# imem_loader

<file path="src/rtl/imem_pkg.sv">
// Shared instruction-memory parameters and the loader state encoding.
package imem_pkg;

  localparam int IMEM_ADDR_W = 6;
  localparam int IMEM_DATA_W = 16;

  typedef enum logic [2:0] {
    S_WAIT_LEN = 3'd0,
    S_HI       = 3'd1,
    S_LO       = 3'd2,
    S_CHECK    = 3'd3,
    S_DONE     = 3'd4,
    S_ERR      = 3'd5
  } loader_state_t;

endpackage

</file>
<file path="src/rtl/imem_loader.sv">
// Byte-stream program loader: frames LEN / 2*LEN data bytes / CHK into
// 16-bit words, writes them into the instruction memory through a
// registered port and releases the core only after the checksum matches.
module imem_loader
  import imem_pkg::*;
#(
  parameter int ADDR_W = IMEM_ADDR_W
) (
  input  logic                   clk,
  input  logic                   rst,
  input  logic                   reload,
  input  logic [7:0]             in_data,
  input  logic                   in_valid,
  output logic                   in_ready,
  output logic                   mem_we,
  output logic [ADDR_W-1:0]      mem_waddr,
  output logic [IMEM_DATA_W-1:0] mem_wdata,
  output logic                   cpu_hold,
  output logic                   done,
  output logic                   err
);

  localparam int         DEPTH   = 2**ADDR_W;
  localparam logic [8:0] DEPTH_9 = 9'(DEPTH);

  // Running XOR checksum over the data bytes.
  function automatic logic [7:0] chk_fold(input logic [7:0] acc, input logic [7:0] b);
    return acc ^ b;
  endfunction

  loader_state_t   state_q, state_d;
  logic [ADDR_W:0] len_q;
  logic [ADDR_W:0] cnt_q;
  logic [ADDR_W:0] cnt_inc;
  logic [7:0]      hi_q;
  logic [7:0]      chk_q;
  logic            xfer;
  logic            take;
  logic            len_bad;
  logic            last_word;
  logic            wr_d;

  // Status outputs decode the registered state only.
  assign in_ready = (state_q == S_WAIT_LEN) || (state_q == S_HI) ||
                    (state_q == S_LO) || (state_q == S_CHECK);
  assign cpu_hold = (state_q != S_DONE);
  assign done     = (state_q == S_DONE);
  assign err      = (state_q == S_ERR);

  assign xfer      = in_valid && in_ready;
  // A byte arriving together with reload is dropped.
  assign take      = xfer && !reload;
  assign len_bad   = (in_data == 8'd0) || ({1'b0, in_data} > DEPTH_9);
  // Counter is one bit wider than the address so LEN = DEPTH ends cleanly.
  assign cnt_inc   = cnt_q + 1'b1;
  assign last_word = (cnt_inc == len_q);

  // State register.
  always_ff @(posedge clk) begin
    if (rst) state_q <= S_WAIT_LEN;
    else     state_q <= state_d;
  end

  // Next-state decode and write-issue strobe.
  always_comb begin
    state_d = state_q;
    wr_d    = 1'b0;
    if (reload) begin
      state_d = S_WAIT_LEN;
    end else if (xfer) begin
      unique case (state_q)
        S_WAIT_LEN: state_d = len_bad ? S_ERR : S_HI;
        S_HI:       state_d = S_LO;
        S_LO: begin
          wr_d    = 1'b1;
          state_d = last_word ? S_CHECK : S_HI;
        end
        S_CHECK:    state_d = (in_data == chk_q) ? S_DONE : S_ERR;
        default:    state_d = state_q;
      endcase
    end
  end

  // Framing datapath: length, word counter, high byte and checksum.
  always_ff @(posedge clk) begin
    if (take) begin
      unique case (state_q)
        S_WAIT_LEN: begin
          if (!len_bad) begin
            len_q <= in_data[ADDR_W:0];
            cnt_q <= '0;
            chk_q <= '0;
          end
        end
        S_HI: begin
          hi_q  <= in_data;
          chk_q <= chk_fold(chk_q, in_data);
        end
        S_LO: begin
          chk_q <= chk_fold(chk_q, in_data);
          cnt_q <= cnt_inc;
        end
        default: ;
      endcase
    end
  end

  // Registered write port; one-cycle strobe the cycle after the LO byte.
  always_ff @(posedge clk) begin
    if (rst) begin
      mem_we    <= 1'b0;
      mem_waddr <= '0;
      mem_wdata <= '0;
    end else begin
      mem_we <= wr_d;
      if (wr_d) begin
        mem_waddr <= cnt_q[ADDR_W-1:0];
        mem_wdata <= {hi_q, in_data};
      end
    end
  end

endmodule
</file>
<file path="config.mk">
export PLATFORM = sky130hd
export DESIGN_NAME = imem_loader
export DESIGN_NICKNAME = d
export VERILOG_FILES = /design/src/rtl/imem_pkg.sv /design/src/rtl/imem_loader.sv
export SDC_FILE = /design/constraint.sdc
export NUM_CORES = 1
export LEC_CHECK = 0
export ABC_AREA = 1
export CAP_MARGIN = 20
export CORE_MARGIN = 1
export CORE_UTILIZATION = 45
export DETAILED_ROUTE_END_ITERATION = 8
export PLACE_DENSITY_LB_ADDON = 0.1
export SYNTH_ARGS = -nofsm -noshare
export SYNTH_HDL_FRONTEND = slang
export SYNTH_SLANG_ARGS = --single-unit
</file>
<file path="constraint.sdc">
create_clock -name clk -period 3.7 [get_ports clk]
set_clock_uncertainty 0.2 [all_clocks]
set_input_delay 0.74 -clock clk [delete_from_list [all_inputs] [get_ports clk]]
set_output_delay 0.74 -clock clk [all_outputs]
set_load 0.005 [all_outputs]
</file>
**imem_loader: clock routing**

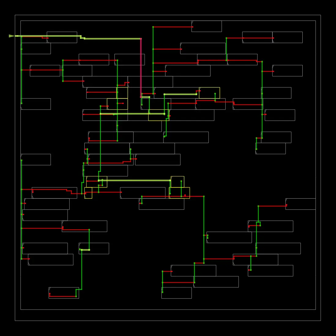
Clk Latency, worst-skew pair: 0.31 ns
clock sink count: 56
Num CTS Buffers: 5
layout clock buffer count: 5
Clock Power: 337 uW

**imem_loader: routed clock nets over the placement**

Bar = 20 um.
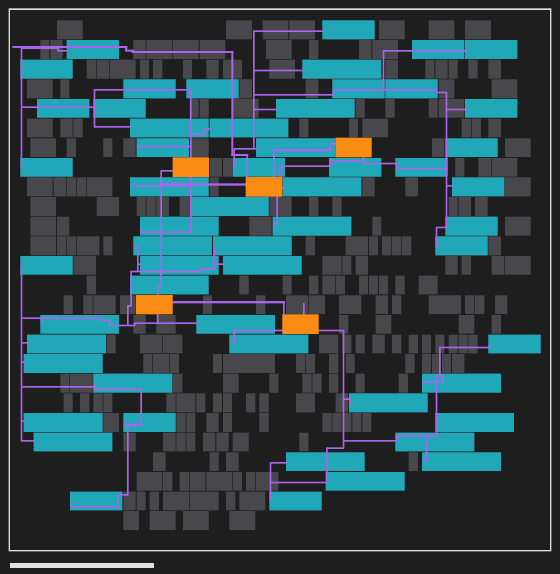
orange -> cells driving clock nets  # count 5
purple -> clock wires  # length 614 um
cyan -> flip-flops  # count 56
routed clock nets = 6
flops lie = spread over the die
Clock power frac: 0.311

==> impl_metrics.csv <==
group,metric,value,unit
outcome,status,"finished clean",
worst_setup_path,critPathMaxFanout,8,
finish,final_common_cell,"nor2_1",
finish,nNonClkInverters,28,
yosys,synth_cells,257,
yosys,fa_ha_area_frac,0.005241,
worst_hold_path,min_to,"mem_wdata[9]",
clock_network,post_cts_buffers,0,
detailed_routing,vias,1778,
clock_network,cts_root_buffer,"clkbuf_8",
detailed_routing,wl_met2,2.394,mm
pwr,powerDensity,371.2,nW/um2
flow_run,tool_warnings,26,
worst_setup_path,r2r_slack,1.81,ns
place,hpwl,3.583,mm
**imem_loader: sequential cells grouped by signal name**

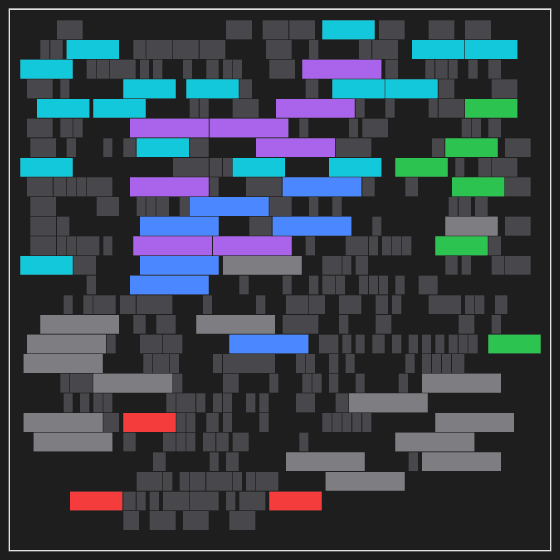
cyan -> `mem_wdata`  # sequential cells 16
green -> `mem_waddr`  # sequential cells 6
blue -> `len_q`  # sequential cells 7, where centre
red -> `state_q`  # sequential cells 3
purple -> `hi_q`  # sequential cells 8, where north


# sram_mask_clr

**sram_mask_clr: sequential cells grouped by signal name**

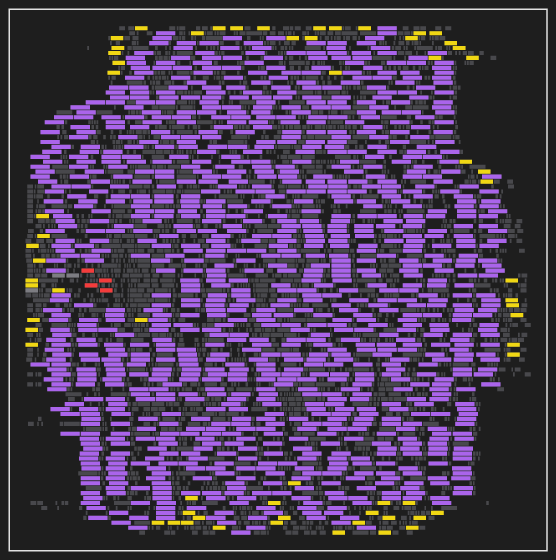
## config.mk

```make
export PLATFORM = sky130hd
export DESIGN_NAME = sram_mask_clr
export DESIGN_NICKNAME = d
export VERILOG_FILES = /design/src/rtl/sram_mask_clr.sv
export SDC_FILE = /design/constraint.sdc
export NUM_CORES = 1
export LEC_CHECK = 0
export ABC_AREA = 1
export CORE_AREA = 8 8 287 289
export DETAILED_ROUTE_END_ITERATION = 16
export DIE_AREA = 0 0 295 297
export GPL_TIMING_DRIVEN = 0
export PLACE_DENSITY = 0.72
export SYNTH_ARGS = -nofsm -noshare
export SYNTH_HDL_FRONTEND = slang
export SYNTH_SLANG_ARGS = --single-unit
```

## constraint.sdc

```tcl
create_clock -name CLK -period 3.2 [get_ports CLK]
set_input_delay 0.64 -clock CLK [delete_from_list [all_inputs] [get_ports CLK]]
set_output_delay 0.64 -clock CLK [all_outputs]
set_load 0.02 [all_outputs]
```

## src/rtl/sram_mask_clr.sv

```systemverilog
// sram_mask_clr
//   Single-port synchronous SRAM model with per-byte write masking, a
//   registered read path of 1 or 2 cycles latency with a read-valid strobe,
//   and a clear sequencer that zero-fills every word after reset.
//
// Ports
//   CLK      clock, rising edge
//   reset    synchronous active-high reset; restarts the clear sequence
//   CEN      chip enable, active low
//   WEN      write enable, active low (1 = read, 0 = write)
//   A        word address
//   D        write data
//   BWEN     per-byte write enable, active low; bit i covers D[8i+7:8i]
//   Q        registered read data, holds between reads
//   Q_VALID  one-cycle pulse per read result on Q
//   BUSY     clear sequence running; requests are dropped while high
//
// States
//   CLEAR | zero-filling word[ptr] each cycle, requests ignored
//   IDLE  | serving read / write requests

module sram_mask_clr #(
  parameter int WIDTH  = 64,
  parameter int DEPTH  = 16,
  parameter int ADDR_W = 4,
  parameter int RD_LAT = 1
) (
  input  logic                 CLK,
  input  logic                 reset,
  input  logic                 CEN,
  input  logic                 WEN,
  input  logic [ADDR_W-1:0]    A,
  input  logic [WIDTH-1:0]     D,
  input  logic [WIDTH/8-1:0]   BWEN,
  output logic [WIDTH-1:0]     Q,
  output logic                 Q_VALID,
  output logic                 BUSY
);

  localparam int NB = WIDTH / 8;
  localparam logic [ADDR_W:0]   DEPTH_X = (ADDR_W+1)'(DEPTH);
  localparam logic [ADDR_W-1:0] LAST    = ADDR_W'(DEPTH - 1);

  typedef enum logic {CLEAR, IDLE} state_t;

  state_t            state;
  logic [ADDR_W-1:0] ptr;
  logic [WIDTH-1:0]  mem [DEPTH];

  logic              in_range;
  logic              req_ok;
  logic              wr_en;
  logic              rd_en;
  logic [WIDTH-1:0]  rd_word;

  // Addresses at or beyond DEPTH only exist when DEPTH is not a power of two.
  assign in_range = ({1'b0, A} < DEPTH_X);
  assign req_ok   = (state == IDLE) && !CEN;
  assign wr_en    = req_ok && !WEN && in_range;
  assign rd_en    = req_ok && WEN;
  assign rd_word  = in_range ? mem[A] : '0;

  // Clear sequencer. BUSY is registered and drops together with the move to
  // IDLE, so its falling edge lines up with the first accepted request.
  always_ff @(posedge CLK) begin
    if (reset) begin
      state <= CLEAR;
      ptr   <= '0;
      BUSY  <= 1'b1;
    end else if (state == CLEAR) begin
      if (ptr == LAST) begin
        state <= IDLE;
        ptr   <= '0;
        BUSY  <= 1'b0;
      end else begin
        ptr <= ptr + 1'b1;
      end
    end
  end

  // Array storage. No write happens in a reset cycle; the sequencer performs
  // the zero-fill afterwards.
  always_ff @(posedge CLK) begin
    if (!reset) begin
      if (state == CLEAR) begin
        mem[ptr] <= '0;
      end else if (wr_en) begin
        for (int i = 0; i < NB; i++) begin
          if (!BWEN[i]) mem[A][8*i +: 8] <= D[8*i +: 8];
        end
      end
    end
  end

  // Read pipeline. Q only loads when a result emerges, so later writes to the
  // same word do not disturb the value already on Q.
  generate
    if (RD_LAT == 1) begin : g_lat1
      always_ff @(posedge CLK) begin
        if (reset) begin
          Q       <= '0;
          Q_VALID <= 1'b0;
        end else begin
          Q_VALID <= rd_en;
          if (rd_en) Q <= rd_word;
        end
      end
    end else begin : g_lat2
      logic             s1_v;
      logic [WIDTH-1:0] s1_d;

      always_ff @(posedge CLK) begin
        if (reset) begin
          s1_v    <= 1'b0;
          s1_d    <= '0;
          Q       <= '0;
          Q_VALID <= 1'b0;
        end else begin
          s1_v    <= rd_en;
          if (rd_en) s1_d <= rd_word;
          Q_VALID <= s1_v;
          if (s1_v) Q <= s1_d;
        end
      end
    end
  endgenerate

endmodule

```

==> impl_metrics.csv <==
group,metric,value,unit
yosys,synth_top_flop_cell,"edfxtp_1",
worst_setup_path,crit_top_cell,"nand3_1",
place,hpwl,87.38,mm
worst_setup_path,worst-path-buf-inv,5,
place,dpl_worst_slack,-1.318,ns
worst_setup_path,r2r-start,"state",
yosys,synth_cells,3642,
detailed_routing,routedWlPerCell,26.65,um
yosys,fa_ha_area_frac,0.0002842,
worst_setup_path,start_kind,"input pin",
clock_network,htreeDepth,3,
grt,antenna_found_initial,6,
yosys,ys_cells,3642,
sta,fin_ws,-0.1508,ns
outcome,violations,"setup timing",
sta,timing.hold.ws,0.4131,ns
worst_hold_path,min_path_cells,2,
worst_setup_path,cp_slowest_stage_delay,0.88,ns
yosys,yosys_area,44020,um2
detailed_routing,wirelength,136.9,mm
grt,grt_overflow,0,
worst_setup_path,cp_slowest_cell,"buf_1",
finish,dominant-cell-class,"registers",
sta,slew_headroom,0.06295,
detailed_routing,ant_nets,0,
outcome,status,"complete, but fails checks",
clock_network,clkSinkCount,1095,
finish,nNonClkInverters,148,
yosys,synth_seq_share,0.7308,
detailed_routing,met3WireLength,18.43,mm
flow_run,tool_warnings,29,
worst_hold_path,hp-class,"in -> reg",
sta,fin_skew,0.03122,ns
sta,finalSetupViolations,17,
yosys,yosysUniqueCellTypes,24,
worst_setup_path,cp_top_family,"buffers and inverters",
pwr,seq_power_share,0.510,
yosys,synth.avg_cell_area,12.09,um2
yosys,xor_share,0.0001990,
sta,fmax,298.4,MHz
clock_network,cts_tree,"done",
worst_setup_path,r2r_slack,0.13,ns
About 'sequential cells grouped by signal name' of sram_mask_clr:
red -> `ptr`  # sequential cells 4, where west
purple -> `mem`  # sequential cells 1024, where spread over the die
yellow -> `Q`  # sequential cells 64, where spread over the die
Seq area share: 0.6004
Sequential Area: 32170 um2
sequential cell power: 15600 uW
final core occ: 0.6872


# rhs_spi_responder

### src/rtl/rhs_spi_responder.sv
// rhs_spi_responder: RHS2116 chip-side SPI emulator for one headstage port.
// It decodes CONVERT/READ/WRITE/CALIBRATE/CLEAR words from the rhs_256 master
// and returns each result two words later on MISO, so rhs_256 (including its
// oversample_offset tuning) can be exercised in loopback without hardware.
// SCLK, CS and MOSI are oversampled on clk, which must run at least 6x SCLK.
// Optional build macro RHS_RESPONDER_DC_DATA_EN fills the CONVERT low half with
// emulated 10-bit low-gain DC data; without it the low half reads as zero.
module rhs_spi_responder #(
  parameter int STARTING_SEED = 0,
  parameter int CHIP_ID       = 32,
  parameter int NUM_REGS      = 16
) (
  input  logic        clk,
  input  logic        rstn,
  input  logic        SCLK,
  input  logic        CS,
  input  logic        MOSI,
  output logic        MISO,
  output logic        cmd_valid,
  output logic        cmd_error,
  output logic [31:0] last_cmd,
  output logic [15:0] frame_count
);

  localparam int REG_AW = (NUM_REGS > 1) ? $clog2(NUM_REGS) : 1;

  typedef enum logic [1:0] {
    IDLE,
    SHIFT,
    DONE
  } state_t;

  state_t      state_q, state_d;
  logic [1:0]  sclk_sync_q, sclk_sync_d;
  logic [1:0]  cs_sync_q, cs_sync_d;
  logic [1:0]  mosi_sync_q, mosi_sync_d;
  logic        sclk_prev_q, sclk_prev_d;
  logic        cs_armed_q, cs_armed_d;
  logic [31:0] rx_shift_q, rx_shift_d;
  logic [31:0] tx_shift_q, tx_shift_d;
  logic [5:0]  bit_cnt_q, bit_cnt_d;
  logic [31:0] resp_pipe_q [2];
  logic [31:0] resp_pipe_d [2];
  logic [15:0] reg_file_q [NUM_REGS];
  logic [15:0] reg_file_d [NUM_REGS];
  logic        cmd_valid_q, cmd_valid_d;
  logic        cmd_error_q, cmd_error_d;
  logic [31:0] last_cmd_q, last_cmd_d;
  logic [15:0] frame_count_q, frame_count_d;

  logic        sclk_s, cs_s, mosi_s;
  logic        sclk_rise, sclk_fall;

  logic [5:0]  cmd_chan;
  logic [7:0]  cmd_addr;
  logic [15:0] cmd_data;
  logic [15:0] conv_ac;
  logic [15:0] conv_dc;
  logic        addr_in_range;
  logic [31:0] dec_result;
  logic [15:0] dec_frame_count;
  logic        dec_reg_we;

  assign sclk_s    = sclk_sync_q[1];
  assign cs_s      = cs_sync_q[1];
  assign mosi_s    = mosi_sync_q[1];
  assign sclk_rise = sclk_s & ~sclk_prev_q;
  assign sclk_fall = ~sclk_s & sclk_prev_q;

  // Decode the received word into its result, frame-count update and register write.
  always_comb begin
    cmd_chan        = rx_shift_q[21:16];
    cmd_addr        = rx_shift_q[23:16];
    cmd_data        = rx_shift_q[15:0];
    conv_ac         = 16'(STARTING_SEED) + {10'b0, cmd_chan} + frame_count_q;
`ifdef RHS_RESPONDER_DC_DATA_EN
    conv_dc         = {6'b0, cmd_chan[3:0], frame_count_q[5:0]};
`else
    conv_dc         = 16'h0000;
`endif
    addr_in_range   = ({24'b0, cmd_addr} < 32'(NUM_REGS));
    dec_result      = 32'h0000_0000;
    dec_frame_count = frame_count_q;
    dec_reg_we      = 1'b0;
    case (rx_shift_q[31:30])
      2'b00: begin
        if (cmd_chan < 6'd16) begin
          dec_result = {conv_ac, conv_dc};
          if (cmd_chan == 6'd15) begin
            dec_frame_count = frame_count_q + 16'd1;
          end
        end else begin
          dec_result = 32'hFFFF_FFFF;
        end
      end
      2'b10: begin
        dec_result = {16'hFFFF, cmd_data};
        dec_reg_we = addr_in_range;
      end
      2'b11: begin
        if (addr_in_range) begin
          dec_result = {16'h0000, reg_file_q[cmd_addr[REG_AW-1:0]]};
        end else begin
          case (cmd_addr)
            8'd251:  dec_result = 32'h0000_0049;
            8'd252:  dec_result = 32'h0000_004E;
            8'd253:  dec_result = 32'h0000_0054;
            8'd254:  dec_result = 32'h0000_0041;
            8'd255:  dec_result = 32'(CHIP_ID);
            default: dec_result = 32'h0000_0000;
          endcase
        end
      end
      default: begin
        if (rx_shift_q == 32'h6A00_0000) begin
          dec_frame_count = 16'h0000;
        end
      end
    endcase
  end

  // Next-state logic: synchronizers, framing FSM, shift registers and result pipeline.
  always_comb begin
    state_d       = state_q;
    sclk_sync_d   = {sclk_sync_q[0], SCLK};
    cs_sync_d     = {cs_sync_q[0], CS};
    mosi_sync_d   = {mosi_sync_q[0], MOSI};
    sclk_prev_d   = sclk_s;
    cs_armed_d    = cs_armed_q | cs_s;
    rx_shift_d    = rx_shift_q;
    tx_shift_d    = tx_shift_q;
    bit_cnt_d     = bit_cnt_q;
    resp_pipe_d   = resp_pipe_q;
    reg_file_d    = reg_file_q;
    cmd_valid_d   = 1'b0;
    cmd_error_d   = 1'b0;
    last_cmd_d    = last_cmd_q;
    frame_count_d = frame_count_q;
    case (state_q)
      IDLE: begin
        if (!cs_s && cs_armed_q) begin
          tx_shift_d = resp_pipe_q[1];
          rx_shift_d = 32'h0000_0000;
          bit_cnt_d  = 6'd0;
          cs_armed_d = 1'b0;
          state_d    = SHIFT;
        end
      end
      SHIFT: begin
        if (cs_s) begin
          state_d = DONE;
        end else begin
          if (sclk_rise) begin
            rx_shift_d = {rx_shift_q[30:0], mosi_s};
            if (bit_cnt_q != 6'd63) begin
              bit_cnt_d = bit_cnt_q + 6'd1;
            end
          end
          if (sclk_fall) begin
            tx_shift_d = {tx_shift_q[30:0], 1'b0};
          end
        end
      end
      DONE: begin
        tx_shift_d = 32'h0000_0000;
        if (bit_cnt_q == 6'd32) begin
          cmd_valid_d    = 1'b1;
          last_cmd_d     = rx_shift_q;
          resp_pipe_d[1] = resp_pipe_q[0];
          resp_pipe_d[0] = dec_result;
          frame_count_d  = dec_frame_count;
          if (dec_reg_we) begin
            reg_file_d[cmd_addr[REG_AW-1:0]] = cmd_data;
          end
        end else begin
          cmd_error_d = 1'b1;
        end
        state_d = IDLE;
      end
      default: begin
        state_d = IDLE;
      end
    endcase
  end

  // State registers; reset clears everything, abandoning any partial word silently.
  always_ff @(posedge clk or negedge rstn) begin
    if (!rstn) begin
      state_q       <= IDLE;
      sclk_sync_q   <= 2'b00;
      cs_sync_q     <= 2'b00;
      mosi_sync_q   <= 2'b00;
      sclk_prev_q   <= 1'b0;
      cs_armed_q    <= 1'b0;
      rx_shift_q    <= 32'h0000_0000;
      tx_shift_q    <= 32'h0000_0000;
      bit_cnt_q     <= 6'd0;
      resp_pipe_q   <= '{default: 32'h0000_0000};
      reg_file_q    <= '{default: 16'h0000};
      cmd_valid_q   <= 1'b0;
      cmd_error_q   <= 1'b0;
      last_cmd_q    <= 32'h0000_0000;
      frame_count_q <= 16'h0000;
    end else begin
      state_q       <= state_d;
      sclk_sync_q   <= sclk_sync_d;
      cs_sync_q     <= cs_sync_d;
      mosi_sync_q   <= mosi_sync_d;
      sclk_prev_q   <= sclk_prev_d;
      cs_armed_q    <= cs_armed_d;
      rx_shift_q    <= rx_shift_d;
      tx_shift_q    <= tx_shift_d;
      bit_cnt_q     <= bit_cnt_d;
      resp_pipe_q   <= resp_pipe_d;
      reg_file_q    <= reg_file_d;
      cmd_valid_q   <= cmd_valid_d;
      cmd_error_q   <= cmd_error_d;
      last_cmd_q    <= last_cmd_d;
      frame_count_q <= frame_count_d;
    end
  end

  assign MISO        = tx_shift_q[31];
  assign cmd_valid   = cmd_valid_q;
  assign cmd_error   = cmd_error_q;
  assign last_cmd    = last_cmd_q;
  assign frame_count = frame_count_q;

endmodule

### config.mk
export PLATFORM = sky130hd
export DESIGN_NAME = rhs_spi_responder
export DESIGN_NICKNAME = d
export VERILOG_FILES = /design/src/rtl/rhs_spi_responder.sv
export SDC_FILE = /design/constraint.sdc
export NUM_CORES = 1
export LEC_CHECK = 0
export CAP_MARGIN = 30
export CORE_ASPECT_RATIO = 0.75
export CORE_MARGIN = 5
export CORE_UTILIZATION = 50
export CTS_BUF_LIST = sky130_fd_sc_hd__clkbuf_4 sky130_fd_sc_hd__clkbuf_8
export CTS_CLUSTER_DIAMETER = 150
export DETAILED_ROUTE_END_ITERATION = 8
export GPL_TIMING_DRIVEN = 0
export PLACE_DENSITY = 0.67
export SLEW_MARGIN = 0
export SYNTH_ARGS = -nofsm -noshare
export SYNTH_HDL_FRONTEND = slang
export SYNTH_SLANG_ARGS = --single-unit
### constraint.sdc
create_clock -name clk -period 4.95 [get_ports clk]
set_clock_uncertainty 0.15 [all_clocks]
set_input_delay 1.485 -clock clk [delete_from_list [all_inputs] [get_ports clk]]
set_output_delay 1.485 -clock clk [all_outputs]
set_load 0.01 [all_outputs]
**rhs_spi_responder: routed clock nets over the placement**

Bar = 50 um.
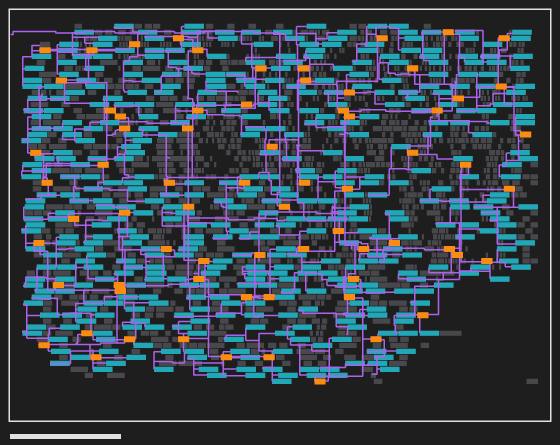
cyan -> flip-flops  # count 450
purple -> clock wires  # length 6090 um
orange -> cells driving clock nets  # count 70
routed clock nets = 71
Clock power frac: 0.449
Clock Power: 3460 uW

**rhs_spi_responder: signal wires on met4**

Supply wires on this layer in grey.
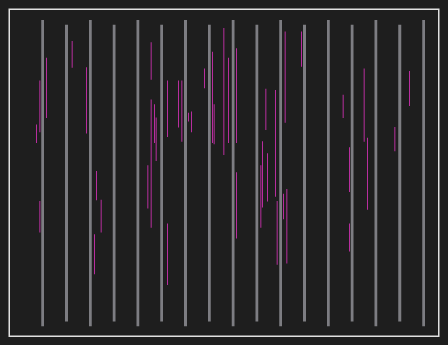
share of all routed wire = 2.4%
wire length on this layer = 1320 um
longest straight run = 72.8 um

==> impl_metrics.csv <==
group,metric,value,unit
yosys,synth.area.mux_share,0.2169,
yosys,ys_sh_simple,0.1140,
floorplan,die_y,185.5,um
finish,top_regs,"reg_file_q x256, resp_pipe_q x64",
pwr,seq_cell_power,3730,uW
flow_run,cap_violations,0,
worst_hold_path,min_to,"mosi_sync_q[1]",
detailed_routing,routedWlPerCell,23.00,um
yosys,ys_ff,450,
yosys,xor_share,0.004265,
yosys,yosysTopAreaCellShare,0.5484,
worst_setup_path,crit_required,5.32,ns
floorplan,num_io_pins,56,
grt,grt_pass1_vias,14714,
finish,dominant-cell-class,"registers",
outcome,status,"finished clean",

# comp_mult_apb_seq

$ cat src/rtl/comp_mult_pkg.sv
// Shared constants for the comp_mult APB sequencer: register map, config codes,
// completion error codes, FSM encoding and step indices.
package comp_mult_pkg;

  localparam logic [2:0] OFS_OP1  = 3'd0;
  localparam logic [2:0] OFS_OP2  = 3'd1;
  localparam logic [2:0] OFS_RES  = 3'd2;
  localparam logic [2:0] OFS_NR   = 3'd3;
  localparam logic [2:0] OFS_CFG  = 3'd4;
  localparam logic [2:0] OFS_STOP = 3'd5;
  localparam logic [2:0] OFS_STS  = 3'd6;

  localparam logic [15:0] CFG_START = 16'h0001;
  localparam logic [15:0] CFG_SWRST = 16'h0002;

  localparam logic [1:0] ERR_OK  = 2'b00;
  localparam logic [1:0] ERR_SLV = 2'b01;
  localparam logic [1:0] ERR_TMO = 2'b10;

  // Step 0 doubles as the timeout cleanup write (engine sw reset).
  localparam logic [3:0] STEP_RST  = 4'd0;
  localparam logic [3:0] STEP_POLL = 4'd6;
  localparam logic [3:0] STEP_CLR  = 4'd7;
  localparam logic [3:0] STEP_STS  = 4'd8;

  typedef enum logic [2:0] {
    ST_IDLE,
    ST_SETUP,
    ST_ACCESS,
    ST_WAIT,
    ST_REPORT
  } state_e;

endpackage

$ cat src/rtl/comp_mult_job_fifo.sv
// Synchronous job FIFO with valid/ready on both sides; DEPTH must be a power of 2
// so the pointers wrap naturally.
module comp_mult_job_fifo #(
  parameter int DWIDTH = 64,
  parameter int DEPTH  = 4
) (
  input  logic              clk,
  input  logic              rst,
  input  logic              in_val,
  output logic              in_rdy,
  input  logic [DWIDTH-1:0] in_data,
  output logic              out_val,
  input  logic              out_rdy,
  output logic [DWIDTH-1:0] out_data
);

  localparam int AW = $clog2(DEPTH);
  localparam int CW = $clog2(DEPTH + 1);

  logic [DWIDTH-1:0] mem_q [DEPTH];
  logic [AW-1:0]     wr_ptr_q, wr_ptr_d;
  logic [AW-1:0]     rd_ptr_q, rd_ptr_d;
  logic [CW-1:0]     cnt_q, cnt_d;
  logic              push, pop;

  assign in_rdy   = (cnt_q != CW'(DEPTH));
  assign out_val  = (cnt_q != '0);
  assign out_data = mem_q[rd_ptr_q];
  assign push     = in_val && in_rdy;
  assign pop      = out_val && out_rdy;

  always_comb begin
    wr_ptr_d = wr_ptr_q;
    rd_ptr_d = rd_ptr_q;
    if (push) wr_ptr_d = wr_ptr_q + AW'(1);
    if (pop)  rd_ptr_d = rd_ptr_q + AW'(1);
    cnt_d = cnt_q + CW'(push) - CW'(pop);
  end

  always_ff @(posedge clk) begin
    if (rst) begin
      wr_ptr_q <= '0;
      rd_ptr_q <= '0;
      cnt_q    <= '0;
    end else begin
      wr_ptr_q <= wr_ptr_d;
      rd_ptr_q <= rd_ptr_d;
      cnt_q    <= cnt_d;
    end
  end

  always_ff @(posedge clk) begin
    if (push) mem_q[wr_ptr_q] <= in_data;
  end

endmodule

$ cat src/rtl/comp_mult_apb_seq.sv
// APB master that runs queued comp_mult jobs: configure, start, poll stop bit,
// clear, read status, and hand back a completion record.
module comp_mult_apb_seq
  import comp_mult_pkg::*;
#(
  parameter int APB_BADDR     = 1024,
  parameter int SYS_AW        = 16,
  parameter int REG_DW        = 16,
  parameter int JOB_DEPTH     = 4,
  parameter int POLL_INTERVAL = 5,
  parameter int POLL_MAX      = 1024
) (
  input  logic                clk,
  input  logic                sw_rst,
  input  logic                job_val,
  output logic                job_rdy,
  input  logic [4*REG_DW-1:0] job_data,
  output logic                done_val,
  input  logic                done_rdy,
  output logic [REG_DW+1:0]   done_data,
  output logic                busy,
  output logic [SYS_AW-1:0]   apb_paddr,
  output logic                apb_psel,
  output logic                apb_penable,
  output logic                apb_pwrite,
  output logic [REG_DW-1:0]   apb_pwdata,
  input  logic                apb_pready,
  input  logic [REG_DW-1:0]   apb_prdata,
  input  logic                apb_pslverr
);

  localparam int JW = 4 * REG_DW;
  localparam int PW = $clog2(POLL_MAX + 1);
  localparam int IW = $clog2(POLL_INTERVAL + 1);

  logic              fifo_val, fifo_pop, launch;
  logic [JW-1:0]     fifo_data;
  state_e            state_q, state_d;
  logic              psel_q, psel_d, penable_q, penable_d, pwrite_q, pwrite_d;
  logic [SYS_AW-1:0] paddr_q, paddr_d;
  logic [REG_DW-1:0] pwdata_q, pwdata_d;
  logic              done_val_q, done_val_d;
  logic [REG_DW+1:0] done_data_q, done_data_d;
  logic [JW-1:0]     job_q, job_d;
  logic [3:0]        step_q, step_d;
  logic [PW-1:0]     poll_cnt_q, poll_cnt_d;
  logic [IW-1:0]     wait_cnt_q, wait_cnt_d;
  logic              tmo_q, tmo_d;

  comp_mult_job_fifo #(.DWIDTH(JW), .DEPTH(JOB_DEPTH)) u_fifo (
    .clk      (clk),
    .rst      (sw_rst),
    .in_val   (job_val),
    .in_rdy   (job_rdy),
    .in_data  (job_data),
    .out_val  (fifo_val),
    .out_rdy  (fifo_pop),
    .out_data (fifo_data)
  );

  function automatic logic [2:0] step_ofs(input logic [3:0] s);
    case (s)
      4'd0, 4'd5: return OFS_CFG;
      4'd1:       return OFS_OP1;
      4'd2:       return OFS_OP2;
      4'd3:       return OFS_RES;
      4'd4:       return OFS_NR;
      4'd6, 4'd7: return OFS_STOP;
      default:    return OFS_STS;
    endcase
  endfunction

  function automatic logic step_wr(input logic [3:0] s);
    return !(s == STEP_POLL || s == STEP_STS);
  endfunction

  function automatic logic [REG_DW-1:0] step_wdata(input logic [3:0] s, input logic [JW-1:0] j);
    case (s)
      4'd0:    return REG_DW'(CFG_SWRST);
      4'd1:    return j[4*REG_DW-1 -: REG_DW];
      4'd2:    return j[3*REG_DW-1 -: REG_DW];
      4'd3:    return j[2*REG_DW-1 -: REG_DW];
      4'd4:    return j[REG_DW-1:0];
      4'd5:    return REG_DW'(CFG_START);
      default: return '0;
    endcase
  endfunction

  always_comb begin
    state_d     = state_q;
    psel_d      = psel_q;
    penable_d   = penable_q;
    pwrite_d    = pwrite_q;
    paddr_d     = paddr_q;
    pwdata_d    = pwdata_q;
    done_val_d  = done_val_q;
    done_data_d = done_data_q;
    job_d       = job_q;
    step_d      = step_q;
    poll_cnt_d  = poll_cnt_q;
    wait_cnt_d  = wait_cnt_q;
    tmo_d       = tmo_q;
    fifo_pop    = 1'b0;
    launch      = 1'b0;

    unique case (state_q)
      ST_IDLE: begin
        if (fifo_val) begin
          fifo_pop   = 1'b1;
          job_d      = fifo_data;
          step_d     = STEP_RST;
          poll_cnt_d = '0;
          tmo_d      = 1'b0;
          launch     = 1'b1;
          state_d    = ST_SETUP;
        end
      end
      ST_SETUP: begin
        penable_d = 1'b1;
        state_d   = ST_ACCESS;
      end
      ST_ACCESS: begin
        if (apb_pready) begin
          // Every transfer is followed by at least one idle bus cycle in WAIT.
          psel_d     = 1'b0;
          penable_d  = 1'b0;
          wait_cnt_d = '0;
          state_d    = ST_WAIT;
          if (apb_pslverr) begin
            done_val_d  = 1'b1;
            done_data_d = {ERR_SLV, {REG_DW{1'b0}}};
            state_d     = ST_REPORT;
          end else if (tmo_q) begin
            done_val_d  = 1'b1;
            done_data_d = {ERR_TMO, {REG_DW{1'b0}}};
            state_d     = ST_REPORT;
          end else if (step_q == STEP_POLL) begin
            if (apb_prdata[0]) begin
              step_d = STEP_CLR;
            end else begin
              poll_cnt_d = poll_cnt_q + PW'(1);
              if (poll_cnt_q == PW'(POLL_MAX - 1)) begin
                tmo_d  = 1'b1;
                step_d = STEP_RST;
              end else begin
                wait_cnt_d = IW'(POLL_INTERVAL - 1);
              end
            end
          end else if (step_q == STEP_STS) begin
            done_val_d  = 1'b1;
            done_data_d = {ERR_OK, apb_prdata};
            state_d     = ST_REPORT;
          end else begin
            step_d = step_q + 4'd1;
          end
        end
      end
      ST_WAIT: begin
        if (wait_cnt_q == '0) begin
          launch  = 1'b1;
          state_d = ST_SETUP;
        end else begin
          wait_cnt_d = wait_cnt_q - IW'(1);
        end
      end
      ST_REPORT: begin
        if (done_rdy) begin
          done_val_d = 1'b0;
          state_d    = ST_IDLE;
        end
      end
      default: state_d = ST_IDLE;
    endcase

    if (launch) begin
      psel_d    = 1'b1;
      penable_d = 1'b0;
      paddr_d   = SYS_AW'(APB_BADDR) + SYS_AW'(step_ofs(step_d));
      pwrite_d  = step_wr(step_d);
      pwdata_d  = step_wr(step_d) ? step_wdata(step_d, job_d) : '0;
    end
  end

  always_ff @(posedge clk) begin
    if (sw_rst) begin
      state_q     <= ST_IDLE;
      psel_q      <= 1'b0;
      penable_q   <= 1'b0;
      pwrite_q    <= 1'b0;
      paddr_q     <= '0;
      pwdata_q    <= '0;
      done_val_q  <= 1'b0;
      done_data_q <= '0;
    end else begin
      state_q     <= state_d;
      psel_q      <= psel_d;
      penable_q   <= penable_d;
      pwrite_q    <= pwrite_d;
      paddr_q     <= paddr_d;
      pwdata_q    <= pwdata_d;
      done_val_q  <= done_val_d;
      done_data_q <= done_data_d;
    end
  end

  // Job context is always reloaded in IDLE before use, so it needs no reset.
  always_ff @(posedge clk) begin
    job_q      <= job_d;
    step_q     <= step_d;
    poll_cnt_q <= poll_cnt_d;
    wait_cnt_q <= wait_cnt_d;
    tmo_q      <= tmo_d;
  end

  assign apb_psel    = psel_q;
  assign apb_penable = penable_q;
  assign apb_pwrite  = pwrite_q;
  assign apb_paddr   = paddr_q;
  assign apb_pwdata  = pwdata_q;
  assign done_val    = done_val_q;
  assign done_data   = done_data_q;
  assign busy        = (state_q != ST_IDLE) || fifo_val;

endmodule
$ cat config.mk
export PLATFORM = sky130hd
export DESIGN_NAME = comp_mult_apb_seq
export DESIGN_NICKNAME = d
export VERILOG_FILES = /design/src/rtl/comp_mult_pkg.sv /design/src/rtl/comp_mult_job_fifo.sv /design/src/rtl/comp_mult_apb_seq.sv
export SDC_FILE = /design/constraint.sdc
export NUM_CORES = 1
export LEC_CHECK = 0
export CAP_MARGIN = 25
export CORE_ASPECT_RATIO = 1.75
export CORE_MARGIN = 5
export CORE_UTILIZATION = 32
export CTS_BUF_LIST = sky130_fd_sc_hd__clkbuf_8
export DETAILED_ROUTE_END_ITERATION = 10
export HOLD_SLACK_MARGIN = 0.08
export PLACE_DENSITY = 0.61
export SYNTH_ARGS = -nofsm -noshare
export SYNTH_HDL_FRONTEND = slang
export SYNTH_SLANG_ARGS = --single-unit
$ cat constraint.sdc
create_clock -name clk -period 7.1 [get_ports clk]
set_clock_uncertainty 0.1 [all_clocks]
set_input_delay 1.42 -clock clk [delete_from_list [all_inputs] [get_ports clk]]
set_output_delay 1.42 -clock clk [all_outputs]
set_load 0.02 [all_outputs]
**comp_mult_apb_seq: sizing map**

Bar = 50 um.
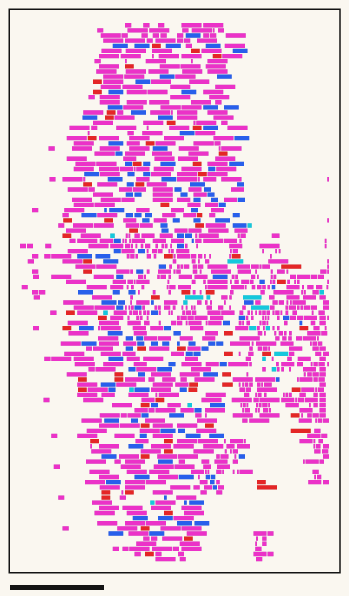
blue -> drive 2  # cells 153
red -> drive 6 and up  # cells 71
magenta -> drive 1 or less  # cells 866
cyan -> drive 3 to 4  # cells 18
Setup WS post-layout: 2.323 ns
cell area after layout: 18150 um2
Signal buffers: 139
Synth-to-Final Area Change: 19.90%

**comp_mult_apb_seq: sequential cells grouped by signal name**

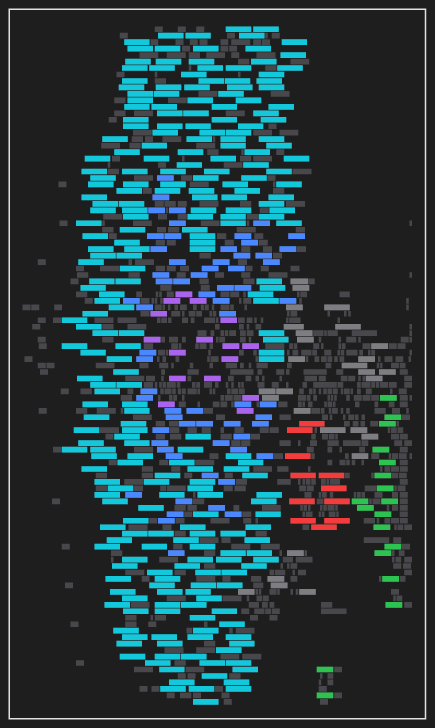
purple -> `apb_pwdata`  # sequential cells 16, where centre
red -> `poll_cnt_q`  # sequential cells 11
cyan -> `u_fifo.mem_q`  # sequential cells 256
green -> `done_data`  # sequential cells 18
blue -> `job_q`  # sequential cells 64
not coloured = 28
final core occ: 0.3871
Sequential Area: 10590 um2
sequential cell power: 3180 uW
Seq area share: 0.5830

==> impl_metrics.csv <==
group,metric,value,unit
outcome,status,"finished clean",
finish,clock_buffers,66,
finish,regMostFlops,"u_fifo.mem_q",
finish,antenna_cells,3,
floorplan,fp_util,0.3228,
worst_setup_path,endpoint,"apb_pwdata[7]",
finish,clk_share,0.06272,
detailed_routing,top_layer,"met4",
sta,timing.hold.ws,0.3621,ns
finish,combAreaFraction,0.2340,
clock_network,cts_tree,"done",
worst_setup_path,cp_slowest_stage_delay,0.88,ns
floorplan,die_y,297.8,um
clock_network,post_cts_resized,0,
clock_network,clkSinkCount,393,
yosys,ys_ff,393,
pwr,powerComb,2060,uW
grt,grt_busiest_layer,"met2",
sta,worst_pin_slew,1.012,ns
yosys,ys_async_sr_fraction,0,

# cpu_run_ctrl_flat

**cpu_run_ctrl_flat: gate-type map**

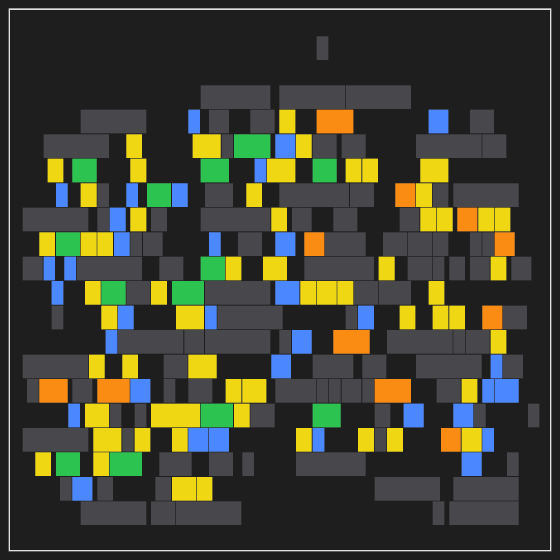
**cpu_run_ctrl_flat: sizing map**

Bar = 20 um.
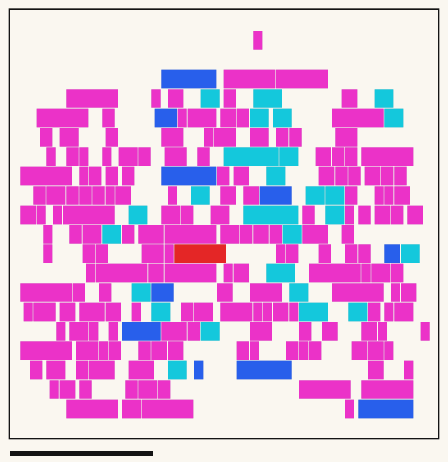
**cpu_run_ctrl_flat: sequential cells grouped by signal name**

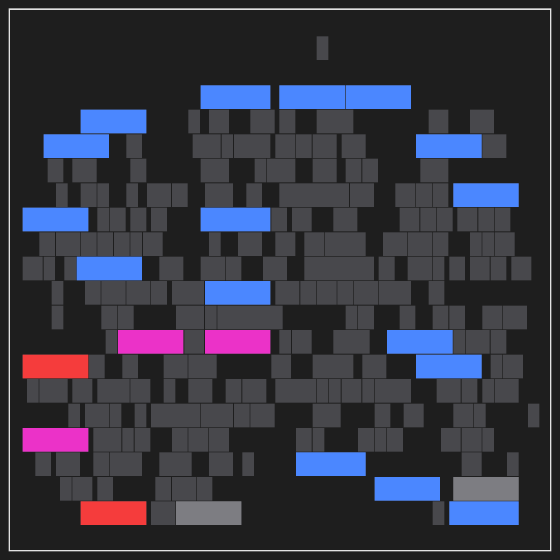
$ cat config.mk
export PLATFORM = sky130hd
export DESIGN_NAME = cpu_run_ctrl_flat
export DESIGN_NICKNAME = d
export VERILOG_FILES = /design/src/rtl/cpu_run_ctrl_pkg.sv /design/src/rtl/cpu_run_ctrl_if.sv /design/src/rtl/cpu_brk_match.sv /design/src/rtl/cpu_run_ctrl.sv /design/src/flat_wrapper.sv
export SDC_FILE = /design/constraint.sdc
export NUM_CORES = 1
export LEC_CHECK = 0
export ABC_AREA = 0
export CORE_UTILIZATION = 46
export DETAILED_ROUTE_END_ITERATION = 7
export DONT_BUFFER_PORTS = 1
export PLACE_DENSITY = 0.73
export REMOVE_ABC_BUFFERS = 1
export SLEW_MARGIN = 20
export SYNTH_ARGS = -nofsm -noshare
export SYNTH_HDL_FRONTEND = slang
export SYNTH_SLANG_ARGS = --single-unit
$ cat constraint.sdc
create_clock -name clk -period 1.9 [get_ports clk]
set_input_delay 0.19 -clock clk [delete_from_list [all_inputs] [get_ports clk]]
set_output_delay 0.19 -clock clk [all_outputs]
set_load 0.01 [all_outputs]
$ cat src/rtl/cpu_run_ctrl_pkg.sv
// Shared types and constants for the CPU run-control unit.
package cpu_run_ctrl_pkg;

  typedef enum logic [2:0] {
    StIdle,
    StFlush,
    StRun,
    StStep,
    StHalt
  } state_e;

  localparam logic [1:0] HC_NONE = 2'd0;
  localparam logic [1:0] HC_QUIT = 2'd1;
  localparam logic [1:0] HC_BRK  = 2'd2;
  localparam logic [1:0] HC_STEP = 2'd3;

endpackage

$ cat src/rtl/cpu_run_ctrl_if.sv
// Host command / pipeline status bundle for cpu_run_ctrl.
// master: host and pipeline side; slave: the run-control unit.
interface cpu_run_ctrl_if #(
  parameter int unsigned NBRK   = 4,
  parameter int unsigned STEP_W = 16,
  parameter int unsigned BIDX_W = (NBRK > 1) ? $clog2(NBRK) : 1
);
  logic              cpu_start;
  logic              quit_cmd;
  logic              step_cmd;
  logic [STEP_W-1:0] step_cnt;
  logic              brk_set;
  logic              brk_clr;
  logic [BIDX_W-1:0] brk_idx;
  logic [29:0]       brk_adr;
  logic [29:0]       pc_id;
  logic              pc_valid_id;
  logic              stall;
  logic              stall_1shot;
  logic              stall_dly;
  logic              rst_pipe;
  logic              halted;
  logic [1:0]        halt_cause;
  logic [NBRK-1:0]   brk_hit_vec;

  modport master (
    output cpu_start, quit_cmd, step_cmd, step_cnt, brk_set, brk_clr, brk_idx, brk_adr,
           pc_id, pc_valid_id,
    input  stall, stall_1shot, stall_dly, rst_pipe, halted, halt_cause, brk_hit_vec
  );

  modport slave (
    input  cpu_start, quit_cmd, step_cmd, step_cnt, brk_set, brk_clr, brk_idx, brk_adr,
           pc_id, pc_valid_id,
    output stall, stall_1shot, stall_dly, rst_pipe, halted, halt_cause, brk_hit_vec
  );

endinterface

$ cat src/rtl/cpu_brk_match.sv
// PC breakpoint channels: armed/address registers with set/clear and parallel comparators.
module cpu_brk_match #(
  parameter int unsigned NBRK   = 4,
  parameter int unsigned BIDX_W = 2
) (
  input  logic              clk_i,
  input  logic              rst_i,
  input  logic              set_i,
  input  logic              clr_i,
  input  logic [BIDX_W-1:0] idx_i,
  input  logic [29:0]       adr_i,
  input  logic [29:0]       pc_i,
  input  logic              pc_valid_i,
  input  logic              skip_i,
  output logic [NBRK-1:0]   hit_o
);

  logic [NBRK-1:0]       armed_q, armed_d;
  logic [NBRK-1:0][29:0] adr_q, adr_d;

  // Clear beats set when both target the same channel.
  always_comb begin
    armed_d = armed_q;
    adr_d   = adr_q;
    for (int unsigned i = 0; i < NBRK; i++) begin
      if (idx_i == BIDX_W'(i)) begin
        if (clr_i) begin
          armed_d[i] = 1'b0;
        end else if (set_i) begin
          armed_d[i] = 1'b1;
          adr_d[i]   = adr_i;
        end
      end
    end
  end

  always_ff @(posedge clk_i) begin
    if (rst_i) begin
      armed_q <= '0;
      adr_q   <= '0;
    end else begin
      armed_q <= armed_d;
      adr_q   <= adr_d;
    end
  end

  always_comb begin
    hit_o = '0;
    for (int unsigned i = 0; i < NBRK; i++) begin
      hit_o[i] = armed_q[i] & pc_valid_i & ~skip_i & (adr_q[i] == pc_i);
    end
  end

endmodule

$ cat src/rtl/cpu_run_ctrl.sv
// Run-control unit: start/flush, N-step, halt/resume and pipeline stall strobes.
// Breakpoint channels are built only when CPU_RUN_CTRL_BRK_EN is defined.
module cpu_run_ctrl
  import cpu_run_ctrl_pkg::*;
#(
  parameter int unsigned NBRK   = 4,
  parameter int unsigned STEP_W = 16,
  parameter int unsigned BIDX_W = (NBRK > 1) ? $clog2(NBRK) : 1
) (
  input logic           clk,
  input logic           rst,
  cpu_run_ctrl_if.slave bus
);

  state_e            state_q, state_d;
  state_e            next_q, next_d;
  logic [STEP_W-1:0] cnt_q, cnt_d;
  logic [1:0]        cause_q, cause_d;
  logic [NBRK-1:0]   hit_q, hit_d;
  logic              stall_dly_q;

  logic [NBRK-1:0]   brk_hit;
  logic              running;
  logic              brk_any;
  logic              stall;
  logic              adv;
  logic              resume_brk;
  logic              step_ok;

  assign running = (state_q == StRun) || (state_q == StStep);
  // A match holds the instruction in ID in the same cycle it is seen.
  assign brk_any = running & (|brk_hit);
  assign stall   = ~running | brk_any;
  assign adv     = bus.pc_valid_id & ~stall;
  assign step_ok = bus.step_cmd & (bus.step_cnt != '0);

  always_comb begin
    state_d    = state_q;
    next_d     = next_q;
    cnt_d      = cnt_q;
    cause_d    = cause_q;
    hit_d      = hit_q;
    resume_brk = 1'b0;
    unique case (state_q)
      StIdle: begin
        if (bus.cpu_start) begin
          state_d = StFlush;
          next_d  = StRun;
          cause_d = HC_NONE;
          hit_d   = '0;
        end else if (step_ok) begin
          state_d = StFlush;
          next_d  = StStep;
          cnt_d   = bus.step_cnt;
          cause_d = HC_NONE;
          hit_d   = '0;
        end
      end
      StFlush: state_d = next_q;
      StRun, StStep: begin
        if ((state_q == StStep) && adv) begin
          cnt_d = cnt_q - STEP_W'(1);
        end
        if (bus.quit_cmd) begin
          state_d = StIdle;
          cause_d = HC_QUIT;
        end else if (brk_any) begin
          state_d = StHalt;
          cause_d = HC_BRK;
          hit_d   = brk_hit;
        end else if ((state_q == StStep) && adv && (cnt_q == STEP_W'(1))) begin
          state_d = StHalt;
          cause_d = HC_STEP;
        end
      end
      StHalt: begin
        if (bus.quit_cmd) begin
          state_d = StIdle;
          cause_d = HC_QUIT;
        end else if (bus.cpu_start) begin
          state_d    = StRun;
          cause_d    = HC_NONE;
          hit_d      = '0;
          resume_brk = (cause_q == HC_BRK);
        end else if (step_ok) begin
          state_d    = StStep;
          cnt_d      = bus.step_cnt;
          cause_d    = HC_NONE;
          hit_d      = '0;
          resume_brk = (cause_q == HC_BRK);
        end
      end
      default: state_d = StIdle;
    endcase
  end

  always_ff @(posedge clk) begin
    if (rst) begin
      state_q     <= StIdle;
      next_q      <= StRun;
      cnt_q       <= '0;
      cause_q     <= HC_NONE;
      hit_q       <= '0;
      stall_dly_q <= 1'b1;
    end else begin
      state_q     <= state_d;
      next_q      <= next_d;
      cnt_q       <= cnt_d;
      cause_q     <= cause_d;
      hit_q       <= hit_d;
      stall_dly_q <= stall;
    end
  end

`ifdef CPU_RUN_CTRL_BRK_EN
  logic skip_q;

  cpu_brk_match #(
    .NBRK   (NBRK),
    .BIDX_W (BIDX_W)
  ) u_brk_match (
    .clk_i      (clk),
    .rst_i      (rst),
    .set_i      (bus.brk_set),
    .clr_i      (bus.brk_clr),
    .idx_i      (bus.brk_idx),
    .adr_i      (bus.brk_adr),
    .pc_i       (bus.pc_id),
    .pc_valid_i (bus.pc_valid_id),
    .skip_i     (skip_q),
    .hit_o      (brk_hit)
  );

  // Lets the trapped instruction retire once after resume instead of re-trapping.
  always_ff @(posedge clk) begin
    if (rst) begin
      skip_q <= 1'b0;
    end else if (resume_brk) begin
      skip_q <= 1'b1;
    end else if (adv) begin
      skip_q <= 1'b0;
    end
  end
`else
  logic unused_brk;

  assign brk_hit    = '0;
  assign unused_brk = ^{bus.brk_set, bus.brk_clr, bus.brk_idx, bus.brk_adr, bus.pc_id,
                        resume_brk};
`endif

  assign bus.stall       = stall;
  assign bus.stall_dly   = stall_dly_q;
  assign bus.stall_1shot = stall & ~stall_dly_q;
  assign bus.rst_pipe    = (state_q == StFlush);
  assign bus.halted      = (state_q == StIdle) || (state_q == StHalt);
  assign bus.halt_cause  = cause_q;
  assign bus.brk_hit_vec = hit_q;

endmodule
$ cat src/flat_wrapper.sv
// flat-port wrapper written by rule: the top's interface ports become plain ports
module cpu_run_ctrl_flat import cpu_run_ctrl_pkg::*;
#(
  parameter int unsigned NBRK   = 4,
  parameter int unsigned STEP_W = 16,
  parameter int unsigned BIDX_W = (NBRK > 1) ? $clog2(NBRK) : 1
)
  (clk, rst, bus_cpu_start, bus_quit_cmd, bus_step_cmd, bus_step_cnt, bus_brk_set, bus_brk_clr, bus_brk_idx, bus_brk_adr, bus_pc_id, bus_pc_valid_id, bus_stall, bus_stall_1shot, bus_stall_dly, bus_rst_pipe, bus_halted, bus_halt_cause, bus_brk_hit_vec);
  cpu_run_ctrl_if #(.NBRK(NBRK), .STEP_W(STEP_W), .BIDX_W(BIDX_W)) bus_i ();
  input logic clk;
  input logic rst;
  input wire logic [$bits(bus_i.cpu_start)-1:0] bus_cpu_start;
  input wire logic [$bits(bus_i.quit_cmd)-1:0] bus_quit_cmd;
  input wire logic [$bits(bus_i.step_cmd)-1:0] bus_step_cmd;
  input wire logic [$bits(bus_i.step_cnt)-1:0] bus_step_cnt;
  input wire logic [$bits(bus_i.brk_set)-1:0] bus_brk_set;
  input wire logic [$bits(bus_i.brk_clr)-1:0] bus_brk_clr;
  input wire logic [$bits(bus_i.brk_idx)-1:0] bus_brk_idx;
  input wire logic [$bits(bus_i.brk_adr)-1:0] bus_brk_adr;
  input wire logic [$bits(bus_i.pc_id)-1:0] bus_pc_id;
  input wire logic [$bits(bus_i.pc_valid_id)-1:0] bus_pc_valid_id;
  output wire logic [$bits(bus_i.stall)-1:0] bus_stall;
  output wire logic [$bits(bus_i.stall_1shot)-1:0] bus_stall_1shot;
  output wire logic [$bits(bus_i.stall_dly)-1:0] bus_stall_dly;
  output wire logic [$bits(bus_i.rst_pipe)-1:0] bus_rst_pipe;
  output wire logic [$bits(bus_i.halted)-1:0] bus_halted;
  output wire logic [$bits(bus_i.halt_cause)-1:0] bus_halt_cause;
  output wire logic [$bits(bus_i.brk_hit_vec)-1:0] bus_brk_hit_vec;
  assign bus_i.cpu_start = bus_cpu_start;
  assign bus_i.quit_cmd = bus_quit_cmd;
  assign bus_i.step_cmd = bus_step_cmd;
  assign bus_i.step_cnt = bus_step_cnt;
  assign bus_i.brk_set = bus_brk_set;
  assign bus_i.brk_clr = bus_brk_clr;
  assign bus_i.brk_idx = bus_brk_idx;
  assign bus_i.brk_adr = bus_brk_adr;
  assign bus_i.pc_id = bus_pc_id;
  assign bus_i.pc_valid_id = bus_pc_valid_id;
  assign bus_stall = bus_i.stall;
  assign bus_stall_1shot = bus_i.stall_1shot;
  assign bus_stall_dly = bus_i.stall_dly;
  assign bus_rst_pipe = bus_i.rst_pipe;
  assign bus_halted = bus_i.halted;
  assign bus_halt_cause = bus_i.halt_cause;
  assign bus_brk_hit_vec = bus_i.brk_hit_vec;
  cpu_run_ctrl #(.NBRK(NBRK), .STEP_W(STEP_W), .BIDX_W(BIDX_W)) u_core (.clk(clk), .rst(rst), .bus(bus_i));
endmodule
==> impl_metrics.csv <==
group,metric,value,unit
outcome,status,"finished clean",
yosys,top_cell,"a21oi_1",
grt,grt_max_degree,34,
worst_setup_path,reg2regPathDepth,5,
detailed_routing,drtIter0Drc,104,
finish,flop-count,23,
place,gp_congestion,0.8708,
yosys,fa_ha_area_frac,0.01617,
finish,combAreaFraction,0.5732,
grt,grt_pass1_wl,6.120,mm
finish,final_common_cell,"a21oi_1",
clock_network,post_cts_buffers,0,
floorplan,coreArea,3128,um2
worst_setup_path,cp_slowest_cell,"or4_4",
detailed_routing,met3WireLength,184,um
finish,signal_buffers,21,
sta,fin_ws,0.08513,ns
pwr,top_power_group,"sequential cells",
clock_network,htreeDepth,1,
finish,clock_buffers,4,
finish,stdcell_area,1735,um2
worst_hold_path,worstHoldStart,"rst",
clock_network,clkSinkCount,23,
worst_setup_path,crit_required,2.16,ns
grt,grt_pass1_vias,1360,
yosys,synth.avg_cell_area,7.477,um2
sta,rsz0062_at_grt,"true",
yosys,synth.area.mux_share,0,
finish,largest_register_ffs,16,
detailed_routing,viasPerCell,6.042,
worst_setup_path,endpoint,"u_core.cnt_q[13]",
place,placed_area,1673,um2
sta,finalSetupViolations,0,
detailed_routing,drc_errors,0,
finish,regMostFlops,"u_core.cnt_q",
detailed_routing,wirelength,3.816,mm
clock_network,clk_pin_slew_worst_paths,0.14,ns
yosys,ys.warnings.count,0,
clock_network,cts_tree,"done",
worst_setup_path,critPathMaxFanout,5,
yosys,common_cells,"a21oi_1 (27), dfxtp_1 (23), nor2_1 (17), nand2_1 (15), clkbuf_1 (12)",
finish,finalNonFillerCells,260,
worst_hold_path,hp-class,"in -> reg",
worst_setup_path,cp_top_family,"simple AND/OR/NAND/NOR gates",
pwr,switching_share,0.3744,
Notes on 'gate-type map' of cpu_run_ctrl_flat above:
orange -> AND and OR gates  # cells 11, most used or3_1
green -> AND-OR and OR-AND gates  # cells 13, most used a21o_1
yellow -> inverting AOI/OAI gates  # cells 58, most used a21oi_1
blue -> NAND gates  # cells 34, most used nand2_1

Notes on 'sizing map' of cpu_run_ctrl_flat above:
red -> drive 6 and up  # cells 1
blue -> drive 2  # cells 10
cyan -> drive 3 to 4  # cells 26
magenta -> drive 1 or less  # cells 179

Notes on 'sequential cells grouped by signal name' of cpu_run_ctrl_flat above:
red -> `u_core.bus.halt_cause`  # sequential cells 2
blue -> `u_core.cnt_q`  # sequential cells 16, where spread over the die
magenta -> `u_core.state_q`  # sequential cells 3
not coloured = 2
final core occ: 0.5548
Seq area share: 0.2682
Sequential Area: 465.4 um2
sequential cell power: 563 uW


# pipeline_hazard_ctrl

**pipeline_hazard_ctrl: clock routing**

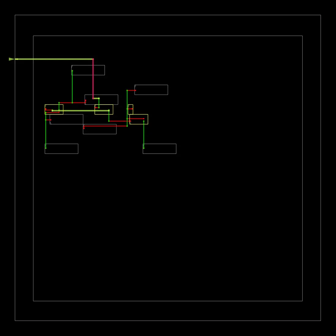
File: src/rtl/pipeline_pkg.sv
// Shared hazard-control types and constants for the pipeline.
// The optional performance counters are enabled by HAZARD_PERF_CNT_EN.
package pipeline_pkg;

   localparam int REG_ADDR_W      = 5;
   localparam int MEM_TIMEOUT_DEF = 16;

   typedef enum logic [1:0] {
      RUN      = 2'd0,
      MEM_WAIT = 2'd1,
      ERROR    = 2'd2
   } hz_state_e;

endpackage

File: src/rtl/hazard_raw_detect.sv
// Read-after-write comparator for the instruction in D against EX and M.
// Writeback is not compared: the register file is write-first.
module hazard_raw_detect
   import pipeline_pkg::*;
(
   input  logic [REG_ADDR_W-1:0] rs1_i,
   input  logic [REG_ADDR_W-1:0] rs2_i,
   input  logic                  rs1_used_i,
   input  logic                  rs2_used_i,
   input  logic [REG_ADDR_W-1:0] rd_ex_i,
   input  logic                  we_ex_i,
   input  logic [REG_ADDR_W-1:0] rd_m_i,
   input  logic                  we_m_i,
   output logic                  raw_o
);

   logic rs1_live;
   logic rs2_live;
   logic hit_ex;
   logic hit_m;

   // x0 is hardwired to zero, so it never carries a dependency
   assign rs1_live = rs1_used_i && (rs1_i != '0);
   assign rs2_live = rs2_used_i && (rs2_i != '0);

   assign hit_ex = we_ex_i &&
                   ((rs1_live && (rd_ex_i == rs1_i)) ||
                    (rs2_live && (rd_ex_i == rs2_i)));

   assign hit_m  = we_m_i &&
                   ((rs1_live && (rd_m_i == rs1_i)) ||
                    (rs2_live && (rd_m_i == rs2_i)));

   assign raw_o = hit_ex || hit_m;

endmodule

File: src/rtl/pipeline_hazard_ctrl.sv
// Pipeline stall/flush controller with data-memory timeout watchdog.
// Define HAZARD_PERF_CNT_EN to build the stall/flush performance counters.
module pipeline_hazard_ctrl
   import pipeline_pkg::*;
#(
   parameter int MEM_TIMEOUT = MEM_TIMEOUT_DEF,
   parameter int CNT_W       = 32
) (
   input  logic                  clk_i,
   input  logic                  rst_ni,
   input  logic [REG_ADDR_W-1:0] rs1_D,
   input  logic [REG_ADDR_W-1:0] rs2_D,
   input  logic                  rs1_used_D,
   input  logic                  rs2_used_D,
   input  logic [REG_ADDR_W-1:0] rd_EX,
   input  logic                  reg_write_EX,
   input  logic [REG_ADDR_W-1:0] rd_M,
   input  logic                  reg_write_M,
   input  logic                  pc_sel_EX,
   input  logic                  mem_req_M,
   input  logic                  mem_ready_M,
   output logic                  stall_F,
   output logic                  stall_D,
   output logic                  stall_E,
   output logic                  stall_M,
   output logic                  flush_D,
   output logic                  flush_E,
   output logic                  flush_W,
   output logic                  err_o,
   output logic [CNT_W-1:0]      stall_cnt_o,
   output logic [CNT_W-1:0]      flush_cnt_o
);

   localparam int WAIT_W = $clog2(MEM_TIMEOUT) + 1;
   localparam logic [WAIT_W-1:0] WAIT_LAST = WAIT_W'(MEM_TIMEOUT - 1);

   hz_state_e         state_q, state_d;
   logic [WAIT_W-1:0] wait_q, wait_d;
   logic              raw;
   logic              mem_busy;

   hazard_raw_detect u_raw (
      .rs1_i      (rs1_D),
      .rs2_i      (rs2_D),
      .rs1_used_i (rs1_used_D),
      .rs2_used_i (rs2_used_D),
      .rd_ex_i    (rd_EX),
      .we_ex_i    (reg_write_EX),
      .rd_m_i     (rd_M),
      .we_m_i     (reg_write_M),
      .raw_o      (raw)
   );

   assign mem_busy = mem_req_M && !mem_ready_M;

   always_ff @(posedge clk_i or negedge rst_ni) begin
      if (!rst_ni) begin
         state_q <= RUN;
         wait_q  <= '0;
      end else begin
         state_q <= state_d;
         wait_q  <= wait_d;
      end
   end

   // wait_q counts busy cycles including the one that left RUN
   always_comb begin
      state_d = state_q;
      wait_d  = wait_q;
      unique case (state_q)
         RUN: begin
            if (mem_busy) begin
               state_d = MEM_WAIT;
               wait_d  = WAIT_W'(1);
            end else begin
               wait_d  = '0;
            end
         end
         MEM_WAIT: begin
            if (!mem_busy) begin
               state_d = RUN;
               wait_d  = '0;
            end else if (wait_q == WAIT_LAST) begin
               state_d = ERROR;
            end else begin
               wait_d  = wait_q + WAIT_W'(1);
            end
         end
         ERROR: begin
            state_d = ERROR;
         end
         default: begin
            state_d = RUN;
            wait_d  = '0;
         end
      endcase
   end

   always_comb begin
      stall_F = 1'b0;
      stall_D = 1'b0;
      stall_E = 1'b0;
      stall_M = 1'b0;
      flush_D = 1'b0;
      flush_E = 1'b0;
      flush_W = 1'b0;
      if (!rst_ni) begin
         stall_F = 1'b0;
      end else if (state_q == ERROR) begin
         stall_F = 1'b1;
         stall_D = 1'b1;
         stall_E = 1'b1;
         stall_M = 1'b1;
      end else if (mem_busy) begin
         // a taken branch stays parked in D_E until memory completes
         stall_F = 1'b1;
         stall_D = 1'b1;
         stall_E = 1'b1;
         stall_M = 1'b1;
         flush_W = 1'b1;
      end else if (pc_sel_EX) begin
         flush_D = 1'b1;
         flush_E = 1'b1;
      end else if (raw) begin
         stall_F = 1'b1;
         stall_D = 1'b1;
         flush_E = 1'b1;
      end
   end

   assign err_o = (state_q == ERROR);

`ifdef HAZARD_PERF_CNT_EN
   logic [CNT_W-1:0] stall_cnt_q, stall_cnt_d;
   logic [CNT_W-1:0] flush_cnt_q, flush_cnt_d;

   always_ff @(posedge clk_i or negedge rst_ni) begin
      if (!rst_ni) begin
         stall_cnt_q <= '0;
         flush_cnt_q <= '0;
      end else begin
         stall_cnt_q <= stall_cnt_d;
         flush_cnt_q <= flush_cnt_d;
      end
   end

   always_comb begin
      stall_cnt_d = stall_cnt_q;
      flush_cnt_d = flush_cnt_q;
      if (stall_F && !(&stall_cnt_q)) begin
         stall_cnt_d = stall_cnt_q + CNT_W'(1);
      end
      if (flush_D && !(&flush_cnt_q)) begin
         flush_cnt_d = flush_cnt_q + CNT_W'(1);
      end
   end

   assign stall_cnt_o = stall_cnt_q;
   assign flush_cnt_o = flush_cnt_q;
`else
   assign stall_cnt_o = '0;
   assign flush_cnt_o = '0;
`endif

endmodule

File: config.mk
export PLATFORM = sky130hd
export DESIGN_NAME = pipeline_hazard_ctrl
export DESIGN_NICKNAME = d
export VERILOG_FILES = /design/src/rtl/pipeline_pkg.sv /design/src/rtl/hazard_raw_detect.sv /design/src/rtl/pipeline_hazard_ctrl.sv
export SDC_FILE = /design/constraint.sdc
export NUM_CORES = 1
export LEC_CHECK = 0
export ABC_AREA = 1
export CAP_MARGIN = 25
export CELL_PAD_IN_SITES_DETAIL_PLACEMENT = 0
export CELL_PAD_IN_SITES_GLOBAL_PLACEMENT = 1
export CORE_MARGIN = 5
export CORE_UTILIZATION = 23
export DETAILED_ROUTE_END_ITERATION = 7
export PLACE_DENSITY_LB_ADDON = 0.1
export SLEW_MARGIN = 20
export SYNTH_ARGS = -nofsm -noshare
export SYNTH_HDL_FRONTEND = slang
export SYNTH_SLANG_ARGS = --single-unit
export TNS_END_PERCENT = 5
File: constraint.sdc
create_clock -name clk_i -period 4.4 [get_ports clk_i]
set_clock_uncertainty 0.1 [all_clocks]
set_input_delay 1.1 -clock clk_i [delete_from_list [all_inputs] [get_ports clk_i]]
set_output_delay 1.1 -clock clk_i [all_outputs]
set_load 0.005 [all_outputs]
==> impl_metrics.csv <==
group,metric,value,unit
pwr,clkPwrFrac,0.383,
detailed_routing,top_layer,"met4",
sta,hold_viol,0,
worst_setup_path,cp-end-kind,"output port",
clock_network,post_cts_resized,0,
detailed_routing,drc_errors,0,
worst_setup_path,worstSetupStartpoint,"rs1_D[0]",
detailed_routing,firstDrtPassIters,2,
floorplan,num_io_pins,101,
yosys,ys_cells,178,
finish,buf_share,0.2412,
pwr,seq_cell_power,64.7,uW
finish,seq_area,175.2,um2
finish,clk_share,0.02953,
clock_network,clk_pin_slew_worst_paths,0.04,ns
worst_hold_path,worstHoldStart,"wait_q[4]",
floorplan,die_area,7163,um2
sta,fin_crit_sh,0.9268,
worst_setup_path,r2r_end,"wait_q[2]",
yosys,synth_top_flop_cell,"dfrtp_1",
finish,nNonClkInverters,20,
finish,flop-count,7,
yosys,post_synth_ao_oa_area_fraction,0.07031,
place,gp_congestion,0.6794,
outcome,status,"finished clean",
detailed_routing,wl_met2,1.394,mm
clock_network,cts_root_buffer,"clkbuf_8",
finish,stdcell_area,1525,um2
finish,seq_share,0.1148,
floorplan,fp.dieW,84.64,um
sta,timing.setup.tns,0,ns
finish,drive_gt1_frac,0.09722,
yosys,fa_ha_area_frac,0.01953,
finish,final_common_cell,"conb_1",
worst_hold_path,hp-class,"reg -> reg",
sta,slew_violations,0,
pwr,powerComb,81.3,uW
yosys,ys_ff,7,
pwr,p_leak,0.0007890,uW
finish,top_regs,"wait_q x5, state_q x2",
worst_setup_path,reg2regPathDepth,9,
grt,grt_busiest_layer,"met2",
Notes on 'clock routing' of pipeline_hazard_ctrl above:
Clk Latency, worst-skew pair: 0.22 ns
clock sink count: 7


# mmio_uart_tx

**mmio_uart_tx: sizing map**

Bar = 20 um.
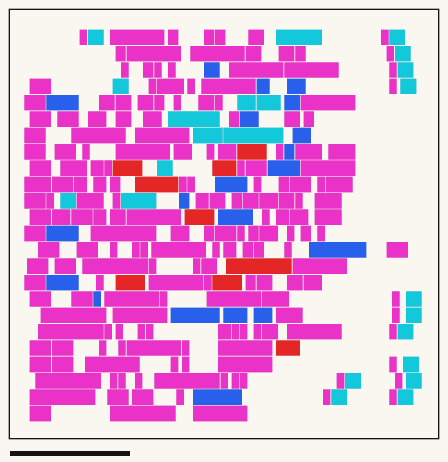
`src/rtl/hack_mmio_pkg.sv`:
```
// Hack SoC memory map, UART STATUS bit positions and UART transmitter state encoding.
package hack_mmio_pkg;

    localparam logic [14:0] MEM_RAM_BASE    = 15'h0000;
    localparam logic [14:0] MEM_SCREEN      = 15'h4000;
    localparam logic [14:0] MEM_KBD         = 15'h6000;
    localparam logic [14:0] MEM_SW          = 15'h6001;
    localparam logic [14:0] MEM_KEYS        = 15'h6002;
    localparam logic [14:0] MEM_LEDG        = 15'h6003;
    localparam logic [14:0] MEM_UART_TXDATA = 15'h6004;
    localparam logic [14:0] MEM_UART_STATUS = 15'h6005;

    localparam int ST_BUSY = 0;
    localparam int ST_FULL = 1;
    localparam int ST_OVR  = 2;

    typedef enum logic [1:0] {
        UART_IDLE  = 2'd0,
        UART_START = 2'd1,
        UART_DATA  = 2'd2,
        UART_STOP  = 2'd3
    } uart_state_t;

endpackage

```
`src/rtl/uart_tx_core.sv`:
```
// 8N1 serializer, LSB first, with a valid/ready byte load. Ready also in the last
// stop-bit cycle so a waiting byte follows with no idle gap.
module uart_tx_core
    import hack_mmio_pkg::*;
#(
    parameter int CLKS_PER_BIT = 434
) (
    input  logic       i_clk_mem,
    input  logic       i_reset,
    input  logic       i_valid,
    input  logic [7:0] i_byte,
    output logic       o_ready,
    output logic       o_tx,
    output logic       o_active
);

    localparam int              CW     = $clog2(CLKS_PER_BIT);
    localparam logic [CW-1:0]   RELOAD = CW'(CLKS_PER_BIT - 1);

    uart_state_t   state;
    logic [CW-1:0] baud;
    logic [2:0]    idx;
    logic [7:0]    shift;
    logic          bit_done;
    logic          load;

    assign bit_done = (baud == '0);
    assign o_active = (state != UART_IDLE);
    assign o_ready  = (state == UART_IDLE) || ((state == UART_STOP) && bit_done);
    assign load     = i_valid && o_ready;

    // o_tx is registered alongside the state so the line value changes on the same edge.
    // NOTE: sequential state uses non-blocking assignments only, so every register
    // samples the pre-edge values regardless of statement order.
    always_ff @(posedge i_clk_mem or posedge i_reset) begin
        if (i_reset) begin
            state <= UART_IDLE;
            baud  <= '0;
            idx   <= '0;
            shift <= '0;
            o_tx  <= 1'b1;
        end else if (load) begin
            state <= UART_START;
            baud  <= RELOAD;
            shift <= i_byte;
            o_tx  <= 1'b0;
        end else begin
            case (state)
                UART_IDLE: o_tx <= 1'b1;
                UART_START: begin
                    if (bit_done) begin
                        state <= UART_DATA;
                        idx   <= '0;
                        baud  <= RELOAD;
                        o_tx  <= shift[0];
                    end else begin
                        baud <= baud - 1'b1;
                    end
                end
                UART_DATA: begin
                    if (bit_done) begin
                        baud <= RELOAD;
                        if (idx == 3'd7) begin
                            state <= UART_STOP;
                            o_tx  <= 1'b1;
                        end else begin
                            idx  <= idx + 3'd1;
                            o_tx <= shift[idx + 3'd1];
                        end
                    end else begin
                        baud <= baud - 1'b1;
                    end
                end
                UART_STOP: begin
                    if (bit_done) begin
                        state <= UART_IDLE;
                        o_tx  <= 1'b1;
                    end else begin
                        baud <= baud - 1'b1;
                    end
                end
                default: state <= UART_IDLE;
            endcase
        end
    end

endmodule

```
`src/rtl/mmio_uart_tx.sv`:
```
// Memory-mapped UART transmitter: TXDATA/STATUS decode, one-entry holding register,
// sticky overrun flag and combinational read mux in front of uart_tx_core.
module mmio_uart_tx
    import hack_mmio_pkg::*;
#(
    parameter int          CLKS_PER_BIT = 434,
    parameter logic [14:0] BASE_ADDR    = MEM_UART_TXDATA
) (
    input  logic        i_clk_mem,
    input  logic        i_reset,
    input  logic [14:0] i_address,
    input  logic [15:0] i_wdata,
    input  logic        i_wstb,
    output logic [15:0] o_rdata,
    output logic        o_sel,
    output logic        o_tx,
    output logic        o_busy
);

    localparam logic [14:0] STATUS_ADDR = BASE_ADDR + 15'd1;

    logic       sel_data;
    logic       sel_status;
    logic       push;
    logic       clr_ovr;
    logic       drain;
    logic       slot_free;
    logic       hold_full;
    logic [7:0] hold_byte;
    logic       overrun;
    logic       core_ready;
    logic       core_active;
    logic       busy;
    logic       unused_wdata;

    assign sel_data   = (i_address == BASE_ADDR);
    assign sel_status = (i_address == STATUS_ADDR);
    assign push       = i_wstb && sel_data;
    assign clr_ovr    = i_wstb && sel_status && i_wdata[ST_OVR];
    // A slot being handed to the shifter this cycle can take a new byte on the same edge.
    assign drain      = hold_full && core_ready;
    assign slot_free  = !hold_full || drain;
    assign busy       = hold_full || core_active;
    assign o_busy     = busy;
    assign o_sel      = sel_data || sel_status;
    assign unused_wdata = ^i_wdata[15:8];

    always_ff @(posedge i_clk_mem or posedge i_reset) begin
        if (i_reset) begin
            hold_full <= 1'b0;
            overrun   <= 1'b0;
        end else begin
            if (push && slot_free) begin
                hold_full <= 1'b1;
            end else if (drain) begin
                hold_full <= 1'b0;
            end
            if (push && !slot_free) begin
                overrun <= 1'b1;
            end else if (clr_ovr) begin
                overrun <= 1'b0;
            end
        end
    end

    // NOTE: the holding byte has no reset; it is only consumed while hold_full is set,
    // and hold_full itself is reset.
    always_ff @(posedge i_clk_mem) begin
        if (push && slot_free) begin
            hold_byte <= i_wdata[7:0];
        end
    end

    // NOTE: o_rdata gets a default before any conditional write, so no latch is inferred.
    always_comb begin
        o_rdata = '0;
        if (sel_status) begin
            o_rdata[ST_BUSY] = busy;
            o_rdata[ST_FULL] = hold_full;
            o_rdata[ST_OVR]  = overrun;
        end
    end

    uart_tx_core #(
        .CLKS_PER_BIT(CLKS_PER_BIT)
    ) u_core (
        .i_clk_mem(i_clk_mem),
        .i_reset  (i_reset),
        .i_valid  (hold_full),
        .i_byte   (hold_byte),
        .o_ready  (core_ready),
        .o_tx     (o_tx),
        .o_active (core_active)
    );

endmodule

```
`config.mk`:
```
export PLATFORM = sky130hd
export DESIGN_NAME = mmio_uart_tx
export DESIGN_NICKNAME = d
export VERILOG_FILES = /design/src/rtl/hack_mmio_pkg.sv /design/src/rtl/uart_tx_core.sv /design/src/rtl/mmio_uart_tx.sv
export SDC_FILE = /design/constraint.sdc
export NUM_CORES = 1
export LEC_CHECK = 0
export CORE_MARGIN = 2
export CORE_UTILIZATION = 43
export DETAILED_ROUTE_END_ITERATION = 8
export GPL_TIMING_DRIVEN = 0
export HOLD_SLACK_MARGIN = 0.12
export PLACE_DENSITY = 0.75
export SLEW_MARGIN = 30
export SYNTH_ARGS = -nofsm -noshare
export SYNTH_HDL_FRONTEND = slang
export SYNTH_SLANG_ARGS = --single-unit
export TNS_END_PERCENT = 50
```
`constraint.sdc`:
```
create_clock -name i_clk_mem -period 2.2 [get_ports i_clk_mem]
set_input_delay 0.22 -clock i_clk_mem [delete_from_list [all_inputs] [get_ports i_clk_mem]]
set_output_delay 0.22 -clock i_clk_mem [all_outputs]
set_load 0.005 [all_outputs]
```
==> impl_metrics.csv <==
group,metric,value,unit
floorplan,die_y,71.18,um
yosys,yosysTopAreaCellShare,0.3095,
finish,finalNonFillerCells,296,
pwr,powerComb,1280,uW
outcome,status,"finished clean",
floorplan,rows,24,
place,hpwl,2.790,mm
pwr,peakVddDrop,0.5080,mV
yosys,common_cells,"nand2_1 (32), dfrtp_1 (24), buf_4 (13), inv_1 (12)",
worst_setup_path,cp_top_family,"simple AND/OR/NAND/NOR gates",
yosys,synth.avg_cell_area,10.16,um2
worst_setup_path,cp_cell_sequence,"inv_1 -> ha_1 -> or4b_4 -> o41ai_4 -> buf_6 -> or3_2 -> nand3_1",
worst_hold_path,hp-class,"in -> async",
floorplan,fp.dieW,71.18,um
worst_setup_path,reg2regPathDepth,7,
finish,buf_share,0.1871,
finish,signal_buffers,51,
clock_network,htreeDepth,2,
sta,fin_ws,0.1186,ns
finish,final_common_cell,"nand2_1",
detailed_routing,viasPerCell,5.277,
clock_network,post_cts_buffers,0,
grt,grt_overflow,0,
yosys,fa_ha_area_frac,0.05803,
grt,met1_usage,0.2297,
pwr,switching_share,0.3843,
About 'sizing map' of mmio_uart_tx:
cyan -> drive 3 to 4  # cells 23
red -> drive 6 and up  # cells 9
blue -> drive 2  # cells 20
magenta -> drive 1 or less  # cells 192



==> notes/layouts.md <==
Pictures saved along the way, in no particular order.

Gate-type map.
image #1
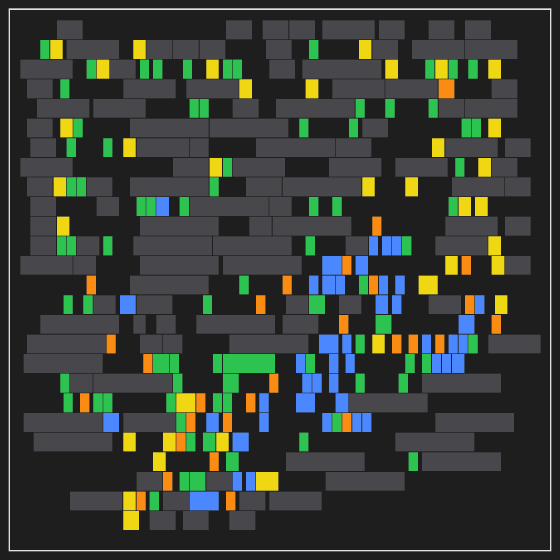
image #2
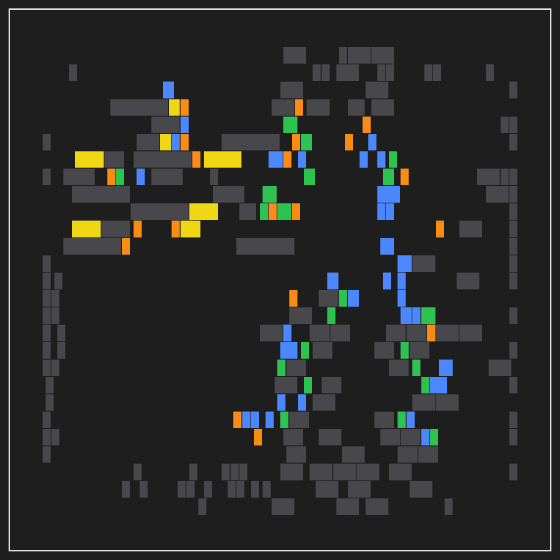
image #3
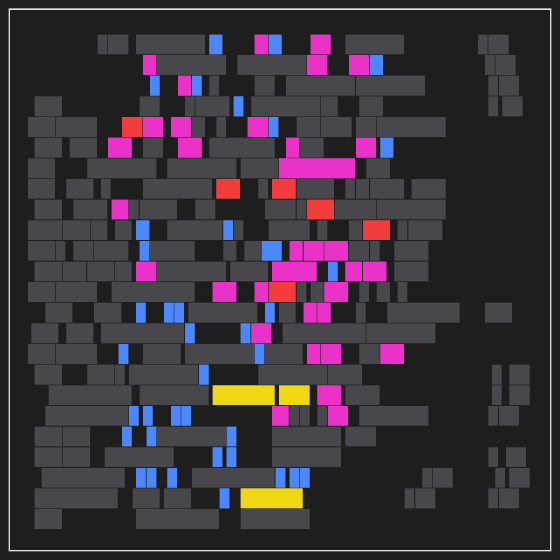
Of these, most cells: image #1
mmio_uart_tx is image #3.
imem_loader is image #1.
pipeline_hazard_ctrl is image #2.

Key to image #2:
yellow -> inverting AOI/OAI gates  # cells 7
orange -> inverters  # cells 20, most used inv_1
blue -> NAND gates  # cells 32, most used nand2_1
green -> NOR gates  # cells 21, most used nor2_1


==> notes/layouts.md <==
Pictures saved along the way, in no particular order.

Routed clock nets over the placement.
shot_01.png
Bar = 20 um.
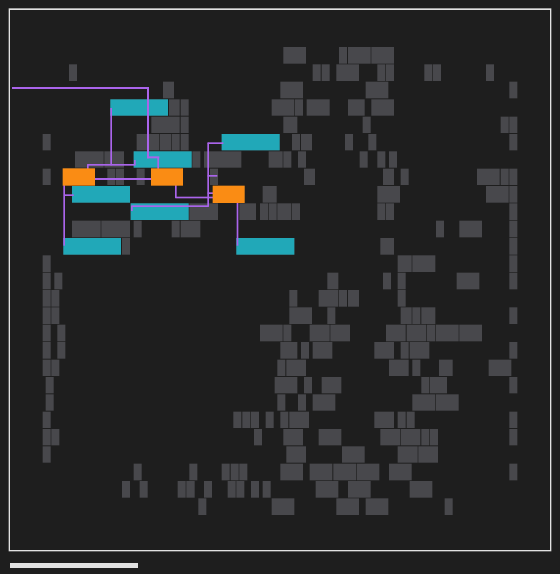
shot_02.png
Bar = 50 um.
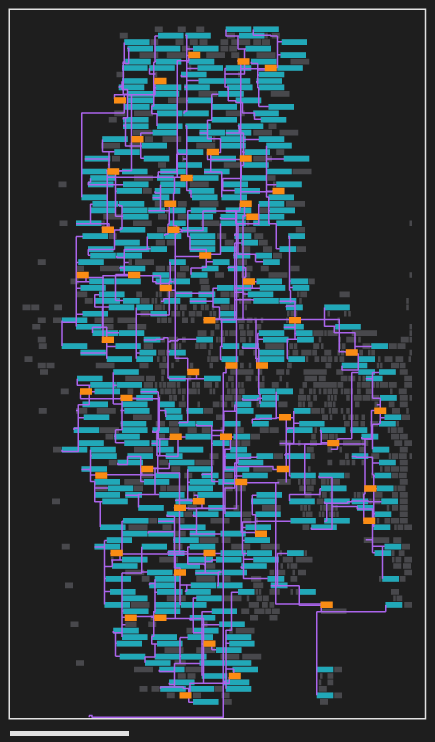
shot_03.png
Bar = 100 um.
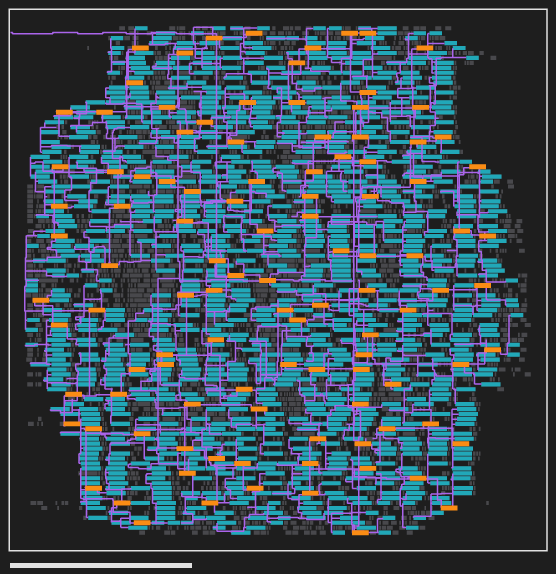
shot_04.png
Bar = 20 um.
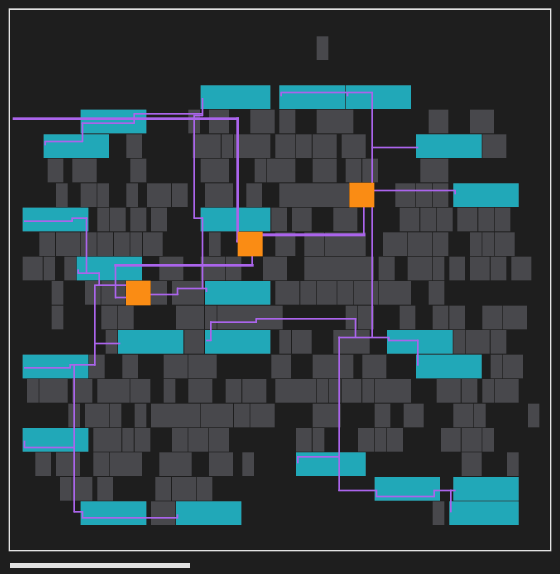
shot_05.png
Bar = 20 um.
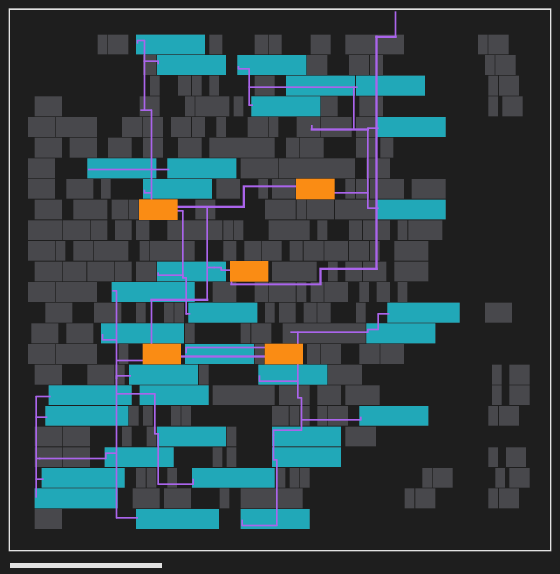
comp_mult_apb_seq: shot_02.png
cpu_run_ctrl_flat: shot_04.png
pipeline_hazard_ctrl: shot_01.png
sram_mask_clr: shot_03.png
mmio_uart_tx: shot_05.png
Of these, fewest sequential cells: shot_01.png
Of these, smallest die: shot_04.png

Key to shot_02.png:
cyan -> flip-flops  # count 393
purple -> clock wires  # length 4890 um
orange -> cells driving clock nets  # count 53
routed clock nets = 54

Power and IR drop assume default switching activity.
